==================== maxnet_controller_flat
--- config.mk ---
export PLATFORM = sky130hd
export DESIGN_NAME = maxnet_controller_flat
export DESIGN_NICKNAME = d
export VERILOG_FILES = /design/src/rtl/maxnet_controller_if.sv /design/src/rtl/maxnet_controller.sv /design/src/flat_wrapper.sv
export SDC_FILE = /design/constraint.sdc
export NUM_CORES = 1
export LEC_CHECK = 0
export CAP_MARGIN = 25
export CORE_MARGIN = 2
export CORE_UTILIZATION = 35
export DETAILED_ROUTE_END_ITERATION = 6
export GPL_ROUTABILITY_DRIVEN = 1
export SYNTH_ARGS = -nofsm -noshare
export SYNTH_HDL_FRONTEND = slang
export SYNTH_SLANG_ARGS = --single-unit
--- constraint.sdc ---
create_clock -name clk -period 3.6 [get_ports clk]
set_clock_uncertainty 0.15 [all_clocks]
set_input_delay 1.08 -clock clk [delete_from_list [all_inputs] [get_ports clk]]
set_output_delay 1.08 -clock clk [all_outputs]
set_load 0.1 [all_outputs]
--- src/rtl/maxnet_controller_if.sv ---
// Control/status bundle between the Maxnet sequencer and its datapath/top-level handshake.
// master = sequencer side, slave = datapath + start/done requester side.
interface maxnet_controller_if;
    logic       start;
    logic       plu_done;
    logic       finish;
    logic       rst_plu;
    logic       eps_reg_we;
    logic       we_prim;
    logic       we_a_reg;
    logic       mux_sel;
    logic       start_plu;
    logic       busy;
    logic       done;
    logic       converged;
    logic       timeout;
    logic       plu_err;
    logic [7:0] iter_count;

    modport master (
        input  start, plu_done, finish,
        output rst_plu, eps_reg_we, we_prim, we_a_reg, mux_sel, start_plu,
        output busy, done, converged, timeout, plu_err, iter_count
    );

    modport slave (
        output start, plu_done, finish,
        input  rst_plu, eps_reg_we, we_prim, we_a_reg, mux_sel, start_plu,
        input  busy, done, converged, timeout, plu_err, iter_count
    );
endinterface

--- src/rtl/maxnet_controller.sv ---
// Maxnet sequencer: LOAD, then START/WAIT/UPDATE/CHECK rounds until finish, MAX_ITER or a WAIT_LIMIT abort.
// Latency 1 + N*(L+3) + 1 cycles start-to-done; start is accepted only in IDLE and never queued.
module maxnet_controller #(
    parameter int MAX_ITER   = 16,
    parameter int WAIT_LIMIT = 64
) (
    input  logic                 clk,
    input  logic                 rst,
    maxnet_controller_if.master  ctl
);

    typedef enum logic [2:0] {
        S_IDLE,
        S_LOAD,
        S_START,
        S_WAIT,
        S_UPDATE,
        S_CHECK,
        S_DONE
    } state_t;

    localparam logic [7:0] MAX_ITER_C = 8'(MAX_ITER);
    localparam logic [7:0] WAIT_LIM_C = 8'(WAIT_LIMIT);

    state_t     state_q, state_d;
    logic [7:0] wait_cnt_q, wait_cnt_d;
    logic [7:0] iter_q, iter_d;
    logic       conv_q, conv_d;
    logic       tmo_q, tmo_d;
    logic       err_q, err_d;

    logic       rst_plu, eps_reg_we, we_prim, we_a_reg, mux_sel, start_plu, busy, done;

    always_ff @(posedge clk) begin
        if (rst) begin
            state_q    <= S_IDLE;
            wait_cnt_q <= 8'd0;
            iter_q     <= 8'd0;
            conv_q     <= 1'b0;
            tmo_q      <= 1'b0;
            err_q      <= 1'b0;
        end else begin
            state_q    <= state_d;
            wait_cnt_q <= wait_cnt_d;
            iter_q     <= iter_d;
            conv_q     <= conv_d;
            tmo_q      <= tmo_d;
            err_q      <= err_d;
        end
    end

    // Next-state and sticky status updates.
    always_comb begin
        state_d    = state_q;
        wait_cnt_d = wait_cnt_q;
        iter_d     = iter_q;
        conv_d     = conv_q;
        tmo_d      = tmo_q;
        err_d      = err_q;

        case (state_q)
            S_IDLE: begin
                if (ctl.start) begin
                    conv_d  = 1'b0;
                    tmo_d   = 1'b0;
                    err_d   = 1'b0;
                    iter_d  = 8'd0;
                    state_d = S_LOAD;
                end
            end
            S_LOAD: begin
                state_d = S_START;
            end
            S_START: begin
                wait_cnt_d = 8'd0;
                state_d    = S_WAIT;
            end
            S_WAIT: begin
                // wait_cnt_d is the number of WAIT cycles spent this round, including this one.
                wait_cnt_d = wait_cnt_q + 8'd1;
                if (ctl.plu_done) begin
                    state_d = S_UPDATE;
                end else if (wait_cnt_d == WAIT_LIM_C) begin
                    err_d   = 1'b1;
                    state_d = S_DONE;
                end
            end
            S_UPDATE: begin
                iter_d  = iter_q + 8'd1;
                state_d = S_CHECK;
            end
            S_CHECK: begin
                if (ctl.finish) begin
                    conv_d  = 1'b1;
                    state_d = S_DONE;
                end else if (iter_q == MAX_ITER_C) begin
                    tmo_d   = 1'b1;
                    state_d = S_DONE;
                end else begin
                    state_d = S_START;
                end
            end
            S_DONE: begin
                state_d = S_IDLE;
            end
            default: begin
                state_d = S_IDLE;
            end
        endcase
    end

    // Moore control decode.
    always_comb begin
        rst_plu    = 1'b0;
        eps_reg_we = 1'b0;
        we_prim    = 1'b0;
        we_a_reg   = 1'b0;
        mux_sel    = 1'b0;
        start_plu  = 1'b0;
        busy       = (state_q != S_IDLE);
        done       = 1'b0;

        case (state_q)
            S_LOAD: begin
                eps_reg_we = 1'b1;
                we_prim    = 1'b1;
                we_a_reg   = 1'b1;
                rst_plu    = 1'b1;
            end
            S_START: begin
                start_plu = 1'b1;
            end
            S_UPDATE: begin
                mux_sel  = 1'b1;
                we_a_reg = 1'b1;
            end
            S_CHECK: begin
                rst_plu = 1'b1;
            end
            S_DONE: begin
                done = 1'b1;
            end
            default: begin
            end
        endcase
    end

    assign ctl.rst_plu    = rst_plu;
    assign ctl.eps_reg_we = eps_reg_we;
    assign ctl.we_prim    = we_prim;
    assign ctl.we_a_reg   = we_a_reg;
    assign ctl.mux_sel    = mux_sel;
    assign ctl.start_plu  = start_plu;
    assign ctl.busy       = busy;
    assign ctl.done       = done;
    assign ctl.converged  = conv_q;
    assign ctl.timeout    = tmo_q;
    assign ctl.plu_err    = err_q;
    assign ctl.iter_count = iter_q;

endmodule

--- src/flat_wrapper.sv ---
// flat-port wrapper written by rule: the top's interface ports become plain ports
module maxnet_controller_flat 
#(
    parameter int MAX_ITER   = 16,
    parameter int WAIT_LIMIT = 64
)
  (clk, rst, ctl_start, ctl_plu_done, ctl_finish, ctl_rst_plu, ctl_eps_reg_we, ctl_we_prim, ctl_we_a_reg, ctl_mux_sel, ctl_start_plu, ctl_busy, ctl_done, ctl_converged, ctl_timeout, ctl_plu_err, ctl_iter_count);
  maxnet_controller_if ctl_i ();
  input  logic clk;
  input  logic rst;
  input wire logic [$bits(ctl_i.start)-1:0] ctl_start;
  input wire logic [$bits(ctl_i.plu_done)-1:0] ctl_plu_done;
  input wire logic [$bits(ctl_i.finish)-1:0] ctl_finish;
  output wire logic [$bits(ctl_i.rst_plu)-1:0] ctl_rst_plu;
  output wire logic [$bits(ctl_i.eps_reg_we)-1:0] ctl_eps_reg_we;
  output wire logic [$bits(ctl_i.we_prim)-1:0] ctl_we_prim;
  output wire logic [$bits(ctl_i.we_a_reg)-1:0] ctl_we_a_reg;
  output wire logic [$bits(ctl_i.mux_sel)-1:0] ctl_mux_sel;
  output wire logic [$bits(ctl_i.start_plu)-1:0] ctl_start_plu;
  output wire logic [$bits(ctl_i.busy)-1:0] ctl_busy;
  output wire logic [$bits(ctl_i.done)-1:0] ctl_done;
  output wire logic [$bits(ctl_i.converged)-1:0] ctl_converged;
  output wire logic [$bits(ctl_i.timeout)-1:0] ctl_timeout;
  output wire logic [$bits(ctl_i.plu_err)-1:0] ctl_plu_err;
  output wire logic [$bits(ctl_i.iter_count)-1:0] ctl_iter_count;
  assign ctl_i.start = ctl_start;
  assign ctl_i.plu_done = ctl_plu_done;
  assign ctl_i.finish = ctl_finish;
  assign ctl_rst_plu = ctl_i.rst_plu;
  assign ctl_eps_reg_we = ctl_i.eps_reg_we;
  assign ctl_we_prim = ctl_i.we_prim;
  assign ctl_we_a_reg = ctl_i.we_a_reg;
  assign ctl_mux_sel = ctl_i.mux_sel;
  assign ctl_start_plu = ctl_i.start_plu;
  assign ctl_busy = ctl_i.busy;
  assign ctl_done = ctl_i.done;
  assign ctl_converged = ctl_i.converged;
  assign ctl_timeout = ctl_i.timeout;
  assign ctl_plu_err = ctl_i.plu_err;
  assign ctl_iter_count = ctl_i.iter_count;
  maxnet_controller #(.MAX_ITER(MAX_ITER), .WAIT_LIMIT(WAIT_LIMIT)) u_core (.clk(clk), .rst(rst), .ctl(ctl_i));
endmodule
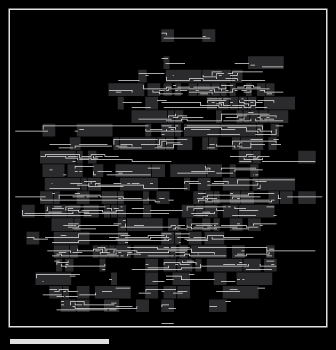
(maxnet_controller_flat/layer_met1.png)
The bar under the picture is 20 um long.
wire length on this layer: 1440 um
nets with wire on the layer: 162

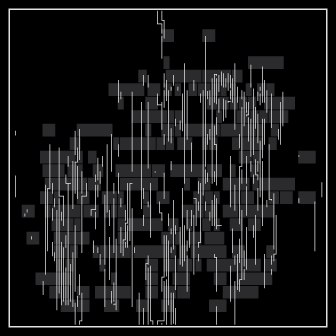
(maxnet_controller_flat/layer_met2.png)
longest straight run: 26.2 um
wire length on this layer: 1410 um

==> qor.log <==
[run_status] run status finished clean
[setup_path] worst reg-to-reg setup slack 1810 ps
[cts] sinks on the clock net 22
[power_and_ir_drop] largest voltage drop on the vdd net 0.000111 V
[setup_path] chain of cells forming the critical path nand2b_1 > nor2_1 > buf_4
[floorplan] Core Rows 21
[placed_design] pre-CTS worst setup slack 990 ps
[setup_path] Worst Path Required 2370 ps
[cells_and_area] register cell area after layout 440 sq um
[yosys] Post-synth regs 22
[power_and_ir_drop] Internal Power 0.321 mW
[global_route] number of global-route vias before repair 1076
[cts] clock root buffer clkbuf_4
[power_and_ir_drop] Power Dens Cells 354 nW/um^2
[yosys] Adders+Majority by Area 3.02%
[yosys] count of mapped cells out of synthesis 151
[cts] hold bufs inserted after CTS 0
[timing] Setup Viol. Count Final 0
[cells_and_area] Clock buf/inv share 1.54%
[yosys] post-synthesis mux area share 0%
[cells_and_area] count of inserted antenna diode cells 0
[yosys] mean post-synth cell area 8.24 sq um
[cells_and_area] growth of design area from synthesis to finish 17.7%

==================== frame_read_index_flat
==> src/rtl/frame_read_index_if.sv <==
// Handshake/bus bundle between the read DMA side and frame_read_index.
// The master drives vsyncs and control; the slave returns read addresses and status.
interface frame_read_index_if #(
  parameter int NUM_CH = 4,
  parameter int ADDR_W = 28
);
  logic [NUM_CH-1:0]        wr_vs;
  logic                     rd_vs;
  logic                     rd_frame_done;
  logic [NUM_CH-1:0]        rd_freeze;
  logic                     ovr_clr;
  logic [NUM_CH*ADDR_W-1:0] read_BaseDdr_addr;
  logic [NUM_CH-1:0]        rd_valid;
  logic                     rd_busy;
  logic [NUM_CH-1:0]        rd_overrun;

  modport master (
    output wr_vs, rd_vs, rd_frame_done, rd_freeze, ovr_clr,
    input  read_BaseDdr_addr, rd_valid, rd_busy, rd_overrun
  );

  modport slave (
    input  wr_vs, rd_vs, rd_frame_done, rd_freeze, ovr_clr,
    output read_BaseDdr_addr, rd_valid, rd_busy, rd_overrun
  );
endinterface

==> src/rtl/frame_read_index.sv <==
// Read-side frame slot tracker: mirrors each writer's 4-slot rotation and
// latches the latest completed slot per channel on every read vsync.
module frame_read_index #(
  parameter int                NUM_CH       = 4,
  parameter int                ADDR_W       = 28,
  parameter logic [ADDR_W-1:0] BASE_ADDR    = 28'h0000000,
  parameter logic [ADDR_W-1:0] FRAME_STRIDE = 28'h0400000,
  parameter logic [ADDR_W-1:0] CH_STRIDE    = 28'h1000000
) (
  input  logic               axi_aclk,
  input  logic               axi_areset,
  frame_read_index_if.slave  bus
);

  logic [NUM_CH-1:0]        r_wr_d1, r_wr_d2;
  logic                     r_rd_d1, r_rd_d2;
  logic [NUM_CH-1:0][1:0]   r_wr_idx, r_slot;
  logic [NUM_CH-1:0]        r_done, r_valid, r_ovr;
  logic                     r_busy;
  logic [NUM_CH*ADDR_W-1:0] r_addr;

  logic [NUM_CH-1:0]        w_wr_pos;
  logic                     w_rd_pos;
  logic [NUM_CH-1:0][1:0]   w_idx_nxt, w_slot_nxt;
  logic [NUM_CH-1:0]        w_latch, w_valid_nxt, w_ovr_set, w_ovr_nxt;
  logic                     w_busy_nxt;
  logic [NUM_CH*ADDR_W-1:0] w_addr, w_addr_rst;

  assign w_wr_pos = r_wr_d1 & ~r_wr_d2;
  assign w_rd_pos = r_rd_d1 & ~r_rd_d2;

  always_comb begin
    w_idx_nxt  = r_wr_idx;
    w_slot_nxt = r_slot;
    w_latch    = '0;
    w_ovr_set  = '0;
    w_addr     = '0;
    w_addr_rst = '0;
    for (int c = 0; c < NUM_CH; c++) begin
      w_idx_nxt[c] = r_wr_idx[c] + {1'b0, w_wr_pos[c]};
      // a writer edge in the latch cycle means its current slot just finished
      w_latch[c] = w_rd_pos & (r_done[c] | w_wr_pos[c]) & ~bus.rd_freeze[c];
      if (w_latch[c])
        w_slot_nxt[c] = w_wr_pos[c] ? r_wr_idx[c] : r_wr_idx[c] - 2'd1;
      w_ovr_set[c] = w_wr_pos[c] & r_busy & r_valid[c] &
                     ((r_wr_idx[c] + 2'd1) == r_slot[c]);
      w_addr_rst[c*ADDR_W +: ADDR_W] = BASE_ADDR + ADDR_W'(c) * CH_STRIDE;
      w_addr[c*ADDR_W +: ADDR_W] = BASE_ADDR + ADDR_W'(c) * CH_STRIDE +
                                   ADDR_W'(r_slot[c]) * FRAME_STRIDE;
    end
  end

  assign w_valid_nxt = r_valid | w_latch;
  assign w_ovr_nxt   = (bus.ovr_clr ? '0 : r_ovr) | w_ovr_set;

  always_comb begin
    w_busy_nxt = r_busy;
    if (w_rd_pos && (|w_valid_nxt))
      w_busy_nxt = 1'b1;
    else if (bus.rd_frame_done)
      w_busy_nxt = 1'b0;
  end

  always_ff @(posedge axi_aclk) begin
    if (axi_areset) begin
      r_wr_d1  <= '0;
      r_wr_d2  <= '0;
      r_rd_d1  <= 1'b0;
      r_rd_d2  <= 1'b0;
      r_wr_idx <= '0;
      r_slot   <= '0;
      r_done   <= '0;
      r_valid  <= '0;
      r_ovr    <= '0;
      r_busy   <= 1'b0;
      r_addr   <= w_addr_rst;
    end else begin
      r_wr_d1  <= bus.wr_vs;
      r_wr_d2  <= r_wr_d1;
      r_rd_d1  <= bus.rd_vs;
      r_rd_d2  <= r_rd_d1;
      r_wr_idx <= w_idx_nxt;
      r_slot   <= w_slot_nxt;
      r_done   <= r_done | w_wr_pos;
      r_valid  <= w_valid_nxt;
      r_ovr    <= w_ovr_nxt;
      r_busy   <= w_busy_nxt;
      r_addr   <= w_addr;
    end
  end

  assign bus.read_BaseDdr_addr = r_addr;
  assign bus.rd_valid          = r_valid;
  assign bus.rd_busy           = r_busy;
  assign bus.rd_overrun        = r_ovr;

endmodule

==> src/flat_wrapper.sv <==
// flat-port wrapper written by rule: the top's interface ports become plain ports
module frame_read_index_flat 
#(
  parameter int                NUM_CH       = 4,
  parameter int                ADDR_W       = 28,
  parameter logic [ADDR_W-1:0] BASE_ADDR    = 28'h0000000,
  parameter logic [ADDR_W-1:0] FRAME_STRIDE = 28'h0400000,
  parameter logic [ADDR_W-1:0] CH_STRIDE    = 28'h1000000
)
  (axi_aclk, axi_areset, bus_wr_vs, bus_rd_vs, bus_rd_frame_done, bus_rd_freeze, bus_ovr_clr, bus_read_BaseDdr_addr, bus_rd_valid, bus_rd_busy, bus_rd_overrun);
  frame_read_index_if #(.NUM_CH(NUM_CH), .ADDR_W(ADDR_W)) bus_i ();
  input  logic axi_aclk;
  input  logic axi_areset;
  input wire logic [$bits(bus_i.wr_vs)-1:0] bus_wr_vs;
  input wire logic [$bits(bus_i.rd_vs)-1:0] bus_rd_vs;
  input wire logic [$bits(bus_i.rd_frame_done)-1:0] bus_rd_frame_done;
  input wire logic [$bits(bus_i.rd_freeze)-1:0] bus_rd_freeze;
  input wire logic [$bits(bus_i.ovr_clr)-1:0] bus_ovr_clr;
  output wire logic [$bits(bus_i.read_BaseDdr_addr)-1:0] bus_read_BaseDdr_addr;
  output wire logic [$bits(bus_i.rd_valid)-1:0] bus_rd_valid;
  output wire logic [$bits(bus_i.rd_busy)-1:0] bus_rd_busy;
  output wire logic [$bits(bus_i.rd_overrun)-1:0] bus_rd_overrun;
  assign bus_i.wr_vs = bus_wr_vs;
  assign bus_i.rd_vs = bus_rd_vs;
  assign bus_i.rd_frame_done = bus_rd_frame_done;
  assign bus_i.rd_freeze = bus_rd_freeze;
  assign bus_i.ovr_clr = bus_ovr_clr;
  assign bus_read_BaseDdr_addr = bus_i.read_BaseDdr_addr;
  assign bus_rd_valid = bus_i.rd_valid;
  assign bus_rd_busy = bus_i.rd_busy;
  assign bus_rd_overrun = bus_i.rd_overrun;
  frame_read_index #(.NUM_CH(NUM_CH), .ADDR_W(ADDR_W), .BASE_ADDR(BASE_ADDR), .FRAME_STRIDE(FRAME_STRIDE), .CH_STRIDE(CH_STRIDE)) u_core (.axi_aclk(axi_aclk), .axi_areset(axi_areset), .bus(bus_i));
endmodule
==> config.mk <==
export PLATFORM = sky130hd
export DESIGN_NAME = frame_read_index_flat
export DESIGN_NICKNAME = d
export VERILOG_FILES = /design/src/rtl/frame_read_index_if.sv /design/src/rtl/frame_read_index.sv /design/src/flat_wrapper.sv
export SDC_FILE = /design/constraint.sdc
export NUM_CORES = 1
export LEC_CHECK = 0
export CORE_MARGIN = 3
export CORE_UTILIZATION = 40
export DETAILED_ROUTE_END_ITERATION = 6
export PLACE_DENSITY = 0.8
export SLEW_MARGIN = 15
export SYNTH_ARGS = -nofsm -noshare
export SYNTH_HDL_FRONTEND = slang
export SYNTH_SLANG_ARGS = --single-unit
==> constraint.sdc <==
create_clock -name axi_aclk -period 1.69 [get_ports axi_aclk]
set_clock_uncertainty 0.05 [all_clocks]
set_input_delay 0.169 -clock axi_aclk [delete_from_list [all_inputs] [get_ports axi_aclk]]
set_output_delay 0.169 -clock axi_aclk [all_outputs]
set_load 0.02 [all_outputs]
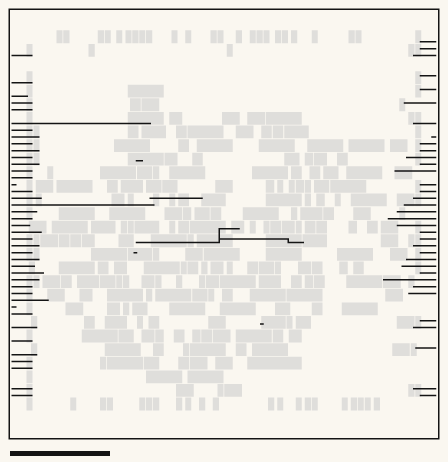
(frame_read_index_flat/layer_met3.png)
The bar under the picture is 20 um long.
main direction: horizontal
wire length on this layer: 433 um
nets with wire on the layer: 77
share of all routed wire: 11%
longest straight run: 28.3 um

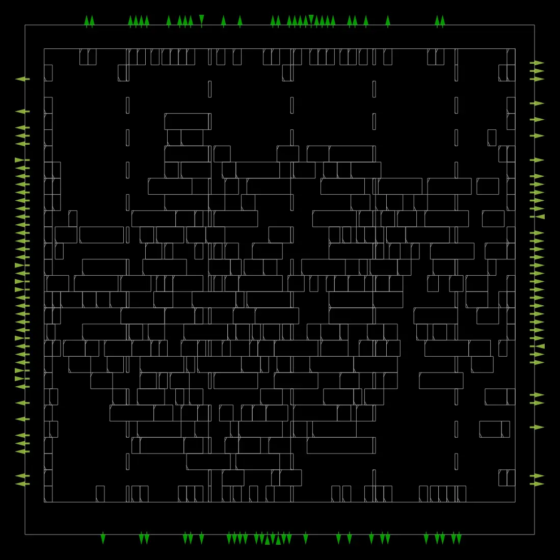
(frame_read_index_flat/placement.png)
core occupancy in the finished layout: 43.9%
Core Rows: 28
layout sequential cell count: 47
register fraction of the total cell area: 35.6%

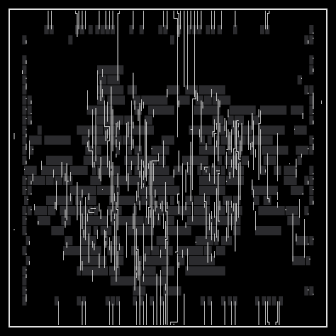
(frame_read_index_flat/layer_met2.png)
wire length on this layer: 1810 um
share of all routed wire: 48%
nets with wire on the layer: 293
Vias: 1518
global-route met2 utilization: 16.2%
routed wire length: 3.77 mm

==> qor.log <==
[setup_path] sum of buffers and inverters on the critical path 1
[placed_design] port buffer count 29
[yosys] Post-Synth XOR/XNOR Area 3.80%
[setup_path] largest fanout on the critical path 3
[yosys] Cell variety after synth 30
[cells_and_area] register cell area after layout 941 sq um
[placed_design] detailed-placement wirelength estimate 2.98 mm
[power_and_ir_drop] Clock Power 0.841 mW
[cells_and_area] post-layout instance area 2650 sq um
[cts] clock tree from TritonCTS yes
[cts] Max Buffers Root-to-Sink 2
[cts] post-CTS setup repair buffer count 0
[yosys] area of the mapped netlist 2530 sq um
[cts] sinks on the clock net 47
[setup_path] crit start category register
[cts] H-tree lvl count 2
[power_and_ir_drop] largest voltage drop on the vdd net 0.000461 V
[hold_path] Worst Hold Depth 2
[setup_path] CP Capture Point bus_rd_valid[0]
[cts] Num CTS Buffers 5
[yosys] main combinational cell family by area after synthesis buffers and inverters
[timing] post-layout period usage 91.9%
[yosys] post-synthesis mux area share 0%
[run_status] run status finished clean
[detailed_routing] vias per inst 3.93
[yosys] area fraction in and, or, nand and nor cells 17.9%
[placed_design] number of instances in the placed design 378
[cells_and_area] final-layout non-clock buffer area share 12.0%
[setup_path] chain of cells forming the critical path clkdlybuf4s50_1
[global_route] largest net degree at the start of global routing 48
[global_route] global routing usage summed across all routing layers 9.80%
[power_and_ir_drop] Net Switching 0.692 mW
[cells_and_area] Clock buf/inv share 4.44%
[cts] Latency at later pin 300 ps
[floorplan] die outline area 7320 sq um
[power_and_ir_drop] combinational-cell power consumption 0.404 mW
[setup_path] worst reg-to-reg setup slack 290 ps
[yosys] most frequently used cell type in the post-synthesis netlist buf_4
[setup_path] Worst Path Required 1470 ps
[detailed_routing] number of remaining DRC errors 0
[yosys] Yosys Warn Count 0

==================== ras_ctrl
==> ras_ctrl/layer_met1.png <==
The bar under the picture is 50 um long.
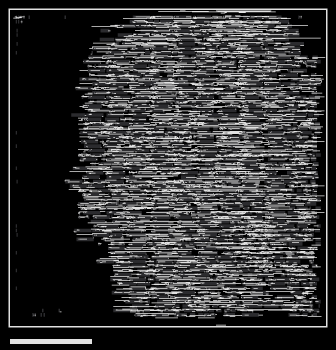
==> ras_ctrl/layer_met2.png <==
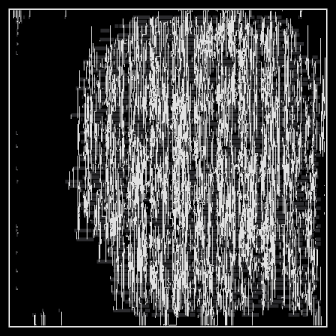
File: config.mk
export PLATFORM = sky130hd
export DESIGN_NAME = ras_ctrl
export DESIGN_NICKNAME = d
export VERILOG_FILES = /design/src/rtl/ras_ctrl.sv
export SDC_FILE = /design/constraint.sdc
export NUM_CORES = 1
export LEC_CHECK = 0
export CORE_MARGIN = 3
export CORE_UTILIZATION = 54
export CTS_CLUSTER_DIAMETER = 40
export DETAILED_ROUTE_END_ITERATION = 7
export GPL_ROUTABILITY_DRIVEN = 0
export MAX_ROUTING_LAYER = met4
export PLACE_DENSITY = 0.85
export SYNTH_ARGS = -nofsm -noshare
export SYNTH_HDL_FRONTEND = slang
export SYNTH_SLANG_ARGS = --single-unit
File: constraint.sdc
create_clock -name clk -period 3.65 [get_ports clk]
set_clock_uncertainty 0.05 [all_clocks]
set_input_delay 0.73 -clock clk [delete_from_list [all_inputs] [get_ports clk]]
set_output_delay 0.73 -clock clk [all_outputs]
set_load 0.03 [all_outputs]
File: src/rtl/ras_ctrl.sv
// rtl/ras_ctrl.sv - return address stack speculation controller with checkpoint repair
// Optional RAS_CTRL_STATS_EN builds the overflow/recover counters; otherwise they read 0.
module ras_ctrl #(
  parameter int STACK_DEPTH = 8,
  parameter int CKPT_DEPTH  = 4
) (
  input  logic                          clk,
  input  logic                          rst_n,
  input  logic                          f_valid_i,
  output logic                          f_ready_o,
  input  logic                          f_call_i,
  input  logic                          f_ret_i,
  input  logic [31:2]                   f_target_i,
  output logic [$clog2(CKPT_DEPTH)-1:0] f_ckpt_id_o,
  output logic [31:2]                   pred_target_o,
  output logic                          pred_valid_o,
  input  logic                          commit_i,
  input  logic                          redirect_i,
  input  logic [$clog2(CKPT_DEPTH)-1:0] redirect_id_i,
  input  logic                          redirect_call_i,
  input  logic                          redirect_ret_i,
  input  logic [31:2]                   redirect_target_i,
  output logic [15:0]                   overflow_cnt_o,
  output logic [15:0]                   recover_cnt_o
);
  localparam int SP_W  = $clog2(STACK_DEPTH);
  localparam int ID_W  = $clog2(CKPT_DEPTH);
  localparam int CNT_W = SP_W + 1;
  localparam logic [CNT_W-1:0] CNT_MAX = CNT_W'(STACK_DEPTH);

  typedef enum logic [1:0] {NORMAL, RESTORE, REPLAY} state_t;
  state_t state, state_nx;

  logic [31:2]      stack [STACK_DEPTH];
  logic [SP_W-1:0]  sp, sp_nx;
  logic [CNT_W-1:0] count, count_nx;

  logic [SP_W-1:0]  ck_sp  [CKPT_DEPTH];
  logic [31:2]      ck_top [CKPT_DEPTH];
  logic [CNT_W-1:0] ck_cnt [CKPT_DEPTH];
  logic [ID_W:0]    head, tail, head_nx, rid_ptr;
  logic [ID_W-1:0]  rid_off;

  logic             rp_call, rp_ret;
  logic [31:2]      rp_target;

  logic             ckpt_empty, ckpt_full, accept, replay, commit_go;
  logic             op_call, op_ret, op_live, push, pop, swap;
  logic [31:2]      op_target;
  logic             st_we;
  logic [SP_W-1:0]  st_addr;
  logic [31:2]      st_data;

  // The extra MSB on head/tail separates a full queue from an empty one.
  assign ckpt_empty = (head == tail);
  assign ckpt_full  = (head[ID_W] != tail[ID_W]) && (head[ID_W-1:0] == tail[ID_W-1:0]);
  assign f_ready_o  = rst_n && (state == NORMAL) && !ckpt_full && !redirect_i;
  assign accept     = f_valid_i && f_ready_o;
  assign replay     = (state == RESTORE) && !redirect_i;
  assign commit_go  = commit_i && !ckpt_empty;
  assign head_nx    = head + (ID_W+1)'(commit_go);
  assign rid_off    = redirect_id_i - head[ID_W-1:0];
  assign rid_ptr    = head + {1'b0, rid_off};

  // Fetch accepts and the replayed corrected op share one set of stack-update rules.
  assign op_call   = accept ? f_call_i   : rp_call;
  assign op_ret    = accept ? f_ret_i    : rp_ret;
  assign op_target = accept ? f_target_i : rp_target;
  assign op_live   = accept || replay;
  assign push      = op_live && op_call && !op_ret;
  assign pop       = op_live && op_ret && !op_call;
  assign swap      = op_live && op_call && op_ret;

  assign pred_target_o = stack[sp];
  assign pred_valid_o  = (count != '0);
  assign f_ckpt_id_o   = tail[ID_W-1:0];

  always_comb begin
    state_nx = state;
    sp_nx    = sp;
    count_nx = count;
    st_we    = 1'b0;
    st_addr  = sp;
    st_data  = op_target;
    case (state)
      NORMAL:  state_nx = NORMAL;
      RESTORE: state_nx = REPLAY;
      REPLAY:  state_nx = NORMAL;
      default: state_nx = NORMAL;
    endcase
    if (redirect_i) begin
      state_nx = RESTORE;
      sp_nx    = ck_sp[redirect_id_i];
      count_nx = ck_cnt[redirect_id_i];
      st_we    = 1'b1;
      st_addr  = ck_sp[redirect_id_i];
      st_data  = ck_top[redirect_id_i];
    end else if (push) begin
      sp_nx   = sp + 1'b1;
      st_we   = 1'b1;
      st_addr = sp + 1'b1;
      if (count != CNT_MAX) count_nx = count + 1'b1;
    end else if (pop) begin
      sp_nx = sp - 1'b1;
      if (count != '0) count_nx = count - 1'b1;
    end else if (swap) begin
      st_we = 1'b1;
    end
  end

  always_ff @(posedge clk) begin
    if (!rst_n) begin
      state     <= NORMAL;
      sp        <= '0;
      count     <= '0;
      head      <= '0;
      tail      <= '0;
      rp_call   <= 1'b0;
      rp_ret    <= 1'b0;
      rp_target <= '0;
      for (int i = 0; i < STACK_DEPTH; i++) stack[i] <= '0;
    end else begin
      state <= state_nx;
      sp    <= sp_nx;
      count <= count_nx;
      head  <= head_nx;
      if (st_we) stack[st_addr] <= st_data;
      if (redirect_i) begin
        tail      <= rid_ptr + 1'b1;
        rp_call   <= redirect_call_i;
        rp_ret    <= redirect_ret_i;
        rp_target <= redirect_target_i;
      end else if (accept) begin
        tail <= tail + 1'b1;
      end
    end
  end

  always_ff @(posedge clk) begin
    if (rst_n && accept) begin
      ck_sp[tail[ID_W-1:0]]  <= sp;
      ck_top[tail[ID_W-1:0]] <= stack[sp];
      ck_cnt[tail[ID_W-1:0]] <= count;
    end
  end

  // Redirect must name a live checkpoint once this cycle's commit has been applied.
  always_ff @(posedge clk) begin
    if (rst_n && redirect_i)
      assert ({1'b0, redirect_id_i - head_nx[ID_W-1:0]} < (tail - head_nx));
  end

`ifdef RAS_CTRL_STATS_EN
  logic [15:0] ovf_cnt, rec_cnt;
  always_ff @(posedge clk) begin
    if (!rst_n) begin
      ovf_cnt <= '0;
      rec_cnt <= '0;
    end else begin
      if (push && !redirect_i && count == CNT_MAX && ovf_cnt != 16'hFFFF) ovf_cnt <= ovf_cnt + 1'b1;
      if (redirect_i && rec_cnt != 16'hFFFF) rec_cnt <= rec_cnt + 1'b1;
    end
  end
  assign overflow_cnt_o = ovf_cnt;
  assign recover_cnt_o  = rec_cnt;
`else
  assign overflow_cnt_o = '0;
  assign recover_cnt_o  = '0;
`endif
endmodule

==> qor.log <==
[cells_and_area] post-layout instance area 22200 sq um
[setup_path] crit start category register
[yosys] top cells by area, synth edfxtp_1 (61%), mux4_2 (12%), nor2_1 (6.2%)
[cells_and_area] multi-input gate count 684
[cells_and_area] filler cell count in the final layout 2156
[hold_path] worst-case hold path end point rp_target[9]
[power_and_ir_drop] overall power 11.8 mW
[cts] Num CTS Buffers 45
[timing] Setup Viol. Count Final 0
[hold_path] worst min-delay path startpoint rp_target[9]
[timing] crit path time final 3600 ps
[global_route] sum of overflow across all layers after global routing 0
[cts] Latency at later pin 550 ps
[yosys] Yosys Warn Count 0
[detailed_routing] wire length on met2 24.1 mm
[hold_path] Worst Hold Depth 2
[placed_design] detailed-placement wirelength estimate 25.4 mm
[cells_and_area] largest register by flop count stack
[setup_path] kind of capture point of the worst setup path primary output
[cts] clock root buffer clkbuf_16
[global_route] number of global-route vias before repair 12031
[run_status] run status finished clean
[yosys] mean post-synth cell area 15.7 sq um
[power_and_ir_drop] switch share 24.7%
[floorplan] # IOs 137
[setup_path] dominant delay contributor by cell family on the critical path multiplexers
[cells_and_area] layout sequential cell count 438
[setup_path] launch instance of the worst register-to-register path tail[1]
[run] reported max-cap violation count 0
[cells_and_area] number of nets in the layout 1437
[cts] sinks on the clock net 438
[cells_and_area] count of inserted antenna diode cells 0
About ras_ctrl/layer_met1.png:
nets with wire on the layer: 1357
main direction: horizontal
share of all routed wire: 35%
longest straight run: 64.9 um

About ras_ctrl/layer_met2.png:
wire length on this layer: 24.1 mm
main direction: vertical
share of all routed wire: 51%
longest straight run: 90.3 um


==================== uart_rx
==> uart_rx/layer_met2.png <==
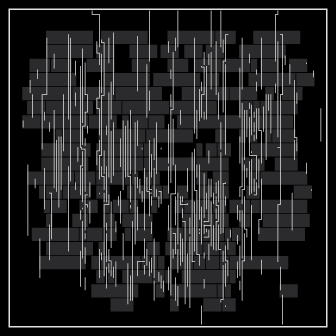
[src/rtl/uart_rx.sv]
// 8N1 UART receiver: 2-flop synchronised input, mid-bit sampling by counting
// sysclk cycles, registered parallel byte with one-cycle valid / frame-error strobes.
module uart_rx #(
  parameter int CLK_FREQ  = 125_000_000,
  parameter int BAUD_RATE = 115_200,
  parameter int DATA_BITS = 8
) (
  input  logic                 sysclk,
  input  logic                 rst,
  input  logic                 rx_en,
  input  logic                 rx,
  output logic [DATA_BITS-1:0] rx_data,
  output logic                 rx_valid,
  output logic                 rx_busy,
  output logic                 rx_frame_err
);

  localparam int CLKS_PER_BIT = CLK_FREQ / BAUD_RATE;
  localparam int HALF_BIT     = (CLKS_PER_BIT - 1) / 2;
  localparam int CNT_W        = $clog2(CLKS_PER_BIT);
  localparam int IDX_W        = (DATA_BITS > 1) ? $clog2(DATA_BITS) : 1;

  localparam logic [CNT_W-1:0] CNT_LAST = CNT_W'(CLKS_PER_BIT - 1);
  localparam logic [CNT_W-1:0] CNT_HALF = CNT_W'(HALF_BIT);
  localparam logic [IDX_W-1:0] IDX_LAST = IDX_W'(DATA_BITS - 1);

  if (CLKS_PER_BIT < 4) begin : g_bad_rate
    $error("uart_rx: CLK_FREQ/BAUD_RATE must be at least 4");
  end

  typedef enum logic [2:0] {
    S_IDLE,
    S_START,
    S_DATA,
    S_STOP,
    S_BREAK
  } state_e;

  logic [1:0]           sync_q;
  logic                 rx_s;
  state_e               state_q, state_d;
  logic [CNT_W-1:0]     cnt_q, cnt_d;
  logic [IDX_W-1:0]     idx_q, idx_d;
  logic [DATA_BITS-1:0] sh_q, sh_d;
  logic [DATA_BITS-1:0] data_q, data_d;
  logic                 valid_q, valid_d;
  logic                 err_q, err_d;
  logic                 busy_q, busy_d;
  logic [DATA_BITS:0]   shift_w;

  // Synchroniser idles at 1 so reset never looks like a start bit.
  always_ff @(posedge sysclk or posedge rst) begin
    if (rst) sync_q <= 2'b11;
    else     sync_q <= {sync_q[0], rx};
  end

  assign rx_s    = sync_q[1];
  assign shift_w = {rx_s, sh_q};

  always_comb begin
    state_d = state_q;
    cnt_d   = cnt_q;
    idx_d   = idx_q;
    sh_d    = sh_q;
    data_d  = data_q;
    valid_d = 1'b0;
    err_d   = 1'b0;

    unique case (state_q)
      S_IDLE: begin
        if (rx_en && !rx_s) begin
          state_d = S_START;
          cnt_d   = '0;
        end
      end
      S_START: begin
        if (cnt_q == CNT_HALF) begin
          cnt_d = '0;
          if (!rx_s) begin
            state_d = S_DATA;
            idx_d   = '0;
          end else begin
            state_d = S_IDLE;
          end
        end else begin
          cnt_d = cnt_q + 1'b1;
        end
      end
      S_DATA: begin
        if (cnt_q == CNT_LAST) begin
          // Right shift: first bit on the wire lands in the LSB.
          sh_d  = shift_w[DATA_BITS:1];
          cnt_d = '0;
          if (idx_q == IDX_LAST) state_d = S_STOP;
          else                   idx_d   = idx_q + 1'b1;
        end else begin
          cnt_d = cnt_q + 1'b1;
        end
      end
      S_STOP: begin
        if (cnt_q == CNT_LAST) begin
          cnt_d = '0;
          if (rx_s) begin
            data_d  = sh_q;
            valid_d = 1'b1;
            state_d = S_IDLE;
          end else begin
            err_d   = 1'b1;
            state_d = S_BREAK;
          end
        end else begin
          cnt_d = cnt_q + 1'b1;
        end
      end
      S_BREAK: begin
        if (rx_s) state_d = S_IDLE;
      end
      default: state_d = S_IDLE;
    endcase

    // Disable aborts any frame in flight without a strobe.
    if (state_q != S_IDLE && !rx_en) begin
      state_d = S_IDLE;
      data_d  = data_q;
      valid_d = 1'b0;
      err_d   = 1'b0;
    end

    busy_d = (state_d != S_IDLE);
  end

  always_ff @(posedge sysclk or posedge rst) begin
    if (rst) begin
      state_q <= S_IDLE;
      cnt_q   <= '0;
      idx_q   <= '0;
      sh_q    <= '0;
      data_q  <= '0;
      valid_q <= 1'b0;
      err_q   <= 1'b0;
      busy_q  <= 1'b0;
    end else begin
      state_q <= state_d;
      cnt_q   <= cnt_d;
      idx_q   <= idx_d;
      sh_q    <= sh_d;
      data_q  <= data_d;
      valid_q <= valid_d;
      err_q   <= err_d;
      busy_q  <= busy_d;
    end
  end

  assign rx_data      = data_q;
  assign rx_valid     = valid_q;
  assign rx_busy      = busy_q;
  assign rx_frame_err = err_q;

endmodule

[config.mk]
export PLATFORM = sky130hd
export DESIGN_NAME = uart_rx
export DESIGN_NICKNAME = d
export VERILOG_FILES = /design/src/rtl/uart_rx.sv
export SDC_FILE = /design/constraint.sdc
export NUM_CORES = 1
export LEC_CHECK = 0
export CORE_MARGIN = 2
export CORE_UTILIZATION = 57
export DETAILED_ROUTE_END_ITERATION = 8
export HOLD_SLACK_MARGIN = 0.1
export PLACE_DENSITY_LB_ADDON = 0.12
export SETUP_SLACK_MARGIN = 0.2
export SLEW_MARGIN = 40
export SYNTH_ARGS = -nofsm -noshare
export SYNTH_HDL_FRONTEND = slang
export SYNTH_SLANG_ARGS = --single-unit
[constraint.sdc]
create_clock -name sysclk -period 2.57 [get_ports sysclk]
set_clock_uncertainty 0.1 [all_clocks]
set_input_delay 0.3855 -clock sysclk [delete_from_list [all_inputs] [get_ports sysclk]]
set_output_delay 0.3855 -clock sysclk [all_outputs]
set_load 0.01 [all_outputs]
==> qor.log <==
[run_status] run status finished clean
[setup_path] total stage count of the critical path 4
[floorplan] starting utilization of the core area 60.2%
[power_and_ir_drop] Leading power group registers
[run] number of OpenROAD warnings 28
[detailed_routing] uppermost layer routed met4
[setup_path] kind of capture point of the worst setup path register
[yosys] share of the synthesized area in the top cell type 48.6%
[cells_and_area] post-layout instance area 2120 sq um
[cells_and_area] top library cells by usage in the layout, fill and taps aside dfrtp_1 (36), nor2_1 (19), clkdlybuf4s50_1 (14), nand2_1 (13)
[detailed_routing] vias per inst 5.58
[cells_and_area] multi-input gate count 113
[power_and_ir_drop] combinational cell fraction of total power 22.2%
[floorplan] Die X 61.0 um
[timing] final setup TNS 0 ps
[yosys] Yosys Warn Count 0
[yosys] Adders+Majority by Area 3.37%
[placed_design] final estimated routing congestion in global placement 0.845
[power_and_ir_drop] Clock Power 0.333 mW
[cells_and_area] largest register by flop count cnt_q
[cells_and_area] core occupancy in the finished layout 68.9%
[cells_and_area] final-layout non-clock buffer area share 8.03%
Notes on uart_rx/layer_met2.png above:
share of all routed wire: 50%
wire length on this layer: 1710 um
nets with wire on the layer: 161
longest straight run: 27.5 um
main direction: vertical


==================== s4ga_seq
==> s4ga_seq/flops_by_reg.png <==
Other sequential cells in the stronger gray, the rest of the logic in the fainter gray.
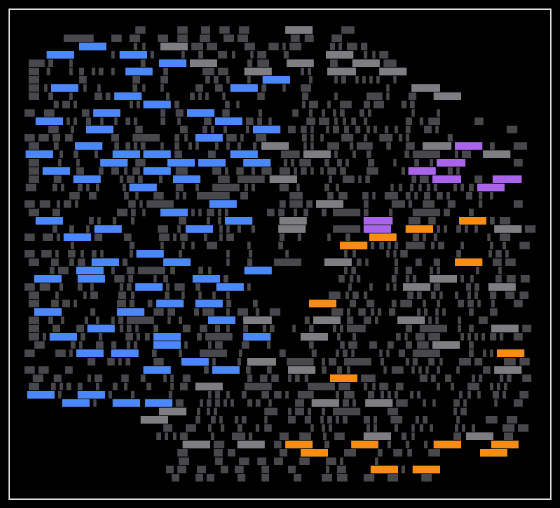
==> s4ga_seq/layer_met1.png <==
The bar under the picture is 50 um long.
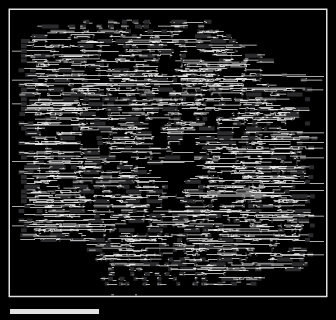
--- src/rtl/s4ga_seq.sv ---
// s4ga array sequencer: resets the LUT array, then streams each packed LUT
// config word into the array as SI_W-bit segments, one array clock per segment.
//
// state        | meaning
// RESET_HOLD   | ga_rst high, N+2 array clock pulses
// IDLE         | waiting for run / init
// FETCH        | cfg_ready high, waiting for cfg_valid; array frozen
// SHIFT        | two phases per segment: data with ga_clk low, then ga_clk high
module s4ga_seq #(
  parameter  int N         = 89,
  parameter  int K         = 5,
  parameter  int SI_W      = 4,
  parameter  int GEN_W     = 16,
  localparam int N_W       = $clog2(N),
  localparam int MASK_W    = 1 << K,
  localparam int IDX_SEGS  = (N_W + SI_W - 1) / SI_W,
  localparam int MASK_SEGS = (MASK_W + SI_W - 1) / SI_W,
  localparam int SEGS      = K * IDX_SEGS + MASK_SEGS,
  localparam int CFG_W     = SEGS * SI_W
) (
  input  logic             clk,
  input  logic             rst_n,
  input  logic             init,
  input  logic             run,
  input  logic             stop,
  input  logic [GEN_W-1:0] gens,
  output logic [N_W-1:0]   cfg_addr,
  input  logic             cfg_valid,
  input  logic [CFG_W-1:0] cfg_data,
  output logic             cfg_ready,
  output logic             ga_clk,
  output logic             ga_rst,
  output logic [SI_W-1:0]  ga_si,
  output logic             busy,
  output logic [N_W-1:0]   lut_idx,
  output logic [GEN_W-1:0] gen_cnt,
  output logic             done
);

  localparam int RC_W  = N_W + 1;
  localparam int SEG_W = $clog2(SEGS + 1);
  localparam logic [RC_W-1:0]  RC_LOAD  = RC_W'(N + 1);
  localparam logic [SEG_W-1:0] SEG_LAST = SEG_W'(SEGS - 1);
  localparam logic [N_W-1:0]   LUT_LAST = N_W'(N - 1);

  typedef enum logic [1:0] {S_RESET_HOLD, S_IDLE, S_FETCH, S_SHIFT} state_t;

  state_t           r_state;
  logic             r_phase;
  logic [RC_W-1:0]  r_rcnt;
  logic [SEG_W-1:0] r_seg;
  logic [CFG_W-1:0] r_shreg;
  logic             r_ga_clk;
  logic             r_ga_rst;
  logic [SI_W-1:0]  r_ga_si;
  logic             r_cfg_ready;
  logic             r_done;
  logic             r_busy;
  logic [N_W-1:0]   r_lut_idx;
  logic [GEN_W-1:0] r_gen_cnt;
  logic [GEN_W-1:0] r_gens;
  logic             r_stop;
  logic             r_init;

  logic             w_lut_wrap;
  logic [N_W-1:0]   w_lut_nxt;
  logic [GEN_W-1:0] w_gen_nxt;

  assign w_lut_wrap = (r_lut_idx == LUT_LAST);
  assign w_lut_nxt  = w_lut_wrap ? '0 : r_lut_idx + N_W'(1);
  assign w_gen_nxt  = r_gen_cnt + GEN_W'(w_lut_wrap);

  always_ff @(posedge clk or negedge rst_n) begin
    if (!rst_n) begin
      r_state     <= S_RESET_HOLD;
      r_phase     <= 1'b0;
      r_rcnt      <= RC_LOAD;
      r_seg       <= '0;
      r_shreg     <= '0;
      r_ga_clk    <= 1'b0;
      r_ga_rst    <= 1'b1;
      r_ga_si     <= '0;
      r_cfg_ready <= 1'b0;
      r_done      <= 1'b0;
      r_busy      <= 1'b1;
      r_lut_idx   <= '0;
      r_gen_cnt   <= '0;
      r_gens      <= '0;
      r_stop      <= 1'b0;
      r_init      <= 1'b0;
    end else begin
      r_done <= 1'b0;
      if (stop && r_state != S_IDLE) r_stop <= 1'b1;
      if (init && (r_state == S_FETCH || r_state == S_SHIFT)) r_init <= 1'b1;
      case (r_state)
        S_RESET_HOLD: begin
          if (!r_phase) begin
            r_ga_clk <= 1'b1;
            r_phase  <= 1'b1;
          end else begin
            r_ga_clk <= 1'b0;
            r_phase  <= 1'b0;
            if (r_rcnt == '0) begin
              r_state  <= S_IDLE;
              r_ga_rst <= 1'b0;
              r_busy   <= 1'b0;
              r_stop   <= 1'b0;
            end else begin
              r_rcnt <= r_rcnt - RC_W'(1);
            end
          end
        end
        S_IDLE: begin
          if (run) begin
            r_state     <= S_FETCH;
            r_lut_idx   <= '0;
            r_gen_cnt   <= '0;
            r_gens      <= gens;
            r_cfg_ready <= 1'b1;
            r_busy      <= 1'b1;
          end else if (init) begin
            r_state  <= S_RESET_HOLD;
            r_phase  <= 1'b0;
            r_rcnt   <= RC_LOAD;
            r_ga_rst <= 1'b1;
            r_ga_si  <= '0;
            r_busy   <= 1'b1;
          end
        end
        S_FETCH: begin
          // FETCH sits on a LUT boundary, so a pending init or stop acts here
          if (r_init || init) begin
            r_state     <= S_RESET_HOLD;
            r_phase     <= 1'b0;
            r_rcnt      <= RC_LOAD;
            r_ga_rst    <= 1'b1;
            r_ga_si     <= '0;
            r_cfg_ready <= 1'b0;
            r_init      <= 1'b0;
          end else if (r_stop || stop) begin
            r_state     <= S_IDLE;
            r_cfg_ready <= 1'b0;
            r_busy      <= 1'b0;
            r_stop      <= 1'b0;
          end else if (cfg_valid) begin
            r_state     <= S_SHIFT;
            r_cfg_ready <= 1'b0;
            r_shreg     <= cfg_data;
            r_ga_si     <= cfg_data[CFG_W-1 -: SI_W];
            r_seg       <= SEG_LAST;
            r_phase     <= 1'b0;
          end
        end
        S_SHIFT: begin
          if (!r_phase) begin
            r_ga_clk <= 1'b1;
            r_phase  <= 1'b1;
          end else begin
            r_ga_clk <= 1'b0;
            r_phase  <= 1'b0;
            r_shreg  <= {r_shreg[CFG_W-SI_W-1:0], {SI_W{1'b0}}};
            if (r_seg != '0) begin
              r_seg   <= r_seg - SEG_W'(1);
              r_ga_si <= r_shreg[CFG_W-SI_W-1 -: SI_W];
            end else begin
              r_lut_idx <= w_lut_nxt;
              r_gen_cnt <= w_gen_nxt;
              if (r_init || init) begin
                r_state  <= S_RESET_HOLD;
                r_rcnt   <= RC_LOAD;
                r_ga_rst <= 1'b1;
                r_ga_si  <= '0;
                r_init   <= 1'b0;
              end else if (w_lut_wrap && r_gens != '0 && w_gen_nxt == r_gens) begin
                r_state <= S_IDLE;
                r_done  <= 1'b1;
                r_busy  <= 1'b0;
                r_stop  <= 1'b0;
              end else if (r_stop || stop) begin
                r_state <= S_IDLE;
                r_busy  <= 1'b0;
                r_stop  <= 1'b0;
              end else begin
                r_state     <= S_FETCH;
                r_cfg_ready <= 1'b1;
              end
            end
          end
        end
        default: r_state <= S_RESET_HOLD;
      endcase
    end
  end

  assign cfg_addr  = r_lut_idx;
  assign cfg_ready = r_cfg_ready;
  assign ga_clk    = r_ga_clk;
  assign ga_rst    = r_ga_rst;
  assign ga_si     = r_ga_si;
  assign busy      = r_busy;
  assign lut_idx   = r_lut_idx;
  assign gen_cnt   = r_gen_cnt;
  assign done      = r_done;

endmodule
--- config.mk ---
export PLATFORM = sky130hd
export DESIGN_NAME = s4ga_seq
export DESIGN_NICKNAME = d
export VERILOG_FILES = /design/src/rtl/s4ga_seq.sv
export SDC_FILE = /design/constraint.sdc
export NUM_CORES = 1
export LEC_CHECK = 0
export ABC_AREA = 1
export CELL_PAD_IN_SITES_DETAIL_PLACEMENT = 1
export CELL_PAD_IN_SITES_GLOBAL_PLACEMENT = 2
export CORE_ASPECT_RATIO = 0.9
export CORE_MARGIN = 4
export CORE_UTILIZATION = 28
export DETAILED_ROUTE_END_ITERATION = 8
export GPL_TIMING_DRIVEN = 0
export PLACE_DENSITY_LB_ADDON = 0.3
export SLEW_MARGIN = 15
export SYNTH_ARGS = -nofsm -noshare
export SYNTH_HDL_FRONTEND = slang
export SYNTH_SLANG_ARGS = --single-unit
export TNS_END_PERCENT = 5
--- constraint.sdc ---
create_clock -name clk -period 2.25 [get_ports clk]
set_input_delay 0.675 -clock clk [delete_from_list [all_inputs] [get_ports clk]]
set_output_delay 0.675 -clock clk [all_outputs]
set_load 0.05 [all_outputs]
==> qor.log <==
[cells_and_area] number of nets in the layout 1172
[yosys] Post-synth regs 134
[cts] Latency at later pin 440 ps
[cts] clock root buffer clkbuf_16
[cells_and_area] layout cell share with drive strength beyond 1 15.4%
[run_status] violated checks setup timing
[power_and_ir_drop] combinational cell fraction of total power 42.2%
[detailed_routing] wire length on met2 10.6 mm
[cts] hold bufs inserted after CTS 0
[placed_design] placed standard-cell area 9040 sq um
[timing] slack of the critical path -427 ps
[yosys] Post-Synth XOR/XNOR Area 0.364%
[power_and_ir_drop] Leading power group combinational cells
[timing] final clock skew 27.0 ps
[cells_and_area] largest cell class by area flip-flops and latches
[detailed_routing] met3 routed wirelength 1.02 mm
[detailed_routing] Vias 6712
[placed_design] port buffer count 132
[yosys] library cell occupying the most area in the post-synthesis netlist dfrtp_1
[placed_design] pre-CTS worst setup slack -849 ps
[run_status] run status finished with violations
[timing] Setup Viol. Count Final 13
[power_and_ir_drop] combinational-cell power consumption 4.89 mW
## Picture notes: s4ga_seq/flops_by_reg.png
| name in the netlist | color | sequential cells |
|---|---|---|
| r_rcnt | purple | 8 |
| r_shreg | blue | 68 |
| r_gens | orange | 16 |
not colored: 42

## Picture notes: s4ga_seq/layer_met1.png
nets with wire on the layer: 1059
wire length on this layer: 11000 um
main direction: horizontal
share of all routed wire: 48%
routed wire length: 22.8 mm
met1 Resource Use GR: 22.4%


==================== seg_scan_ctrl
==> seg_scan_ctrl/layer_met1.png <==
The bar under the picture is 20 um long.
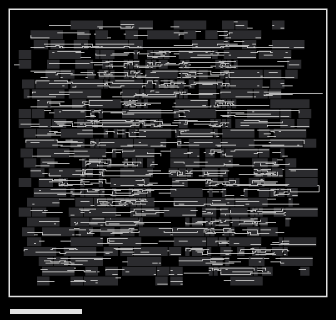
<file path="src/rtl/seg_scan_ctrl.sv">
// Four-digit multiplexed seven-segment scan controller with dead-time between digits,
// double-buffered display data and leading-zero / per-digit blanking.
module seg_scan_ctrl #(
    parameter int ON_CYCLES   = 50000,
    parameter int DEAD_CYCLES = 500
) (
    input  logic        clock,
    input  logic        reset_n,
    input  logic [15:0] value,
    input  logic [3:0]  blank,
    input  logic [3:0]  dp,
    input  logic        lz_en,
    input  logic        load,
    output logic [3:0]  hex_sel,
    output logic        dp_out,
    output logic [3:0]  anodes,
    output logic [1:0]  digit_idx,
    output logic        frame_done
);

    localparam int MAX_CYCLES = (ON_CYCLES > DEAD_CYCLES) ? ON_CYCLES : DEAD_CYCLES;
    localparam int CW         = (MAX_CYCLES > 1) ? $clog2(MAX_CYCLES) : 1;

    typedef enum logic {ST_DEAD, ST_ON} state_t;

    state_t        state_q, state_d;
    logic [1:0]    digit_q, digit_d;
    logic [CW-1:0] cnt_q, cnt_d;
    logic          boundary;

    logic [15:0]   s_value_q, s_value_d;
    logic [3:0]    s_blank_q, s_blank_d;
    logic [3:0]    s_dp_q, s_dp_d;
    logic          s_lz_q, s_lz_d;
    logic          pending_q, pending_d;

    logic [15:0]   a_value_q, a_value_d;
    logic [3:0]    a_blank_q, a_blank_d;
    logic [3:0]    a_dp_q, a_dp_d;
    logic          a_lz_q, a_lz_d;

    logic [3:0]    anodes_q, anodes_d;
    logic [3:0]    hex_q, hex_d;
    logic          dp_q, dp_d;
    logic [1:0]    idx_q, idx_d;
    logic          fd_q, fd_d;

    logic [3:0]    supp;

    always_comb begin
        state_d  = state_q;
        digit_d  = digit_q;
        cnt_d    = cnt_q + 1'b1;
        boundary = 1'b0;
        case (state_q)
            ST_DEAD: begin
                if (cnt_q == CW'(DEAD_CYCLES - 1)) begin
                    state_d = ST_ON;
                    cnt_d   = '0;
                end
            end
            default: begin
                if (cnt_q == CW'(ON_CYCLES - 1)) begin
                    state_d  = ST_DEAD;
                    digit_d  = digit_q + 2'd1;
                    cnt_d    = '0;
                    boundary = (digit_q == 2'd3);
                end
            end
        endcase
    end

    // A load coinciding with the frame boundary lands in the shadow set and waits a frame.
    always_comb begin
        s_value_d = load ? value : s_value_q;
        s_blank_d = load ? blank : s_blank_q;
        s_dp_d    = load ? dp    : s_dp_q;
        s_lz_d    = load ? lz_en : s_lz_q;
        pending_d = load ? 1'b1 : (boundary ? 1'b0 : pending_q);
        a_value_d = a_value_q;
        a_blank_d = a_blank_q;
        a_dp_d    = a_dp_q;
        a_lz_d    = a_lz_q;
        if (boundary && pending_q) begin
            a_value_d = s_value_q;
            a_blank_d = s_blank_q;
            a_dp_d    = s_dp_q;
            a_lz_d    = s_lz_q;
        end
    end

    for (genvar gi = 0; gi < 4; gi++) begin : g_supp
        if (gi == 0) begin : g_first
            assign supp[gi] = a_blank_d[gi];
        end else begin : g_upper
            assign supp[gi] = a_blank_d[gi] | (a_lz_d & (a_value_d[15:4*gi] == '0));
        end
    end

    // Outputs are computed from next-state so they line up with the state they describe.
    always_comb begin
        anodes_d = 4'b1111;
        dp_d     = 1'b0;
        hex_d    = a_value_d[{digit_d, 2'b00} +: 4];
        idx_d    = digit_d;
        fd_d     = boundary;
        if (state_d == ST_ON && !supp[digit_d]) begin
            anodes_d = ~(4'b0001 << digit_d);
            dp_d     = a_dp_d[digit_d];
        end
    end

    always_ff @(posedge clock or negedge reset_n) begin
        if (!reset_n) begin
            state_q   <= ST_DEAD;
            digit_q   <= 2'd0;
            cnt_q     <= '0;
            s_value_q <= '0;
            s_blank_q <= '0;
            s_dp_q    <= '0;
            s_lz_q    <= 1'b0;
            pending_q <= 1'b0;
            a_value_q <= '0;
            a_blank_q <= '0;
            a_dp_q    <= '0;
            a_lz_q    <= 1'b0;
            anodes_q  <= 4'b1111;
            hex_q     <= 4'd0;
            dp_q      <= 1'b0;
            idx_q     <= 2'd0;
            fd_q      <= 1'b0;
        end else begin
            state_q   <= state_d;
            digit_q   <= digit_d;
            cnt_q     <= cnt_d;
            s_value_q <= s_value_d;
            s_blank_q <= s_blank_d;
            s_dp_q    <= s_dp_d;
            s_lz_q    <= s_lz_d;
            pending_q <= pending_d;
            a_value_q <= a_value_d;
            a_blank_q <= a_blank_d;
            a_dp_q    <= a_dp_d;
            a_lz_q    <= a_lz_d;
            anodes_q  <= anodes_d;
            hex_q     <= hex_d;
            dp_q      <= dp_d;
            idx_q     <= idx_d;
            fd_q      <= fd_d;
        end
    end

    assign anodes     = anodes_q;
    assign hex_sel    = hex_q;
    assign dp_out     = dp_q;
    assign digit_idx  = idx_q;
    assign frame_done = fd_q;

endmodule
</file>
<file path="config.mk">
export PLATFORM = sky130hd
export DESIGN_NAME = seg_scan_ctrl
export DESIGN_NICKNAME = d
export VERILOG_FILES = /design/src/rtl/seg_scan_ctrl.sv
export SDC_FILE = /design/constraint.sdc
export NUM_CORES = 1
export LEC_CHECK = 0
export CAP_MARGIN = 5
export CORE_ASPECT_RATIO = 0.9
export CORE_MARGIN = 2
export CORE_UTILIZATION = 55
export CTS_BUF_LIST = sky130_fd_sc_hd__clkbuf_8
export DETAILED_ROUTE_END_ITERATION = 6
export PLACE_DENSITY_LB_ADDON = 0.1
export SLEW_MARGIN = 20
export SYNTH_ARGS = -nofsm -noshare
export SYNTH_HDL_FRONTEND = slang
export SYNTH_SLANG_ARGS = --single-unit
</file>
<file path="constraint.sdc">
create_clock -name clock -period 5.8 [get_ports clock]
set_input_delay 0.87 -clock clock [delete_from_list [all_inputs] [get_ports clock]]
set_output_delay 0.87 -clock clock [all_outputs]
set_load 0.1 [all_outputs]
</file>
==> qor.log <==
[run_status] run status finished clean
[cells_and_area] largest cell class by area flip-flops and latches
[setup_path] total stage count of the critical path 8
[cells_and_area] number of nets in the layout 378
[cells_and_area] core occupancy in the finished layout 67.4%
[timing] post-layout period usage 53.1%
[setup_path] most numerous cell on the critical path mux2_2
[setup_path] launch instance of the worst register-to-register path cnt_q[0]
[setup_path] worst r2r path cells 8
[cells_and_area] final-layout non-clock buffer area share 9.68%
[floorplan] count of inserted tapcells 72
[yosys] number of standard cells reported by yosys 308
[yosys] proportion of register bits with asynchronous set or reset after synthesis 100%
[power_and_ir_drop] sequential fraction of design power 53.9%
[cts] post-CTS setup repair buffer count 0
[yosys] Post-Synth XOR/XNOR Area 3.83%
[yosys] library cell occupying the most area in the post-synthesis netlist dfrtp_1
[cts] hold bufs inserted after CTS 0
[timing] slack of the critical path 2720 ps
[yosys] main combinational cell family by area after synthesis simple AND/OR/NAND/NOR gates
[setup_path] crit path max-delay cell type nand4_2
[cells_and_area] number of non-clock buffers 40
[power_and_ir_drop] Power Dens Cells 266 nW/um^2
[floorplan] die outline area 6890 sq um
[setup_path] dominant delay contributor by cell family on the critical path simple AND/OR/NAND/NOR gates
[cells_and_area] Clock buf/inv share 5.31%
[global_route] sum of overflow across all layers after global routing 0
[cells_and_area] growth of design area from synthesis to finish 19.5%
[yosys] mean post-synth cell area 11.1 sq um
[detailed_routing] wire length on met2 3.01 mm
[power_and_ir_drop] Clock Power 0.450 mW
[setup_path] Data arrival, critical path 3320 ps
About seg_scan_ctrl/layer_met1.png:
share of all routed wire: 47%
longest straight run: 25.3 um


==================== flasher_seq_ctrl
==> flasher_seq_ctrl/layer_met1.png <==
The bar under the picture is 50 um long.
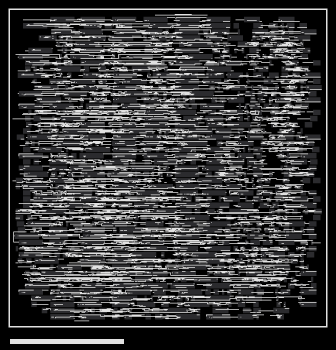
--- src/rtl/flasher_seq_ctrl.sv ---
// Bound-flasher sequencer: walks a thermometer lamp bar toward a table of limits,
// one bit per cycle, with optional per-entry kick-backs capped per run.
module flasher_seq_ctrl #(
  parameter int WIDTH     = 16,
  parameter int DEPTH     = 8,
  parameter int AW        = 3,
  parameter int MAX_KICKS = 4
) (
  input  logic             clk,
  input  logic             rst,
  input  logic             cfg_we,
  input  logic [AW-1:0]    cfg_addr,
  input  logic [WIDTH-1:0] cfg_data,
  input  logic             cfg_kick_en,
  input  logic [AW-1:0]    cfg_kick_tgt,
  input  logic [AW-1:0]    cfg_last,
  input  logic             start,
  input  logic             abort,
  input  logic             flick,
  output logic [WIDTH-1:0] lamp,
  output logic [AW-1:0]    stage,
  output logic             busy,
  output logic             done,
  output logic             cfg_err
);

  localparam int KW = $clog2(MAX_KICKS + 2);

  typedef enum logic [1:0] {S_IDLE, S_LOAD, S_STEP, S_ADVANCE} state_t;

  state_t           state_reg, state_next;
  logic [WIDTH-1:0] lamp_reg, lamp_next;
  logic [WIDTH-1:0] limit_reg, limit_next;
  logic [AW-1:0]    stage_reg, stage_next;
  logic [AW-1:0]    last_reg, last_next;
  logic [KW-1:0]    kick_cnt_reg, kick_cnt_next;
  logic             busy_reg, done_reg, cfg_err_reg;
  logic             done_next, cfg_err_next;

  logic [WIDTH-1:0] tbl_limit    [DEPTH];
  logic             tbl_kick_en  [DEPTH];
  logic [AW-1:0]    tbl_kick_tgt [DEPTH];

  logic [AW-1:0]    last_in, kick_tgt_in;
  logic             cfg_therm, cfg_accept;

  function automatic logic [WIDTH-1:0] default_limit(input int idx);
    logic [15:0] v;
    case (idx % 8)
      0:       v = 16'h003F;
      2:       v = 16'h07FF;
      3:       v = 16'h001F;
      4:       v = 16'hFFFF;
      6:       v = 16'hFFFF;
      default: v = 16'h0000;
    endcase
    return WIDTH'(v);
  endfunction

  // Out-of-range indices only exist when DEPTH is not a power of two.
  if (DEPTH < (1 << AW)) begin : g_clamp
    assign last_in     = (cfg_last > AW'(DEPTH - 1)) ? AW'(DEPTH - 1) : cfg_last;
    assign kick_tgt_in = (cfg_kick_tgt > AW'(DEPTH - 1)) ? AW'(DEPTH - 1) : cfg_kick_tgt;
  end else begin : g_noclamp
    assign last_in     = cfg_last;
    assign kick_tgt_in = cfg_kick_tgt;
  end

  // A thermometer code plus one has no bits in common with itself.
  assign cfg_therm    = ((cfg_data & (cfg_data + WIDTH'(1))) == '0);
  assign cfg_accept   = cfg_we && (state_reg == S_IDLE) && cfg_therm;
  assign cfg_err_next = cfg_we && !cfg_accept;

  always_ff @(posedge clk) begin
    for (int i = 0; i < DEPTH; i++) begin
      if (rst) begin
        tbl_limit[i]    <= default_limit(i);
        tbl_kick_en[i]  <= 1'b0;
        tbl_kick_tgt[i] <= '0;
      end else if (cfg_accept && (cfg_addr == AW'(i))) begin
        tbl_limit[i]    <= cfg_data;
        tbl_kick_en[i]  <= cfg_kick_en;
        tbl_kick_tgt[i] <= kick_tgt_in;
      end
    end
  end

  always_comb begin
    state_next    = state_reg;
    lamp_next     = lamp_reg;
    limit_next    = limit_reg;
    stage_next    = stage_reg;
    last_next     = last_reg;
    kick_cnt_next = kick_cnt_reg;
    done_next     = 1'b0;
    case (state_reg)
      S_IDLE: begin
        if (start) begin
          state_next    = S_LOAD;
          stage_next    = '0;
          kick_cnt_next = '0;
          last_next     = last_in;
        end
      end
      S_LOAD: begin
        limit_next = tbl_limit[stage_reg];
        state_next = S_STEP;
      end
      S_STEP: begin
        if (lamp_reg < limit_reg) begin
          lamp_next = {lamp_reg[WIDTH-2:0], 1'b1};
        end else if (lamp_reg > limit_reg) begin
          lamp_next = lamp_reg >> 1;
        end else begin
          state_next = S_ADVANCE;
        end
      end
      S_ADVANCE: begin
        if (flick && tbl_kick_en[stage_reg] && (kick_cnt_reg < KW'(MAX_KICKS))) begin
          stage_next    = tbl_kick_tgt[stage_reg];
          kick_cnt_next = kick_cnt_reg + 1'b1;
          state_next    = S_LOAD;
        end else if (stage_reg == last_reg) begin
          done_next  = 1'b1;
          state_next = S_IDLE;
        end else begin
          stage_next = stage_reg + 1'b1;
          state_next = S_LOAD;
        end
      end
      default: state_next = S_IDLE;
    endcase
    // Abort overrides everything, including a completion in the same cycle.
    if ((state_reg != S_IDLE) && abort) begin
      state_next = S_IDLE;
      lamp_next  = '0;
      stage_next = '0;
      done_next  = 1'b0;
    end
  end

  always_ff @(posedge clk) begin
    if (rst) begin
      state_reg    <= S_IDLE;
      lamp_reg     <= '0;
      limit_reg    <= '0;
      stage_reg    <= '0;
      last_reg     <= AW'(DEPTH - 1);
      kick_cnt_reg <= '0;
      busy_reg     <= 1'b0;
      done_reg     <= 1'b0;
      cfg_err_reg  <= 1'b0;
    end else begin
      state_reg    <= state_next;
      lamp_reg     <= lamp_next;
      limit_reg    <= limit_next;
      stage_reg    <= stage_next;
      last_reg     <= last_next;
      kick_cnt_reg <= kick_cnt_next;
      busy_reg     <= (state_next != S_IDLE);
      done_reg     <= done_next;
      cfg_err_reg  <= cfg_err_next;
    end
  end

  assign lamp    = lamp_reg;
  assign stage   = stage_reg;
  assign busy    = busy_reg;
  assign done    = done_reg;
  assign cfg_err = cfg_err_reg;

endmodule

--- config.mk ---
export PLATFORM = sky130hd
export DESIGN_NAME = flasher_seq_ctrl
export DESIGN_NICKNAME = d
export VERILOG_FILES = /design/src/rtl/flasher_seq_ctrl.sv
export SDC_FILE = /design/constraint.sdc
export NUM_CORES = 1
export LEC_CHECK = 0
export CELL_PAD_IN_SITES_DETAIL_PLACEMENT = 1
export CELL_PAD_IN_SITES_GLOBAL_PLACEMENT = 1
export CORE_MARGIN = 1.5
export CORE_UTILIZATION = 55
export CTS_BUF_LIST = sky130_fd_sc_hd__clkbuf_4
export DETAILED_ROUTE_END_ITERATION = 10
export GPL_TIMING_DRIVEN = 0
export PLACE_DENSITY_LB_ADDON = 0.1
export SLEW_MARGIN = 5
export SYNTH_ARGS = -nofsm -noshare
export SYNTH_HDL_FRONTEND = slang
export SYNTH_SLANG_ARGS = --single-unit
export TNS_END_PERCENT = 5
--- constraint.sdc ---
create_clock -name clk -period 11.6 [get_ports clk]
set_input_delay 1.74 -clock clk [delete_from_list [all_inputs] [get_ports clk]]
set_output_delay 1.74 -clock clk [all_outputs]
set_load 0.02 [all_outputs]
==> qor.log <==
[run] number of OpenROAD warnings 30
[yosys] flip-flops with a built-in enable 160
[run_status] run status finished clean
[power_and_ir_drop] clock network fraction of design power 32.1%
[detailed_routing] WL per Instance 28.2 um
[setup_path] chain of cells forming the critical path clkdlybuf4s50_1 > inv_1 > a222oi_1 > nand3_1 > or4_1 > buf_2 > buf_2 > o31ai_4 > buf_8
[yosys] Adders+Majority by Area 2.84%
[yosys] main combinational cell family by area after synthesis simple AND/OR/NAND/NOR gates
[floorplan] starting utilization of the core area 56.3%
[cells_and_area] final-layout non-clock buffer area share 7.83%
[global_route] met3 global-route usage 7.70%
[detailed_routing] tally of nets with antenna violations remaining after routing 0
[yosys] number of standard cells reported by yosys 815
[detailed_routing] wire length on met2 17.0 mm
[timing] Worst Hold Margin 484 ps
[yosys] Post-Synth XOR/XNOR Area 0.345%
[detailed_routing] uppermost layer routed met4
[setup_path] most numerous cell on the critical path buf_2
[power_and_ir_drop] sequential fraction of design power 41.7%
Notes on flasher_seq_ctrl/layer_met1.png above:
wire length on this layer: 12000 um
longest straight run: 58.9 um
share of all routed wire: 35%


==================== id_ex_stage_buffer_flat
**src/rtl/id_ex_stage_buffer_if.sv**
```systemverilog
// ID -> ID/EX -> EX/forwarding signal bundle for id_ex_stage_buffer.
// The slave modport is the pipeline register; the master modport is the surrounding core.
interface id_ex_stage_buffer_if #(
  parameter int unsigned DATA_W = 32,
  parameter int unsigned REG_AW = 5
);
  logic              id_valid_ip;
  logic [6:0]        id_opcode_ip;
  logic [REG_AW-1:0] id_rs1_ip;
  logic [REG_AW-1:0] id_rs2_ip;
  logic [REG_AW-1:0] id_rd_ip;
  logic [1:0]        id_wb_mux_ip;
  logic [DATA_W-1:0] id_rs1_data_ip;
  logic [DATA_W-1:0] id_rs2_data_ip;
  logic [DATA_W-1:0] id_imm_ip;
  logic [DATA_W-1:0] id_pc_ip;
  logic              flush_ip;

  logic              idex_valid_op;
  logic [6:0]        idex_opcode_op;
  logic [REG_AW-1:0] idex_rs1_op;
  logic [REG_AW-1:0] idex_rs2_op;
  logic [REG_AW-1:0] idex_rd_op;
  logic [1:0]        idex_wb_mux_op;
  logic [DATA_W-1:0] idex_rs1_data_op;
  logic [DATA_W-1:0] idex_rs2_data_op;
  logic [DATA_W-1:0] idex_imm_op;
  logic [DATA_W-1:0] idex_pc_op;
  logic              stall_op;

  modport master (
    output id_valid_ip, id_opcode_ip, id_rs1_ip, id_rs2_ip, id_rd_ip, id_wb_mux_ip,
           id_rs1_data_ip, id_rs2_data_ip, id_imm_ip, id_pc_ip, flush_ip,
    input  idex_valid_op, idex_opcode_op, idex_rs1_op, idex_rs2_op, idex_rd_op,
           idex_wb_mux_op, idex_rs1_data_op, idex_rs2_data_op, idex_imm_op, idex_pc_op,
           stall_op
  );

  modport slave (
    input  id_valid_ip, id_opcode_ip, id_rs1_ip, id_rs2_ip, id_rd_ip, id_wb_mux_ip,
           id_rs1_data_ip, id_rs2_data_ip, id_imm_ip, id_pc_ip, flush_ip,
    output idex_valid_op, idex_opcode_op, idex_rs1_op, idex_rs2_op, idex_rd_op,
           idex_wb_mux_op, idex_rs1_data_op, idex_rs2_data_op, idex_imm_op, idex_pc_op,
           stall_op
  );
endinterface

```
**src/rtl/id_ex_stage_buffer.sv**
```systemverilog
// ID/EX pipeline register with load-use hazard detection (one bubble) and EX branch flush.
// Optional macro IDEX_STALL_CNT_EN adds a saturating 32-bit count of inserted load-use bubbles.
module id_ex_stage_buffer #(
  parameter int unsigned DATA_W = 32,
  parameter int unsigned REG_AW = 5
) (
  input  logic                 clk,
  input  logic                 reset,
  id_ex_stage_buffer_if.slave  bus
`ifdef IDEX_STALL_CNT_EN
  ,
  output logic [31:0]          stall_cnt_op
`endif
);

  localparam logic [6:0] OPCODE_LOAD   = 7'b0000011;
  localparam logic [6:0] OPCODE_OPIMM  = 7'b0010011;
  localparam logic [6:0] OPCODE_STORE  = 7'b0100011;
  localparam logic [6:0] OPCODE_OP     = 7'b0110011;
  localparam logic [6:0] OPCODE_BRANCH = 7'b1100011;
  localparam logic [6:0] OPCODE_JALR   = 7'b1100111;

  typedef enum logic [1:0] {
    NO_WRITEBACK = 2'd0,
    WB_ALU       = 2'd1,
    WB_MEM       = 2'd2,
    WB_PC4       = 2'd3
  } write_back_mux_selector_e;

  typedef enum logic [0:0] {StRun, StBubble} state_e;

  state_e                   state_q, state_d;
  logic                     valid_q, valid_d;
  logic [6:0]               opcode_q, opcode_d;
  logic [REG_AW-1:0]        rd_q, rd_d;
  write_back_mux_selector_e wb_q, wb_d;
  logic [REG_AW-1:0]        rs1_q, rs2_q;
  logic [DATA_W-1:0]        rs1_data_q, rs2_data_q, imm_q, pc_q;

  logic uses_rs1, uses_rs2, hazard, capture, load_instr;

  always_comb begin
    uses_rs1 = 1'b0;
    uses_rs2 = 1'b0;
    case (bus.id_opcode_ip)
      OPCODE_OP, OPCODE_STORE, OPCODE_BRANCH: begin
        uses_rs1 = 1'b1;
        uses_rs2 = 1'b1;
      end
      OPCODE_OPIMM, OPCODE_LOAD, OPCODE_JALR: uses_rs1 = 1'b1;
      default: ;
    endcase
  end

  assign hazard = (state_q == StRun) && valid_q && (opcode_q == OPCODE_LOAD) &&
                  (rd_q != '0) && bus.id_valid_ip &&
                  ((uses_rs1 && (bus.id_rs1_ip == rd_q)) ||
                   (uses_rs2 && (bus.id_rs2_ip == rd_q)));

  assign bus.stall_op = hazard && !bus.flush_ip;

  // Defaults describe a bubble; only a captured valid instruction overrides them.
  always_comb begin
    state_d  = state_q;
    capture  = 1'b0;
    valid_d  = 1'b0;
    opcode_d = '0;
    rd_d     = '0;
    wb_d     = NO_WRITEBACK;
    if (bus.flush_ip) begin
      state_d = StRun;
    end else begin
      unique case (state_q)
        StRun: begin
          if (hazard) state_d = StBubble;
          else        capture = 1'b1;
        end
        StBubble: begin
          state_d = StRun;
          capture = 1'b1;
        end
        default: state_d = StRun;
      endcase
    end
    load_instr = capture && bus.id_valid_ip;
    if (load_instr) begin
      valid_d  = 1'b1;
      opcode_d = bus.id_opcode_ip;
      rd_d     = bus.id_rd_ip;
      wb_d     = write_back_mux_selector_e'(bus.id_wb_mux_ip);
    end
  end

  always_ff @(posedge clk or posedge reset) begin
    if (reset) begin
      state_q    <= StRun;
      valid_q    <= 1'b0;
      opcode_q   <= '0;
      rd_q       <= '0;
      wb_q       <= NO_WRITEBACK;
      rs1_q      <= '0;
      rs2_q      <= '0;
      rs1_data_q <= '0;
      rs2_data_q <= '0;
      imm_q      <= '0;
      pc_q       <= '0;
    end else begin
      state_q  <= state_d;
      valid_q  <= valid_d;
      opcode_q <= opcode_d;
      rd_q     <= rd_d;
      wb_q     <= wb_d;
      // Bubbles leave index/data fields stale; consumers gate on valid.
      if (load_instr) begin
        rs1_q      <= bus.id_rs1_ip;
        rs2_q      <= bus.id_rs2_ip;
        rs1_data_q <= bus.id_rs1_data_ip;
        rs2_data_q <= bus.id_rs2_data_ip;
        imm_q      <= bus.id_imm_ip;
        pc_q       <= bus.id_pc_ip;
      end
    end
  end

  assign bus.idex_valid_op    = valid_q;
  assign bus.idex_opcode_op   = opcode_q;
  assign bus.idex_rs1_op      = rs1_q;
  assign bus.idex_rs2_op      = rs2_q;
  assign bus.idex_rd_op       = rd_q;
  assign bus.idex_wb_mux_op   = wb_q;
  assign bus.idex_rs1_data_op = rs1_data_q;
  assign bus.idex_rs2_data_op = rs2_data_q;
  assign bus.idex_imm_op      = imm_q;
  assign bus.idex_pc_op       = pc_q;

`ifdef IDEX_STALL_CNT_EN
  logic [31:0] stall_cnt_q;

  always_ff @(posedge clk or posedge reset) begin
    if (reset) begin
      stall_cnt_q <= '0;
    end else if ((state_q == StRun) && (state_d == StBubble) && (stall_cnt_q != '1)) begin
      stall_cnt_q <= stall_cnt_q + 32'd1;
    end
  end

  assign stall_cnt_op = stall_cnt_q;
`endif

endmodule

```
**src/flat_wrapper.sv**
```systemverilog
// flat-port wrapper written by rule: the top's interface ports become plain ports
module id_ex_stage_buffer_flat 
#(
  parameter int unsigned DATA_W = 32,
  parameter int unsigned REG_AW = 5
)
  (clk, reset, bus_id_valid_ip, bus_id_opcode_ip, bus_id_rs1_ip, bus_id_rs2_ip, bus_id_rd_ip, bus_id_wb_mux_ip, bus_id_rs1_data_ip, bus_id_rs2_data_ip, bus_id_imm_ip, bus_id_pc_ip, bus_flush_ip, bus_idex_valid_op, bus_idex_opcode_op, bus_idex_rs1_op, bus_idex_rs2_op, bus_idex_rd_op, bus_idex_wb_mux_op, bus_idex_rs1_data_op, bus_idex_rs2_data_op, bus_idex_imm_op, bus_idex_pc_op, bus_stall_op);
  id_ex_stage_buffer_if #(.DATA_W(DATA_W), .REG_AW(REG_AW)) bus_i ();
  input  logic clk;
  input  logic reset;
  input wire logic [$bits(bus_i.id_valid_ip)-1:0] bus_id_valid_ip;
  input wire logic [$bits(bus_i.id_opcode_ip)-1:0] bus_id_opcode_ip;
  input wire logic [$bits(bus_i.id_rs1_ip)-1:0] bus_id_rs1_ip;
  input wire logic [$bits(bus_i.id_rs2_ip)-1:0] bus_id_rs2_ip;
  input wire logic [$bits(bus_i.id_rd_ip)-1:0] bus_id_rd_ip;
  input wire logic [$bits(bus_i.id_wb_mux_ip)-1:0] bus_id_wb_mux_ip;
  input wire logic [$bits(bus_i.id_rs1_data_ip)-1:0] bus_id_rs1_data_ip;
  input wire logic [$bits(bus_i.id_rs2_data_ip)-1:0] bus_id_rs2_data_ip;
  input wire logic [$bits(bus_i.id_imm_ip)-1:0] bus_id_imm_ip;
  input wire logic [$bits(bus_i.id_pc_ip)-1:0] bus_id_pc_ip;
  input wire logic [$bits(bus_i.flush_ip)-1:0] bus_flush_ip;
  output wire logic [$bits(bus_i.idex_valid_op)-1:0] bus_idex_valid_op;
  output wire logic [$bits(bus_i.idex_opcode_op)-1:0] bus_idex_opcode_op;
  output wire logic [$bits(bus_i.idex_rs1_op)-1:0] bus_idex_rs1_op;
  output wire logic [$bits(bus_i.idex_rs2_op)-1:0] bus_idex_rs2_op;
  output wire logic [$bits(bus_i.idex_rd_op)-1:0] bus_idex_rd_op;
  output wire logic [$bits(bus_i.idex_wb_mux_op)-1:0] bus_idex_wb_mux_op;
  output wire logic [$bits(bus_i.idex_rs1_data_op)-1:0] bus_idex_rs1_data_op;
  output wire logic [$bits(bus_i.idex_rs2_data_op)-1:0] bus_idex_rs2_data_op;
  output wire logic [$bits(bus_i.idex_imm_op)-1:0] bus_idex_imm_op;
  output wire logic [$bits(bus_i.idex_pc_op)-1:0] bus_idex_pc_op;
  output wire logic [$bits(bus_i.stall_op)-1:0] bus_stall_op;
  assign bus_i.id_valid_ip = bus_id_valid_ip;
  assign bus_i.id_opcode_ip = bus_id_opcode_ip;
  assign bus_i.id_rs1_ip = bus_id_rs1_ip;
  assign bus_i.id_rs2_ip = bus_id_rs2_ip;
  assign bus_i.id_rd_ip = bus_id_rd_ip;
  assign bus_i.id_wb_mux_ip = bus_id_wb_mux_ip;
  assign bus_i.id_rs1_data_ip = bus_id_rs1_data_ip;
  assign bus_i.id_rs2_data_ip = bus_id_rs2_data_ip;
  assign bus_i.id_imm_ip = bus_id_imm_ip;
  assign bus_i.id_pc_ip = bus_id_pc_ip;
  assign bus_i.flush_ip = bus_flush_ip;
  assign bus_idex_valid_op = bus_i.idex_valid_op;
  assign bus_idex_opcode_op = bus_i.idex_opcode_op;
  assign bus_idex_rs1_op = bus_i.idex_rs1_op;
  assign bus_idex_rs2_op = bus_i.idex_rs2_op;
  assign bus_idex_rd_op = bus_i.idex_rd_op;
  assign bus_idex_wb_mux_op = bus_i.idex_wb_mux_op;
  assign bus_idex_rs1_data_op = bus_i.idex_rs1_data_op;
  assign bus_idex_rs2_data_op = bus_i.idex_rs2_data_op;
  assign bus_idex_imm_op = bus_i.idex_imm_op;
  assign bus_idex_pc_op = bus_i.idex_pc_op;
  assign bus_stall_op = bus_i.stall_op;
  id_ex_stage_buffer #(.DATA_W(DATA_W), .REG_AW(REG_AW)) u_core (.clk(clk), .reset(reset), .bus(bus_i));
endmodule
```
**config.mk**
```make
export PLATFORM = sky130hd
export DESIGN_NAME = id_ex_stage_buffer_flat
export DESIGN_NICKNAME = d
export VERILOG_FILES = /design/src/rtl/id_ex_stage_buffer_if.sv /design/src/rtl/id_ex_stage_buffer.sv /design/src/flat_wrapper.sv
export SDC_FILE = /design/constraint.sdc
export NUM_CORES = 1
export LEC_CHECK = 0
export CELL_PAD_IN_SITES_DETAIL_PLACEMENT = 1
export CELL_PAD_IN_SITES_GLOBAL_PLACEMENT = 2
export CORE_UTILIZATION = 26
export CTS_BUF_LIST = sky130_fd_sc_hd__clkbuf_8
export CTS_CLUSTER_DIAMETER = 30
export DETAILED_ROUTE_END_ITERATION = 16
export HOLD_SLACK_MARGIN = 0.03
export PLACE_DENSITY = 0.8
export SLEW_MARGIN = 0
export SYNTH_ARGS = -nofsm -noshare
export SYNTH_HDL_FRONTEND = slang
export SYNTH_SLANG_ARGS = --single-unit
```
**constraint.sdc**
```tcl
create_clock -name clk -period 5.2 [get_ports clk]
set_input_delay 0.52 -clock clk [delete_from_list [all_inputs] [get_ports clk]]
set_output_delay 0.52 -clock clk [all_outputs]
set_load 0.02 [all_outputs]
```
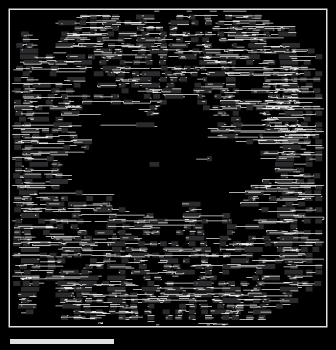
(id_ex_stage_buffer_flat/layer_met1.png)
The bar under the picture is 50 um long.
longest straight run: 35.0 um
main direction: horizontal
wire length on this layer: 6300 um

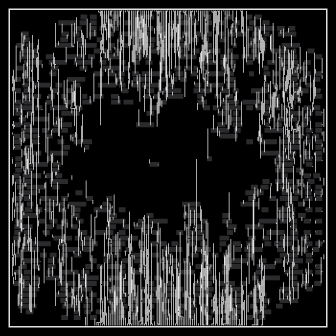
(id_ex_stage_buffer_flat/layer_met2.png)
wire length on this layer: 8850 um
nets with wire on the layer: 797
longest straight run: 52.5 um
main direction: vertical

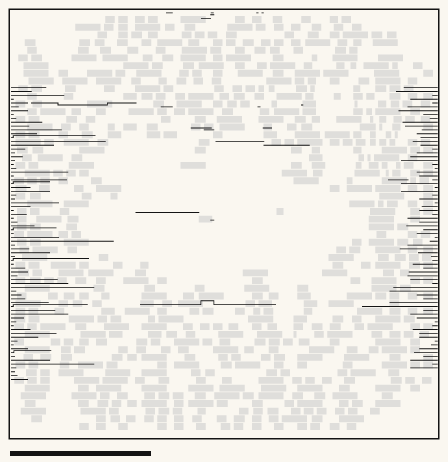
(id_ex_stage_buffer_flat/layer_met3.png)
The bar under the picture is 50 um long.
longest straight run: 36.1 um
share of all routed wire: 8.3%
main direction: horizontal
wire length on this layer: 1410 um
nets with wire on the layer: 159

==> qor.log <==
[timing] final count of hold timing violations 0
[cells_and_area] layout cell share with drive strength beyond 1 17.7%
[detailed_routing] Starting DRT DRC Count 107
[global_route] global-route wire length before repair 25.6 mm
[cells_and_area] final-layout non-clock buffer area share 32.6%
[detailed_routing] wire length on met2 8.85 mm
[yosys] area of the mapped netlist 5820 sq um
[detailed_routing] tally of nets with antenna violations remaining after routing 0
[yosys] flip-flops with a built-in enable 0
[setup_path] Data arrival, critical path 2580 ps
[run_status] run status finished clean
[yosys] AND-OR/OR-AND Cells, Area Fraction 0.516%
[yosys] Post-synth regs 154
[setup_path] dominant delay contributor by cell family on the critical path buffers and inverters
[cts] Num CTS Buffers 17
[power_and_ir_drop] switch share 30.5%
[global_route] number of global-route vias before repair 4619
[cts] hold bufs inserted after CTS 0
[cells_and_area] top library cells by usage in the layout, fill and taps aside clkdlybuf4s50_1 (309), dfrtp_1 (154), mux2_2 (83), mux2_1 (55), clkbuf_8 (19)
[yosys] Yosys Warn Count 0
[setup_path] source of the critical timing path bus_id_opcode_ip[0]
[detailed_routing] uppermost layer routed met4
[power_and_ir_drop] sequential fraction of design power 45.2%

==================== decode_stage_p_flat
==> decode_stage_p_flat/layer_met1.png <==
The bar under the picture is 20 um long.
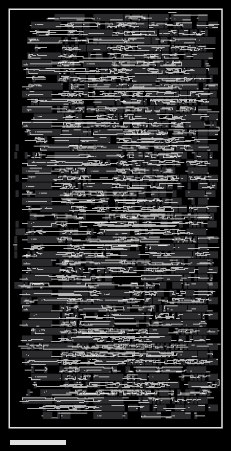
<file path="config.mk">
export PLATFORM = sky130hd
export DESIGN_NAME = decode_stage_p_flat
export DESIGN_NICKNAME = d
export VERILOG_FILES = /design/src/rtl/decode_stage_p_if.sv /design/src/rtl/decode_stage_p.sv /design/src/flat_wrapper.sv
export SDC_FILE = /design/constraint.sdc
export NUM_CORES = 1
export LEC_CHECK = 0
export ABC_AREA = 1
export CAP_MARGIN = 20
export CORE_ASPECT_RATIO = 2
export CORE_UTILIZATION = 55
export CTS_CLUSTER_DIAMETER = 30
export CTS_CLUSTER_SIZE = 30
export DETAILED_ROUTE_END_ITERATION = 8
export PLACE_DENSITY = 0.81
export SLEW_MARGIN = 25
export SYNTH_ARGS = -nofsm -noshare
export SYNTH_HDL_FRONTEND = slang
export SYNTH_SLANG_ARGS = --single-unit
</file>
<file path="constraint.sdc">
create_clock -name T0 -period 1.95 [get_ports T0]
set_clock_uncertainty 0.1 [all_clocks]
set_input_delay 0.39 -clock T0 [delete_from_list [all_inputs] [get_ports T0]]
set_output_delay 0.39 -clock T0 [all_outputs]
set_load 0.01 [all_outputs]
</file>
<file path="src/rtl/decode_stage_p_if.sv">
// Bundle of the decode stage's instruction, write-back and output handshake signals.
// The slave modport is the stage itself; master is the upstream/downstream environment.
interface decode_stage_p_if #(
  parameter int DATA_W = 8,
  parameter int REG_AW = 3,
  parameter int OP_W   = 5,
  parameter int IMM_W  = 5,
  parameter int ADDR_W = 16
);
  localparam int IR_W = OP_W + 2*REG_AW + IMM_W;

  logic              in_valid;
  logic              in_ready;
  logic [IR_W-1:0]   ir;
  logic              flush;
  logic              wb_en;
  logic [REG_AW-1:0] wb_idx;
  logic [DATA_W-1:0] wb_data;
  logic              out_valid;
  logic              out_ready;
  logic [OP_W-1:0]   op_out;
  logic [REG_AW-1:0] dst_out;
  logic [DATA_W-1:0] valA;
  logic [DATA_W-1:0] valB;
  logic [DATA_W-1:0] X;
  logic [ADDR_W-1:0] Addr;

  modport slave (
    input  in_valid, ir, flush, wb_en, wb_idx, wb_data, out_ready,
    output in_ready, out_valid, op_out, dst_out, valA, valB, X, Addr
  );

  modport master (
    output in_valid, ir, flush, wb_en, wb_idx, wb_data, out_ready,
    input  in_ready, out_valid, op_out, dst_out, valA, valB, X, Addr
  );
endinterface

</file>
<file path="src/rtl/decode_stage_p.sv">
// Pipelined decode stage: field split, register read with write-back bypass,
// immediate/address formation, one registered output slot and a load-use scoreboard.
module decode_stage_p #(
  parameter int DATA_W = 8,
  parameter int REG_AW = 3,
  parameter int OP_W   = 5,
  parameter int IMM_W  = 5,
  parameter int ADDR_W = 16,
  parameter logic [OP_W-1:0] LOAD_OP = 5'b01000
) (
  input  logic               T0,
  input  logic               rst,
  decode_stage_p_if.slave    bus
);
  localparam int NREG = 1 << REG_AW;

  logic [OP_W-1:0]   op;
  logic [REG_AW-1:0] ra;
  logic [REG_AW-1:0] rb;
  logic [IMM_W-1:0]  imm;

  assign {op, ra, rb, imm} = bus.ir;

  logic [DATA_W-1:0] regs_q [NREG];
  logic [NREG-1:0]   busy_q, busy_d;

  logic              byp_a, byp_b;
  logic [DATA_W-1:0] src_a, src_b;
  logic              hazard, in_ready, accept;

  logic              out_valid_q;
  logic [OP_W-1:0]   op_q;
  logic [REG_AW-1:0] dst_q;
  logic [DATA_W-1:0] val_a_q, val_b_q, x_q;
  logic [ADDR_W-1:0] addr_q;

  // A write-back landing this cycle both forwards its data and releases the busy bit.
  assign byp_a  = bus.wb_en && (bus.wb_idx == ra);
  assign byp_b  = bus.wb_en && (bus.wb_idx == rb);
  assign src_a  = byp_a ? bus.wb_data : regs_q[ra];
  assign src_b  = byp_b ? bus.wb_data : regs_q[rb];
  assign hazard = (busy_q[ra] && !byp_a) || (busy_q[rb] && !byp_b);

  assign in_ready = !rst && !bus.flush && !hazard && (!out_valid_q || bus.out_ready);
  assign accept   = bus.in_valid && in_ready;

  generate
    for (genvar gi = 0; gi < NREG; gi++) begin : g_regs
      always_ff @(posedge T0) begin
        if (rst) begin
          regs_q[gi] <= '0;
        end else if (bus.wb_en && (bus.wb_idx == REG_AW'(gi))) begin
          regs_q[gi] <= bus.wb_data;
        end
      end
    end
  endgenerate

  // Set is applied after clear so a load issuing to a register being written back stays busy.
  always_comb begin
    busy_d = busy_q;
    if (bus.wb_en) busy_d[bus.wb_idx] = 1'b0;
    if (accept && (op == LOAD_OP)) busy_d[ra] = 1'b1;
  end

  always_ff @(posedge T0) begin
    if (rst) begin
      busy_q      <= '0;
      out_valid_q <= 1'b0;
      op_q        <= '0;
      dst_q       <= '0;
      val_a_q     <= '0;
      val_b_q     <= '0;
      x_q         <= '0;
      addr_q      <= '0;
    end else begin
      busy_q <= busy_d;
      if (bus.flush) begin
        out_valid_q <= 1'b0;
      end else if (accept) begin
        out_valid_q <= 1'b1;
        op_q        <= op;
        dst_q       <= ra;
        val_a_q     <= src_a;
        val_b_q     <= src_b;
        x_q         <= DATA_W'($signed(imm));
        addr_q      <= ADDR_W'({rb, imm});
      end else if (bus.out_ready) begin
        out_valid_q <= 1'b0;
      end
    end
  end

  assign bus.in_ready  = in_ready;
  assign bus.out_valid = out_valid_q;
  assign bus.op_out    = op_q;
  assign bus.dst_out   = dst_q;
  assign bus.valA      = val_a_q;
  assign bus.valB      = val_b_q;
  assign bus.X         = x_q;
  assign bus.Addr      = addr_q;
endmodule

</file>
<file path="src/flat_wrapper.sv">
// flat-port wrapper written by rule: the top's interface ports become plain ports
module decode_stage_p_flat 
#(
  parameter int DATA_W = 8,
  parameter int REG_AW = 3,
  parameter int OP_W   = 5,
  parameter int IMM_W  = 5,
  parameter int ADDR_W = 16,
  parameter logic [OP_W-1:0] LOAD_OP = 5'b01000
)
  (T0, rst, bus_in_valid, bus_ir, bus_flush, bus_wb_en, bus_wb_idx, bus_wb_data, bus_out_ready, bus_in_ready, bus_out_valid, bus_op_out, bus_dst_out, bus_valA, bus_valB, bus_X, bus_Addr);
  decode_stage_p_if #(.DATA_W(DATA_W), .REG_AW(REG_AW), .OP_W(OP_W), .IMM_W(IMM_W), .ADDR_W(ADDR_W)) bus_i ();
  input  logic T0;
  input  logic rst;
  input wire logic [$bits(bus_i.in_valid)-1:0] bus_in_valid;
  input wire logic [$bits(bus_i.ir)-1:0] bus_ir;
  input wire logic [$bits(bus_i.flush)-1:0] bus_flush;
  input wire logic [$bits(bus_i.wb_en)-1:0] bus_wb_en;
  input wire logic [$bits(bus_i.wb_idx)-1:0] bus_wb_idx;
  input wire logic [$bits(bus_i.wb_data)-1:0] bus_wb_data;
  input wire logic [$bits(bus_i.out_ready)-1:0] bus_out_ready;
  output wire logic [$bits(bus_i.in_ready)-1:0] bus_in_ready;
  output wire logic [$bits(bus_i.out_valid)-1:0] bus_out_valid;
  output wire logic [$bits(bus_i.op_out)-1:0] bus_op_out;
  output wire logic [$bits(bus_i.dst_out)-1:0] bus_dst_out;
  output wire logic [$bits(bus_i.valA)-1:0] bus_valA;
  output wire logic [$bits(bus_i.valB)-1:0] bus_valB;
  output wire logic [$bits(bus_i.X)-1:0] bus_X;
  output wire logic [$bits(bus_i.Addr)-1:0] bus_Addr;
  assign bus_i.in_valid = bus_in_valid;
  assign bus_i.ir = bus_ir;
  assign bus_i.flush = bus_flush;
  assign bus_i.wb_en = bus_wb_en;
  assign bus_i.wb_idx = bus_wb_idx;
  assign bus_i.wb_data = bus_wb_data;
  assign bus_i.out_ready = bus_out_ready;
  assign bus_in_ready = bus_i.in_ready;
  assign bus_out_valid = bus_i.out_valid;
  assign bus_op_out = bus_i.op_out;
  assign bus_dst_out = bus_i.dst_out;
  assign bus_valA = bus_i.valA;
  assign bus_valB = bus_i.valB;
  assign bus_X = bus_i.X;
  assign bus_Addr = bus_i.Addr;
  decode_stage_p #(.DATA_W(DATA_W), .REG_AW(REG_AW), .OP_W(OP_W), .IMM_W(IMM_W), .ADDR_W(ADDR_W), .LOAD_OP(LOAD_OP)) u_core (.T0(T0), .rst(rst), .bus(bus_i));
endmodule
</file>
==> qor.log <==
[hold_path] worst-case hold path end point u_core.busy_q[0]
[setup_path] dominant delay contributor by cell family on the critical path simple AND/OR/NAND/NOR gates
[cells_and_area] register fraction of the total cell area 34.7%
[detailed_routing] wire length on met2 10.0 mm
[power_and_ir_drop] sequential fraction of design power 45.8%
[run] number of OpenROAD warnings 27
[global_route] largest net degree at the start of global routing 32
[yosys] number of standard cells reported by yosys 840
[setup_path] largest incremental delay on the critical path 340 ps
[timing] post-layout period usage 98.1%
[setup_path] crit path max-delay cell type buf_4
[setup_path] kind of capture point of the worst setup path register
[cells_and_area] largest cell class by area flip-flops and latches
[run_status] run status finished clean
[cells_and_area] clock buffer count 10
[global_route] antenna violations before repair 0
[cells_and_area] growth of design area from synthesis to finish 34.7%
[setup_path] sum of buffers and inverters on the critical path 3
[yosys] Synth top cells by count nand2_1 (293), nor2_1 (172), edfxtp_1 (64)
[cells_and_area] number of non-clock buffers 192
[cells_and_area] number of flip-flops in the largest register 64
[detailed_routing] number of detailed-routing iterations run before antenna repair 6
[setup_path] worst r2r path cells 11
[placed_design] detailed-placement wirelength estimate 14.0 mm
[detailed_routing] number of remaining DRC errors 0
[cells_and_area] post-layout instance area 7920 sq um
[global_route] GR peak layer met2
[timing] final setup TNS 0 ps
[timing] FMAX 523 MHz
[global_route] number of global-route vias before repair 5726
[cells_and_area] top library cells by usage in the layout, fill and taps aside nand2_1 (286), nor2_1 (168), buf_4 (105), edfxtp_1 (64), clkdlybuf4s50_1 (62)
[hold_path] Worst Hold Depth 2
[global_route] global-route met2 utilization 63.0%
[yosys] share of the synthesized area in the top cell type 32.7%
[yosys] proportion of register bits with asynchronous set or reset after synthesis 0%
[cts] Latency at later pin 350 ps
[yosys] mean post-synth cell area 7.00 sq um
[detailed_routing] total routed wire length on the met1 layer 6.49 mm
[detailed_routing] tally of nets with antenna violations remaining after routing 0
[global_route] met1 Resource Use GR 39.3%
[setup_path] CP Capture Point u_core.bus.valB[7]
## Picture notes: decode_stage_p_flat/layer_met1.png
longest straight run: 29.4 um
nets with wire on the layer: 923
main direction: horizontal
share of all routed wire: 33%
wire length on this layer: 6490 um


==================== ask2_keyboard_ctrl
## src/rtl/ask2_kbd_pkg.sv

```systemverilog
// Shared definitions for the ASK2 keyboard controller: register map,
// event word layout, STATUS/CONTROL bit positions and the event word builder.
// Optional feature macro used by the controller: KBD_AUTOREPEAT_EN.
package ask2_kbd_pkg;

  // Register word addresses
  localparam logic [1:0] ADDR_EVENT   = 2'd0;
  localparam logic [1:0] ADDR_STATUS  = 2'd1;
  localparam logic [1:0] ADDR_CONTROL = 2'd2;
  localparam logic [1:0] ADDR_RSVD    = 2'd3;

  // Event types as they appear in the event word
  typedef enum logic [1:0] {
    EV_RELEASE = 2'd0,
    EV_PRESS   = 2'd1,
    EV_REPEAT  = 2'd2
  } ev_type_e;

  // Event word field positions
  localparam int EV_VALID_BIT = 31;
  localparam int EV_TYPE_LSB  = 8;
  localparam int EV_KEY_LSB   = 0;

  // STATUS bit positions
  localparam int ST_COUNT_LSB = 0;
  localparam int ST_EMPTY_BIT = 5;
  localparam int ST_OVF_BIT   = 6;
  localparam int ST_KEYS_LSB  = 16;

  // CONTROL bit positions
  localparam int CTL_IRQ_EN_BIT = 0;
  localparam int CTL_REL_EN_BIT = 1;
  localparam int CTL_FLUSH_BIT  = 4;

  // Compact FIFO entry; expanded to a full word only when read out
  typedef struct packed {
    ev_type_e   typ;
    logic [2:0] key;
  } ev_t;

  function automatic logic [31:0] ev_word(input ev_t ev);
    logic [31:0] w;
    w = '0;
    w[EV_VALID_BIT]       = 1'b1;
    w[EV_TYPE_LSB +: 2]   = ev.typ;
    w[EV_KEY_LSB +: 3]    = ev.key;
    return w;
  endfunction

endpackage

```

## src/rtl/ask2_key_debounce.sv

```systemverilog
// One switch: 2-FF synchroniser, polarity normalisation, debounce FSM.
// Edge pulse is issued the cycle the level has been stable DEBOUNCE_CYCLES samples.
// No backpressure: the edge pulse is a single cycle and must be captured by the caller.
module ask2_key_debounce #(
  parameter int DEBOUNCE_CYCLES = 500000,
  parameter int ACTIVE_LOW      = 1
) (
  input  logic clk,
  input  logic reset_n,
  input  logic raw_i,
  output logic level_o,
  output logic edge_vld_o,
  output logic edge_press_o
);

  localparam int   CW      = $clog2(DEBOUNCE_CYCLES + 1);
  localparam logic REL_RAW = (ACTIVE_LOW != 0);
  localparam logic [CW-1:0] CNT_LAST = CW'(DEBOUNCE_CYCLES - 1);

  typedef enum logic [1:0] {S_REL, S_CHK_PRS, S_PRS, S_CHK_REL} db_state_e;

  db_state_e     state_q, state_d;
  logic [CW-1:0] cnt_q, cnt_d;
  logic          sync1_q, sync1_d;
  logic          sync2_q, sync2_d;
  logic          pressed;

  // Synchroniser and debounce next-state; the synchroniser resets to the released level
  always_comb begin
    sync1_d      = raw_i;
    sync2_d      = sync1_q;
    pressed      = sync2_q ^ REL_RAW;
    state_d      = state_q;
    cnt_d        = cnt_q;
    edge_vld_o   = 1'b0;
    edge_press_o = 1'b0;
    case (state_q)
      S_REL: begin
        if (pressed) begin
          state_d = S_CHK_PRS;
          cnt_d   = '0;
        end
      end
      S_CHK_PRS: begin
        if (!pressed) begin
          state_d = S_REL;
          cnt_d   = '0;
        end else if (cnt_q == CNT_LAST) begin
          state_d      = S_PRS;
          cnt_d        = '0;
          edge_vld_o   = 1'b1;
          edge_press_o = 1'b1;
        end else begin
          cnt_d = cnt_q + 1'b1;
        end
      end
      S_PRS: begin
        if (!pressed) begin
          state_d = S_CHK_REL;
          cnt_d   = '0;
        end
      end
      S_CHK_REL: begin
        if (pressed) begin
          state_d = S_PRS;
          cnt_d   = '0;
        end else if (cnt_q == CNT_LAST) begin
          state_d    = S_REL;
          cnt_d      = '0;
          edge_vld_o = 1'b1;
        end else begin
          cnt_d = cnt_q + 1'b1;
        end
      end
      default: begin
        state_d = S_REL;
        cnt_d   = '0;
      end
    endcase
  end

  // Debounced level: a key stays pressed while its release is still being qualified
  always_comb begin
    level_o = (state_q == S_PRS) || (state_q == S_CHK_REL);
  end

  // State registers
  always_ff @(posedge clk or negedge reset_n) begin
    if (!reset_n) begin
      state_q <= S_REL;
      cnt_q   <= '0;
      sync1_q <= REL_RAW;
      sync2_q <= REL_RAW;
    end else begin
      state_q <= state_d;
      cnt_q   <= cnt_d;
      sync1_q <= sync1_d;
      sync2_q <= sync2_d;
    end
  end

endmodule

```

## src/rtl/ask2_keyboard_ctrl.sv

```systemverilog
// Avalon-MM keyboard controller: debounced key edges -> event FIFO -> CPU, level IRQ.
// Read latency 1 (readdata registered); events reach the FIFO a few cycles after debounce.
// No bus backpressure; a full FIFO discards new events and sets sticky overflow.
// Optional auto-repeat of the lowest held key is enabled by defining KBD_AUTOREPEAT_EN.
module ask2_keyboard_ctrl
  import ask2_kbd_pkg::*;
#(
  parameter int N_KEYS          = 6,
  parameter int DEBOUNCE_CYCLES = 500000,
  parameter int FIFO_DEPTH      = 8,
  parameter int ACTIVE_LOW      = 1,
  parameter int REPEAT_DELAY    = 25000000,
  parameter int REPEAT_PERIOD   = 5000000
) (
  input  logic              clk,
  input  logic              reset_n,
  input  logic [1:0]        address,
  input  logic              chipselect,
  input  logic              read,
  input  logic              write,
  input  logic [31:0]       writedata,
  output logic [31:0]       readdata,
  input  logic [N_KEYS-1:0] in_port,
  output logic              irq
);

  localparam int AW   = $clog2(FIFO_DEPTH);
  localparam int CNTW = AW + 1;

  logic [N_KEYS-1:0] lvl, edge_vld, edge_press;
  logic [N_KEYS-1:0] pend_q, pend_d, ptype_q, ptype_d;
  logic              push_vld;
  ev_t               push_ev;

  ev_t               mem_q [FIFO_DEPTH];
  ev_t               mem_d [FIFO_DEPTH];
  logic [AW-1:0]     wr_ptr_q, wr_ptr_d, rd_ptr_q, rd_ptr_d;
  logic [CNTW-1:0]   count_q, count_d;
  logic              ovf_q, ovf_d;
  logic              ctl_irq_en_q, ctl_irq_en_d, ctl_rel_en_q, ctl_rel_en_d;
  logic              irq_q, irq_d;
  logic [31:0]       readdata_q, readdata_d;

  logic              empty, full, do_pop, do_flush, wr_ctl, push_ok;
  logic              unused_wdata;

  assign unused_wdata = ^{writedata[31:5], writedata[3:2]};

  genvar gi;
  generate
    for (gi = 0; gi < N_KEYS; gi++) begin : g_key
      ask2_key_debounce #(
        .DEBOUNCE_CYCLES(DEBOUNCE_CYCLES),
        .ACTIVE_LOW     (ACTIVE_LOW)
      ) u_db (
        .clk         (clk),
        .reset_n     (reset_n),
        .raw_i       (in_port[gi]),
        .level_o     (lvl[gi]),
        .edge_vld_o  (edge_vld[gi]),
        .edge_press_o(edge_press[gi])
      );
    end
  endgenerate

`ifdef KBD_AUTOREPEAT_EN
  localparam int RMAX = (REPEAT_DELAY > REPEAT_PERIOD) ? REPEAT_DELAY : REPEAT_PERIOD;
  localparam int RW   = $clog2(RMAX + 1);

  logic [RW-1:0] rep_cnt_q, rep_cnt_d;
  logic          rep_first_q, rep_first_d;
  logic          rep_pend_q, rep_pend_d;
  logic [2:0]    rep_key_q, rep_key_d;
  logic          rep_fire;
  logic [2:0]    held_key;

  // Repeat timer: restarts on any key edge, first fires after DELAY then every PERIOD
  always_comb begin
    rep_cnt_d   = rep_cnt_q;
    rep_first_d = rep_first_q;
    rep_fire    = 1'b0;
    held_key    = 3'd0;
    for (int i = N_KEYS - 1; i >= 0; i--) begin
      if (lvl[i]) held_key = 3'(i);
    end
    if ((|edge_vld) || !(|lvl)) begin
      rep_cnt_d   = '0;
      rep_first_d = 1'b1;
    end else if (rep_cnt_q == (rep_first_q ? RW'(REPEAT_DELAY - 1) : RW'(REPEAT_PERIOD - 1))) begin
      rep_fire    = 1'b1;
      rep_cnt_d   = '0;
      rep_first_d = 1'b0;
    end else begin
      rep_cnt_d = rep_cnt_q + 1'b1;
    end
  end

  // Repeat timer registers
  always_ff @(posedge clk or negedge reset_n) begin
    if (!reset_n) begin
      rep_cnt_q   <= '0;
      rep_first_q <= 1'b1;
      rep_pend_q  <= 1'b0;
      rep_key_q   <= 3'd0;
    end else begin
      rep_cnt_q   <= rep_cnt_d;
      rep_first_q <= rep_first_d;
      rep_pend_q  <= rep_pend_d;
      rep_key_q   <= rep_key_d;
    end
  end
`else
  logic unused_repeat_cfg;
  assign unused_repeat_cfg = ^{REPEAT_DELAY, REPEAT_PERIOD};
`endif

  // Priority arbiter: lowest pending key wins; a fresh edge re-arms its flag after the grant
  always_comb begin
    logic granted;
    granted  = 1'b0;
    pend_d   = pend_q;
    ptype_d  = ptype_q;
    push_vld = 1'b0;
    push_ev  = '0;
    for (int i = 0; i < N_KEYS; i++) begin
      if (!granted && pend_q[i]) begin
        granted   = 1'b1;
        pend_d[i] = 1'b0;
        if (ptype_q[i] || ctl_rel_en_q) begin
          push_vld    = 1'b1;
          push_ev.typ = ptype_q[i] ? EV_PRESS : EV_RELEASE;
          push_ev.key = 3'(i);
        end
      end
    end
`ifdef KBD_AUTOREPEAT_EN
    rep_pend_d = rep_pend_q;
    rep_key_d  = rep_key_q;
    if (!granted && rep_pend_q) begin
      push_vld    = 1'b1;
      push_ev.typ = EV_REPEAT;
      push_ev.key = rep_key_q;
      rep_pend_d  = 1'b0;
    end
    if (rep_fire) begin
      rep_pend_d = 1'b1;
      rep_key_d  = held_key;
    end
`endif
    for (int i = 0; i < N_KEYS; i++) begin
      if (edge_vld[i]) begin
        pend_d[i]  = 1'b1;
        ptype_d[i] = edge_press[i];
      end
    end
  end

  // FIFO, overflow and control next-state; flush beats a same-cycle push
  always_comb begin
    empty    = (count_q == '0);
    full     = (count_q == CNTW'(FIFO_DEPTH));
    wr_ctl   = chipselect && write && (address == ADDR_CONTROL);
    do_flush = wr_ctl && writedata[CTL_FLUSH_BIT];
    do_pop   = chipselect && read && (address == ADDR_EVENT) && !empty;
    push_ok  = push_vld && (!full || do_pop);
    mem_d    = mem_q;
    wr_ptr_d = wr_ptr_q;
    rd_ptr_d = rd_ptr_q;
    count_d  = count_q;
    ovf_d    = ovf_q;
    ctl_irq_en_d = ctl_irq_en_q;
    ctl_rel_en_d = ctl_rel_en_q;
    if (wr_ctl) begin
      ctl_irq_en_d = writedata[CTL_IRQ_EN_BIT];
      ctl_rel_en_d = writedata[CTL_REL_EN_BIT];
    end
    if (do_flush) begin
      wr_ptr_d = '0;
      rd_ptr_d = '0;
      count_d  = '0;
      ovf_d    = 1'b0;
    end else begin
      if (push_vld && !push_ok) ovf_d = 1'b1;
      if (push_ok) begin
        mem_d[wr_ptr_q] = push_ev;
        wr_ptr_d        = wr_ptr_q + 1'b1;
      end
      if (do_pop) rd_ptr_d = rd_ptr_q + 1'b1;
      if (push_ok && !do_pop) count_d = count_q + 1'b1;
      else if (do_pop && !push_ok) count_d = count_q - 1'b1;
    end
    irq_d = ctl_irq_en_q && (!empty || ovf_q);
  end

  // Read mux; readdata follows any read strobe, side effects need chipselect
  always_comb begin
    readdata_d = readdata_q;
    if (read) begin
      case (address)
        ADDR_EVENT:   readdata_d = empty ? 32'd0 : ev_word(mem_q[rd_ptr_q]);
        ADDR_STATUS: begin
          readdata_d = '0;
          readdata_d[ST_COUNT_LSB +: 5] = 5'(count_q);
          readdata_d[ST_EMPTY_BIT]      = empty;
          readdata_d[ST_OVF_BIT]        = ovf_q;
          readdata_d[ST_KEYS_LSB +: 8]  = 8'(lvl);
        end
        ADDR_CONTROL: begin
          readdata_d = '0;
          readdata_d[CTL_IRQ_EN_BIT] = ctl_irq_en_q;
          readdata_d[CTL_REL_EN_BIT] = ctl_rel_en_q;
        end
        default:      readdata_d = '0;
      endcase
    end
  end

  assign readdata = readdata_q;
  assign irq      = irq_q;

  // Controller state registers
  always_ff @(posedge clk or negedge reset_n) begin
    if (!reset_n) begin
      pend_q       <= '0;
      ptype_q      <= '0;
      for (int i = 0; i < FIFO_DEPTH; i++) mem_q[i] <= '0;
      wr_ptr_q     <= '0;
      rd_ptr_q     <= '0;
      count_q      <= '0;
      ovf_q        <= 1'b0;
      ctl_irq_en_q <= 1'b0;
      ctl_rel_en_q <= 1'b0;
      irq_q        <= 1'b0;
      readdata_q   <= '0;
    end else begin
      pend_q       <= pend_d;
      ptype_q      <= ptype_d;
      mem_q        <= mem_d;
      wr_ptr_q     <= wr_ptr_d;
      rd_ptr_q     <= rd_ptr_d;
      count_q      <= count_d;
      ovf_q        <= ovf_d;
      ctl_irq_en_q <= ctl_irq_en_d;
      ctl_rel_en_q <= ctl_rel_en_d;
      irq_q        <= irq_d;
      readdata_q   <= readdata_d;
    end
  end

endmodule
```

## config.mk

```make
export PLATFORM = sky130hd
export DESIGN_NAME = ask2_keyboard_ctrl
export DESIGN_NICKNAME = d
export VERILOG_FILES = /design/src/rtl/ask2_kbd_pkg.sv /design/src/rtl/ask2_key_debounce.sv /design/src/rtl/ask2_keyboard_ctrl.sv
export SDC_FILE = /design/constraint.sdc
export NUM_CORES = 1
export LEC_CHECK = 0
export ABC_AREA = 1
export CAP_MARGIN = 20
export CORE_ASPECT_RATIO = 0.5
export CORE_UTILIZATION = 35
export DETAILED_ROUTE_END_ITERATION = 7
export PLACE_DENSITY = 0.59
export SLEW_MARGIN = 20
export SYNTH_ARGS = -nofsm -noshare
export SYNTH_HDL_FRONTEND = slang
export SYNTH_SLANG_ARGS = --single-unit
export TNS_END_PERCENT = 30
```

## constraint.sdc

```tcl
create_clock -name clk -period 2.3 [get_ports clk]
set_clock_uncertainty 0.2 [all_clocks]
set_input_delay 0.46 -clock clk [delete_from_list [all_inputs] [get_ports clk]]
set_output_delay 0.46 -clock clk [all_outputs]
set_load 0.05 [all_outputs]
```

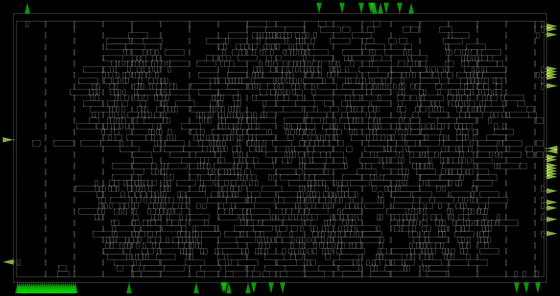
(ask2_keyboard_ctrl/placement.png)
count of inserted tapcells: 423
Post-Layout Cell Count: 2034
floorplan core area: 31000 sq um
layout sequential cell count: 210

==> qor.log <==
[run_status] run status finished clean
[cells_and_area] register cell area after layout 5270 sq um
[yosys] most frequently used cell type in the post-synthesis netlist nand2_1
[yosys] count of mapped cells out of synthesis 1476
[timing] transition at the pin with the smallest max-transition slack 525 ps
[yosys] post-synthesis mux area share 0.189%
[setup_path] CP Capture Point count_q[1]
[setup_path] worst r2r path cells 12
[setup_path] kind of capture point of the worst setup path register
[cells_and_area] proportion of cell area occupied by multi-input gates 38.9%
[setup_path] worst reg-to-reg setup slack 2 ps
[detailed_routing] number of detailed-routing iterations run before antenna repair 5
[cells_and_area] largest register by flop count g_key.u_db.cnt_q
[floorplan] Die Height 129 um
[power_and_ir_drop] reported leakage power 6.22 nW
[setup_path] total stage count of the critical path 12
[setup_path] FF-to-FF End count_q[1]
[yosys] area of the mapped netlist 11300 sq um
[placed_design] number of instances in the placed design 1981
[placed_design] detailed-placement wirelength estimate 19.8 mm
[timing] final count of hold timing violations 0
[yosys] area of the synthesized netlist per yosys stat 11300 sq um

==================== led_pattern_sequencer
<file path="src/rtl/led_pattern_sequencer.sv">
// led_pattern_sequencer
//   Programmable LED blink controller. A prescaler divides CLK_100MHz down to
//   ticks. A DEPTH-entry pattern table holds an LED value and a duration in
//   ticks for each entry. An FSM steps through entries 0..LAST_IDX, either
//   once or in a loop.
//
// State table:
//   IDLE | LEDs off; waiting for START (with STOP low)
//   RUN  | showing table[STEP]; remaining counts ticks left for this entry
//
// Ports:
//   CLK_100MHz  system clock, rising edge
//   RST_N       asynchronous active-low reset; also clears the table
//   WR_EN       table write strobe; writes table[WR_ADDR] <= {WR_LED, WR_DUR}
//   WR_ADDR     table write index
//   WR_LED      LED value for the written entry
//   WR_DUR      duration in ticks for the written entry (0 acts as 1)
//   START       start request, accepted only in IDLE with STOP low
//   STOP        abort; wins over START and over entry expiry
//   LOOP        loop mode, latched at START acceptance
//   LAST_IDX    final entry index, latched at START acceptance
//   LED         registered LED drive
//   BUSY        high while a sequence runs
//   DONE        one-cycle pulse when a one-shot sequence completes
//   STEP        index of the entry currently shown
module led_pattern_sequencer #(
    parameter int NUM_LEDS = 4,
    parameter int TICK_DIV = 100000,
    parameter int DEPTH    = 8,
    parameter int AW       = 3,
    parameter int DUR_W    = 16
) (
    input  logic                CLK_100MHz,
    input  logic                RST_N,
    input  logic                WR_EN,
    input  logic [AW-1:0]       WR_ADDR,
    input  logic [NUM_LEDS-1:0] WR_LED,
    input  logic [DUR_W-1:0]    WR_DUR,
    input  logic                START,
    input  logic                STOP,
    input  logic                LOOP,
    input  logic [AW-1:0]       LAST_IDX,
    output logic [NUM_LEDS-1:0] LED,
    output logic                BUSY,
    output logic                DONE,
    output logic [AW-1:0]       STEP
);

    localparam int PW = (TICK_DIV > 1) ? $clog2(TICK_DIV) : 1;
    localparam logic [PW-1:0] TICK_LAST = PW'(TICK_DIV - 1);

    typedef enum logic {IDLE, RUN} state_t;

    state_t              state;
    logic [NUM_LEDS-1:0] tbl_led [DEPTH];
    logic [DUR_W-1:0]    tbl_dur [DEPTH];
    logic [PW-1:0]       presc;
    logic [DUR_W-1:0]    remaining;
    logic                loop_q;
    logic [AW-1:0]       last_q;

    logic                tick;
    logic                expire;
    logic [AW-1:0]       next_step;

    // A zero duration would otherwise underflow the down-counter; show it
    // for one tick instead.
    function automatic logic [DUR_W-1:0] dur_eff(input logic [DUR_W-1:0] d);
        return (d == '0) ? DUR_W'(1) : d;
    endfunction

    assign tick      = (presc == TICK_LAST);
    // remaining is never 0 in RUN, so the last tick of an entry is the one
    // seen with remaining==1; the next entry loads on that same edge.
    assign expire    = tick && (remaining == DUR_W'(1));
    assign next_step = STEP + AW'(1);

    always_ff @(posedge CLK_100MHz or negedge RST_N) begin
        if (!RST_N) begin
            for (int i = 0; i < DEPTH; i++) begin
                tbl_led[i] <= '0;
                tbl_dur[i] <= '0;
            end
        end else if (WR_EN) begin
            tbl_led[WR_ADDR] <= WR_LED;
            tbl_dur[WR_ADDR] <= WR_DUR;
        end
    end

    always_ff @(posedge CLK_100MHz or negedge RST_N) begin
        if (!RST_N) begin
            state     <= IDLE;
            LED       <= '0;
            BUSY      <= 1'b0;
            DONE      <= 1'b0;
            STEP      <= '0;
            presc     <= '0;
            remaining <= '0;
            loop_q    <= 1'b0;
            last_q    <= '0;
        end else begin
            DONE <= 1'b0;
            case (state)
                IDLE: begin
                    LED       <= '0;
                    BUSY      <= 1'b0;
                    STEP      <= '0;
                    presc     <= '0;
                    remaining <= '0;
                    if (START && !STOP) begin
                        state     <= RUN;
                        BUSY      <= 1'b1;
                        LED       <= tbl_led[0];
                        remaining <= dur_eff(tbl_dur[0]);
                        loop_q    <= LOOP;
                        last_q    <= LAST_IDX;
                    end
                end
                RUN: begin
                    if (STOP) begin
                        state     <= IDLE;
                        LED       <= '0;
                        BUSY      <= 1'b0;
                        STEP      <= '0;
                        presc     <= '0;
                        remaining <= '0;
                    end else if (expire) begin
                        presc <= '0;
                        if (STEP != last_q) begin
                            STEP      <= next_step;
                            LED       <= tbl_led[next_step];
                            remaining <= dur_eff(tbl_dur[next_step]);
                        end else if (loop_q) begin
                            STEP      <= '0;
                            LED       <= tbl_led[0];
                            remaining <= dur_eff(tbl_dur[0]);
                        end else begin
                            state     <= IDLE;
                            LED       <= '0;
                            BUSY      <= 1'b0;
                            STEP      <= '0;
                            remaining <= '0;
                            DONE      <= 1'b1;
                        end
                    end else if (tick) begin
                        presc     <= '0;
                        remaining <= remaining - DUR_W'(1);
                    end else begin
                        presc <= presc + PW'(1);
                    end
                end
                default: state <= IDLE;
            endcase
        end
    end

endmodule

</file>
<file path="config.mk">
export PLATFORM = sky130hd
export DESIGN_NAME = led_pattern_sequencer
export DESIGN_NICKNAME = d
export VERILOG_FILES = /design/src/rtl/led_pattern_sequencer.sv
export SDC_FILE = /design/constraint.sdc
export NUM_CORES = 1
export LEC_CHECK = 0
export ABC_AREA = 1
export CAP_MARGIN = 20
export CORE_MARGIN = 5
export CORE_UTILIZATION = 50
export DETAILED_ROUTE_END_ITERATION = 8
export DONT_BUFFER_PORTS = 1
export GPL_ROUTABILITY_DRIVEN = 0
export GPL_TIMING_DRIVEN = 0
export HOLD_SLACK_MARGIN = 0.02
export PLACE_DENSITY = 0.68
export REMOVE_ABC_BUFFERS = 1
export SYNTH_ARGS = -nofsm -noshare
export SYNTH_HDL_FRONTEND = slang
export SYNTH_SLANG_ARGS = --single-unit
</file>
<file path="constraint.sdc">
create_clock -name CLK_100MHz -period 2.2 [get_ports CLK_100MHz]
set_input_delay 0.55 -clock CLK_100MHz [delete_from_list [all_inputs] [get_ports CLK_100MHz]]
set_output_delay 0.55 -clock CLK_100MHz [all_outputs]
set_load 0.05 [all_outputs]
</file>
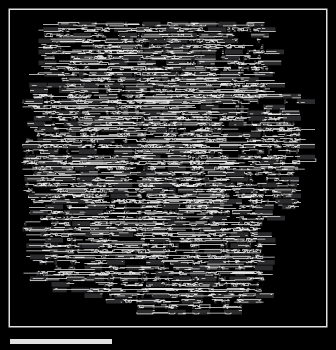
(led_pattern_sequencer/layer_met1.png)
The bar under the picture is 50 um long.
longest straight run: 44.2 um
nets with wire on the layer: 1356
share of all routed wire: 45%
main direction: horizontal
wire length on this layer: 12600 um
Vias: 9137
met1 Resource Use GR: 32.1%
routed wire length: 28.0 mm

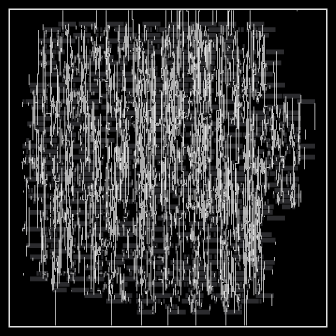
(led_pattern_sequencer/layer_met2.png)
wire length on this layer: 13100 um
nets with wire on the layer: 1073
main direction: vertical

==> qor.log <==
[run_status] run status finished with violations
[run_status] violated checks hold timing
[setup_path] Worst Path Required 2600 ps
[cells_and_area] multi-input gate count 986
[global_route] sum of overflow across all layers after global routing 0
[timing] Worst Hold Margin -265 ps
[yosys] area of the mapped netlist 10500 sq um
[timing] final count of hold timing violations 207
[setup_path] crit path max-delay cell type dfrtp_2
[cells_and_area] number of nets in the layout 1435
[cts] H-tree lvl count 1
[power_and_ir_drop] Net Switching 3.95 mW
[detailed_routing] met3 routed wirelength 1.79 mm
[power_and_ir_drop] Clock Power 4.13 mW
[power_and_ir_drop] clock network fraction of design power 34.0%
[cells_and_area] proportion of cell area occupied by multi-input gates 38.2%
[floorplan] Core Rows 53

==================== bus_arbiter
==> bus_arbiter/layer_met1.png <==
The bar under the picture is 20 um long.
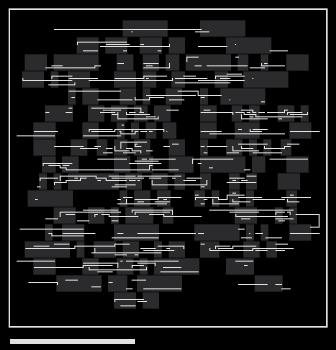
==> bus_arbiter/layer_met2.png <==
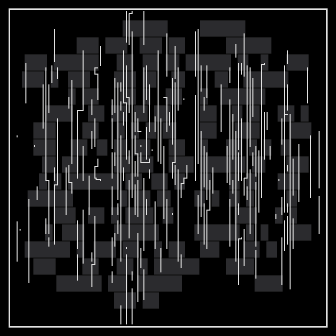
--- config.mk ---
export PLATFORM = sky130hd
export DESIGN_NAME = bus_arbiter
export DESIGN_NICKNAME = d
export VERILOG_FILES = /design/src/rtl/bus_arbiter.sv
export SDC_FILE = /design/constraint.sdc
export NUM_CORES = 1
export LEC_CHECK = 0
export CELL_PAD_IN_SITES_DETAIL_PLACEMENT = 1
export CELL_PAD_IN_SITES_GLOBAL_PLACEMENT = 1
export CORE_UTILIZATION = 33
export CTS_BUF_LIST = sky130_fd_sc_hd__clkbuf_4 sky130_fd_sc_hd__clkbuf_8
export CTS_CLUSTER_DIAMETER = 40
export CTS_CLUSTER_SIZE = 8
export DETAILED_ROUTE_END_ITERATION = 10
export GPL_TIMING_DRIVEN = 1
export HOLD_SLACK_MARGIN = 0.15
export PLACE_DENSITY = 0.81
export REMOVE_ABC_BUFFERS = 1
export SLEW_MARGIN = 30
export SYNTH_ARGS = -nofsm -noshare
export SYNTH_HDL_FRONTEND = slang
export SYNTH_SLANG_ARGS = --single-unit
--- constraint.sdc ---
create_clock -name clk -period 1.8 [get_ports clk]
set_input_delay 0.18 -clock clk [delete_from_list [all_inputs] [get_ports clk]]
set_output_delay 0.18 -clock clk [all_outputs]
set_load 0.03 [all_outputs]
--- src/rtl/bus_arbiter.sv ---
// bus_arbiter: round-robin owner of one gated bus shared by N requesters.
// Each winner gets a burst of max(len,1) cycles. Consecutive bursts are
// separated by one all-zero TURN cycle, so two sources never drive the
// wired bus in the same cycle.
//
// Ports:
//   clk    - clock, all state updates on the rising edge
//   reset  - synchronous active-high reset
//   req    - [N] per-source bus request
//   len    - [LEN_W] burst length, sampled only when arbitrating
//   enable - [N] registered one-hot-or-zero bus gate enables
//   owner  - [$clog2(N)] index of the current or most recent grantee
//   busy   - high whenever any enable bit is high
//   done   - one-cycle pulse (in TURN) marking burst completion
module bus_arbiter #(
   parameter int N     = 4,
   parameter int LEN_W = 4
) (
   input  logic                 clk,
   input  logic                 reset,
   input  logic [N-1:0]         req,
   input  logic [LEN_W-1:0]     len,
   output logic [N-1:0]         enable,
   output logic [$clog2(N)-1:0] owner,
   output logic                 busy,
   output logic                 done
);
   localparam int IW = $clog2(N);

   typedef enum logic [1:0] {IDLE, GRANT, TURN} state_t;

   state_t           r_state, w_state_nxt;
   logic [N-1:0]     r_enable, w_enable_nxt;
   logic [IW-1:0]    r_owner, w_owner_nxt;
   logic [IW-1:0]    r_ptr, w_ptr_nxt;
   logic [LEN_W-1:0] r_cnt, w_cnt_nxt;
   logic             r_done, w_done_nxt;

   logic             w_any;
   logic [IW-1:0]    w_win;
   logic [LEN_W-1:0] w_len_eff;
   logic             w_last;
   logic [IW-1:0]    w_owner_inc;

   // First set request at or above p, wrapping from N-1 back to 0.
   function automatic logic [IW-1:0] f_pick(input logic [N-1:0] rq,
                                            input logic [IW-1:0] p);
      logic [IW-1:0] win;
      logic          found;
      int            idx;
      win   = '0;
      found = 1'b0;
      for (int k = 0; k < N; k++) begin
         idx = (int'(p) + k) % N;
         if (!found && rq[idx]) begin
            found = 1'b1;
            win   = IW'(idx);
         end
      end
      return win;
   endfunction

   assign w_any       = |req;
   assign w_win       = f_pick(req, r_ptr);
   assign w_len_eff   = (len == '0) ? LEN_W'(1) : len;  // len=0 acts as 1
   assign w_last      = (r_cnt == LEN_W'(1));
   assign w_owner_inc = (r_owner == IW'(N - 1)) ? '0 : r_owner + IW'(1);

   always_comb begin
      w_state_nxt  = r_state;
      w_enable_nxt = '0;
      w_owner_nxt  = r_owner;
      w_ptr_nxt    = r_ptr;
      w_cnt_nxt    = r_cnt;
      w_done_nxt   = 1'b0;
      case (r_state)
         IDLE, TURN: begin
            if (w_any) begin
               w_state_nxt  = GRANT;
               w_enable_nxt = {{(N-1){1'b0}}, 1'b1} << w_win;
               w_owner_nxt  = w_win;
               w_cnt_nxt    = w_len_eff;
            end else begin
               w_state_nxt  = IDLE;
            end
         end
         GRANT: begin
            // A dropped request on the final cycle still counts as completion.
            if (!req[r_owner] || w_last) begin
               w_state_nxt = TURN;
               w_done_nxt  = w_last;
               w_ptr_nxt   = w_owner_inc;
            end else begin
               w_enable_nxt = r_enable;
               w_cnt_nxt    = r_cnt - LEN_W'(1);
            end
         end
         default: w_state_nxt = IDLE;
      endcase
   end

   always_ff @(posedge clk) begin
      if (reset) begin
         r_state  <= IDLE;
         r_enable <= '0;
         r_owner  <= '0;
         r_ptr    <= '0;
         r_cnt    <= '0;
         r_done   <= 1'b0;
      end else begin
         r_state  <= w_state_nxt;
         r_enable <= w_enable_nxt;
         r_owner  <= w_owner_nxt;
         r_ptr    <= w_ptr_nxt;
         r_cnt    <= w_cnt_nxt;
         r_done   <= w_done_nxt;
      end
   end

   assign enable = r_enable;
   assign owner  = r_owner;
   assign busy   = |r_enable;
   assign done   = r_done;
endmodule

==> qor.log <==
[run_status] run status finished clean
[setup_path] kind of capture point of the worst setup path register
[yosys] main combinational cell family by area after synthesis simple AND/OR/NAND/NOR gates
[detailed_routing] vias per inst 5.18
[hold_path] worst-case hold path end point enable[0]
[power_and_ir_drop] combinational cell fraction of total power 34.2%
[placed_design] final estimated routing congestion in global placement 0.823
[cells_and_area] Clock buf/inv share 2.72%
[floorplan] count of inserted tapcells 28
[yosys] most frequently used flop master after synthesis dfxtp_1
[timing] final count of hold timing violations 0
[cells_and_area] core occupancy in the finished layout 49.9%
[cts] hold bufs inserted after CTS 0
[yosys] Adders+Majority by Area 4.82%
[yosys] post-synthesis mux area share 8.04%
Notes on bus_arbiter/layer_met1.png above:
share of all routed wire: 43%
longest straight run: 23.5 um
main direction: horizontal
routed wire length: 2.12 mm
Vias: 788
met1 Resource Use GR: 20.7%

Notes on bus_arbiter/layer_met2.png above:
main direction: vertical
nets with wire on the layer: 125



## Gallery

Sequential cells colored by netlist name.
Other sequential cells in the stronger gray, the rest of the logic in the fainter gray.
image #1
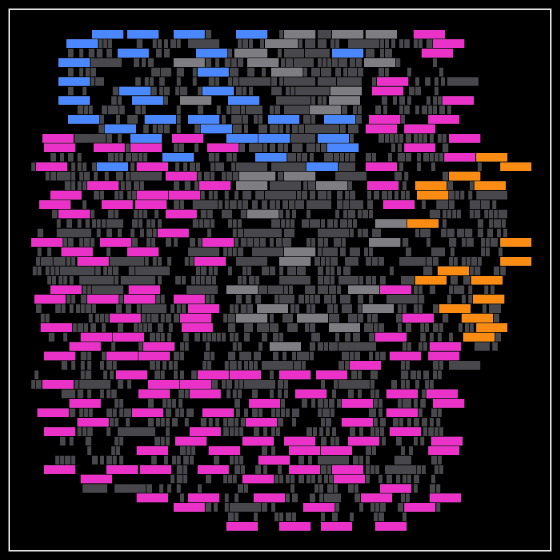
image #2
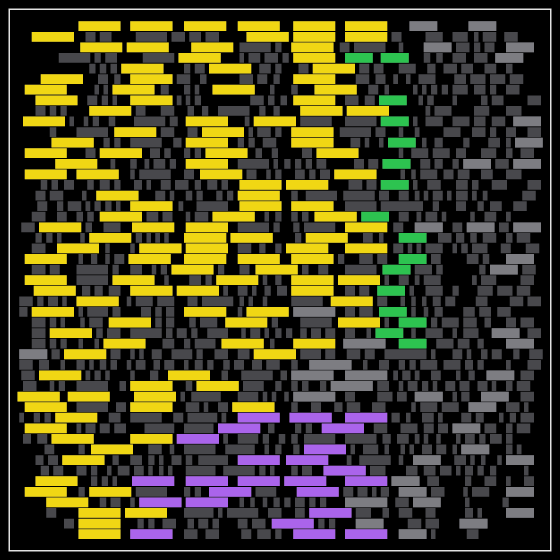
image #3
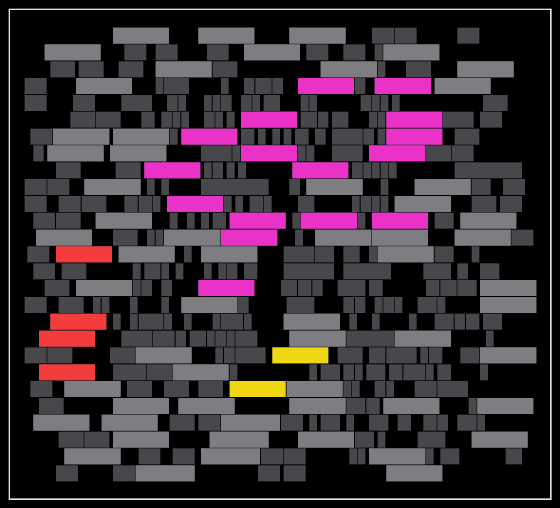
image #4
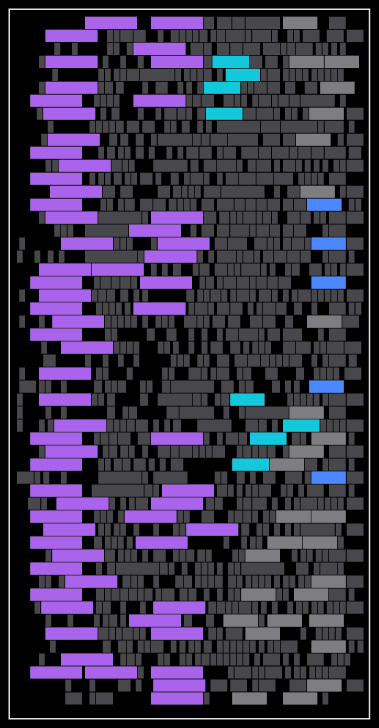
image #5
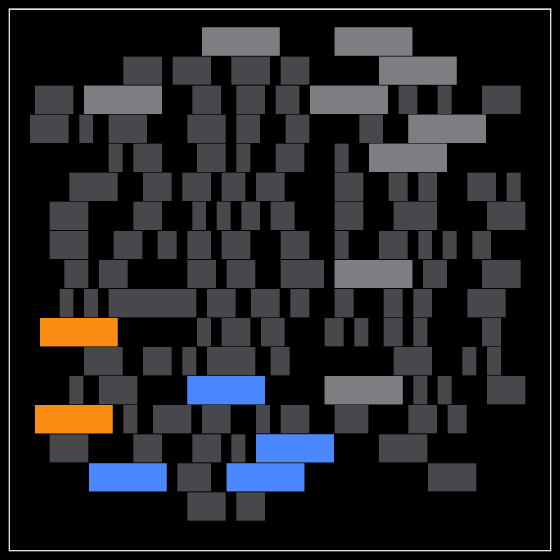
image #6
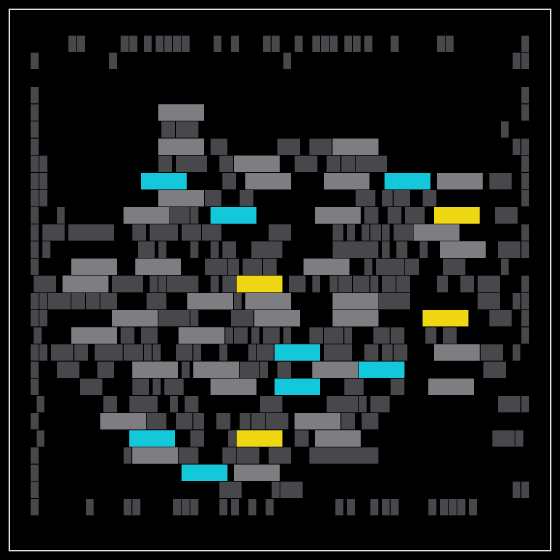
- fewest cells: image #5
- most cells: image #1
- image #1 = led_pattern_sequencer
- image #5 = bus_arbiter
- image #6 = frame_read_index_flat
- image #3 = seg_scan_ctrl
- image #4 = decode_stage_p_flat
- image #2 = flasher_seq_ctrl

Key to image #3:
| name in the netlist | color | sequential cells |
|---|---|---|
| digit_idx | yellow | 2 |
| a_value_q | magenta | 16 |
| s_blank_q | red | 4 |
not colored: 58


==> gallery <==
Cell outlines without signal wires.
picture 1
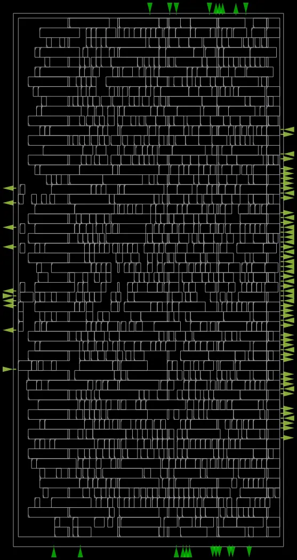
picture 2
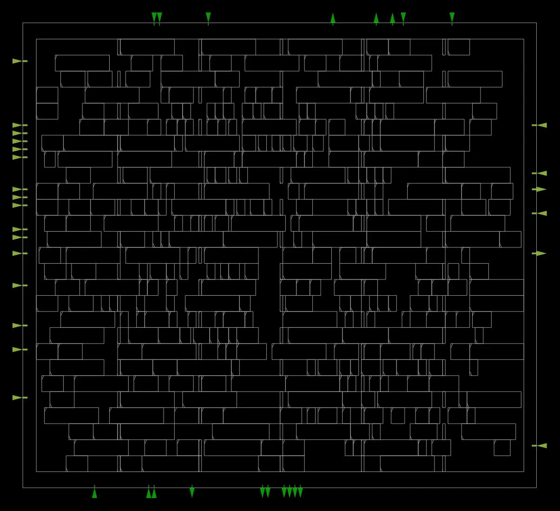
picture 3
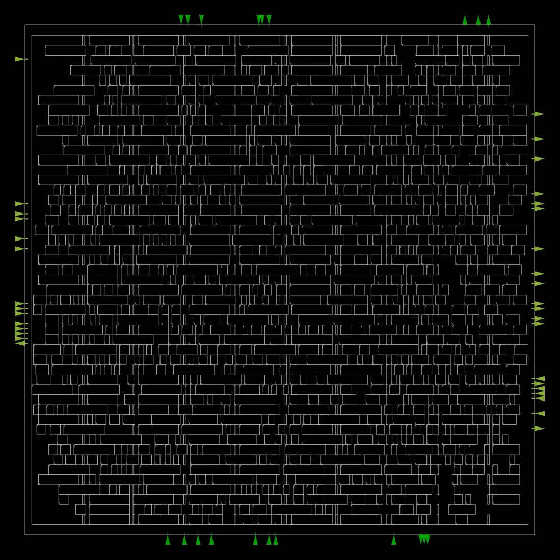
picture 4
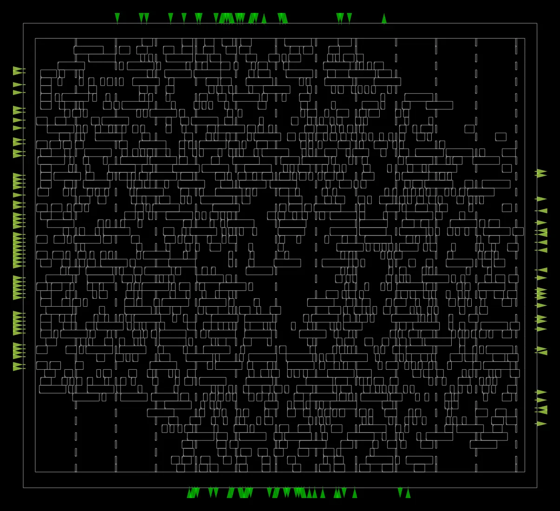
picture 5
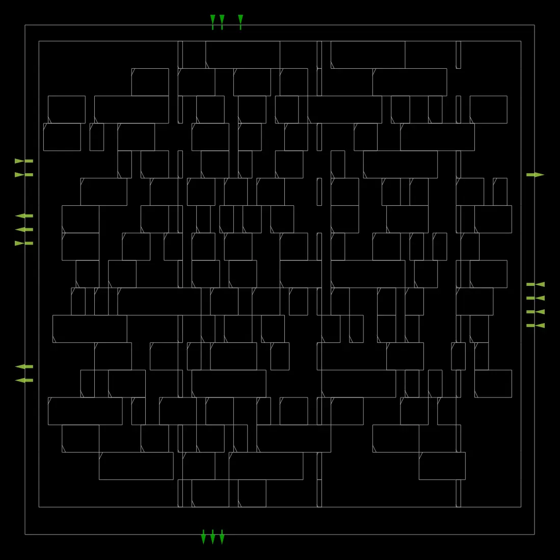
picture 6
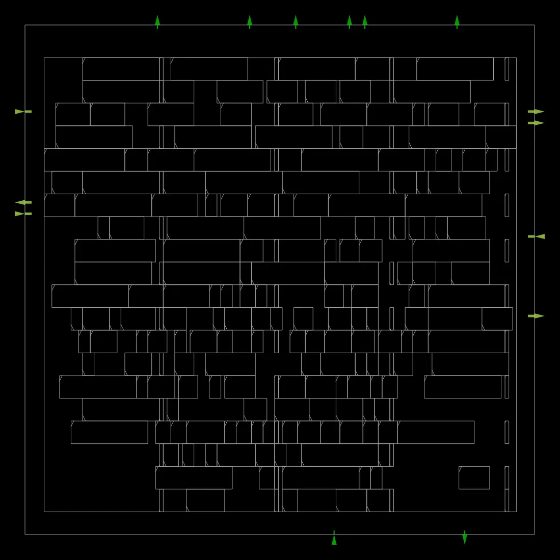
- fewest sequential cells: picture 5
- fewest cells: picture 5
s4ga_seq -> picture 4
uart_rx -> picture 6
seg_scan_ctrl -> picture 2
flasher_seq_ctrl -> picture 3
decode_stage_p_flat -> picture 1
bus_arbiter -> picture 5

Power and IR drop assume default switching activity.
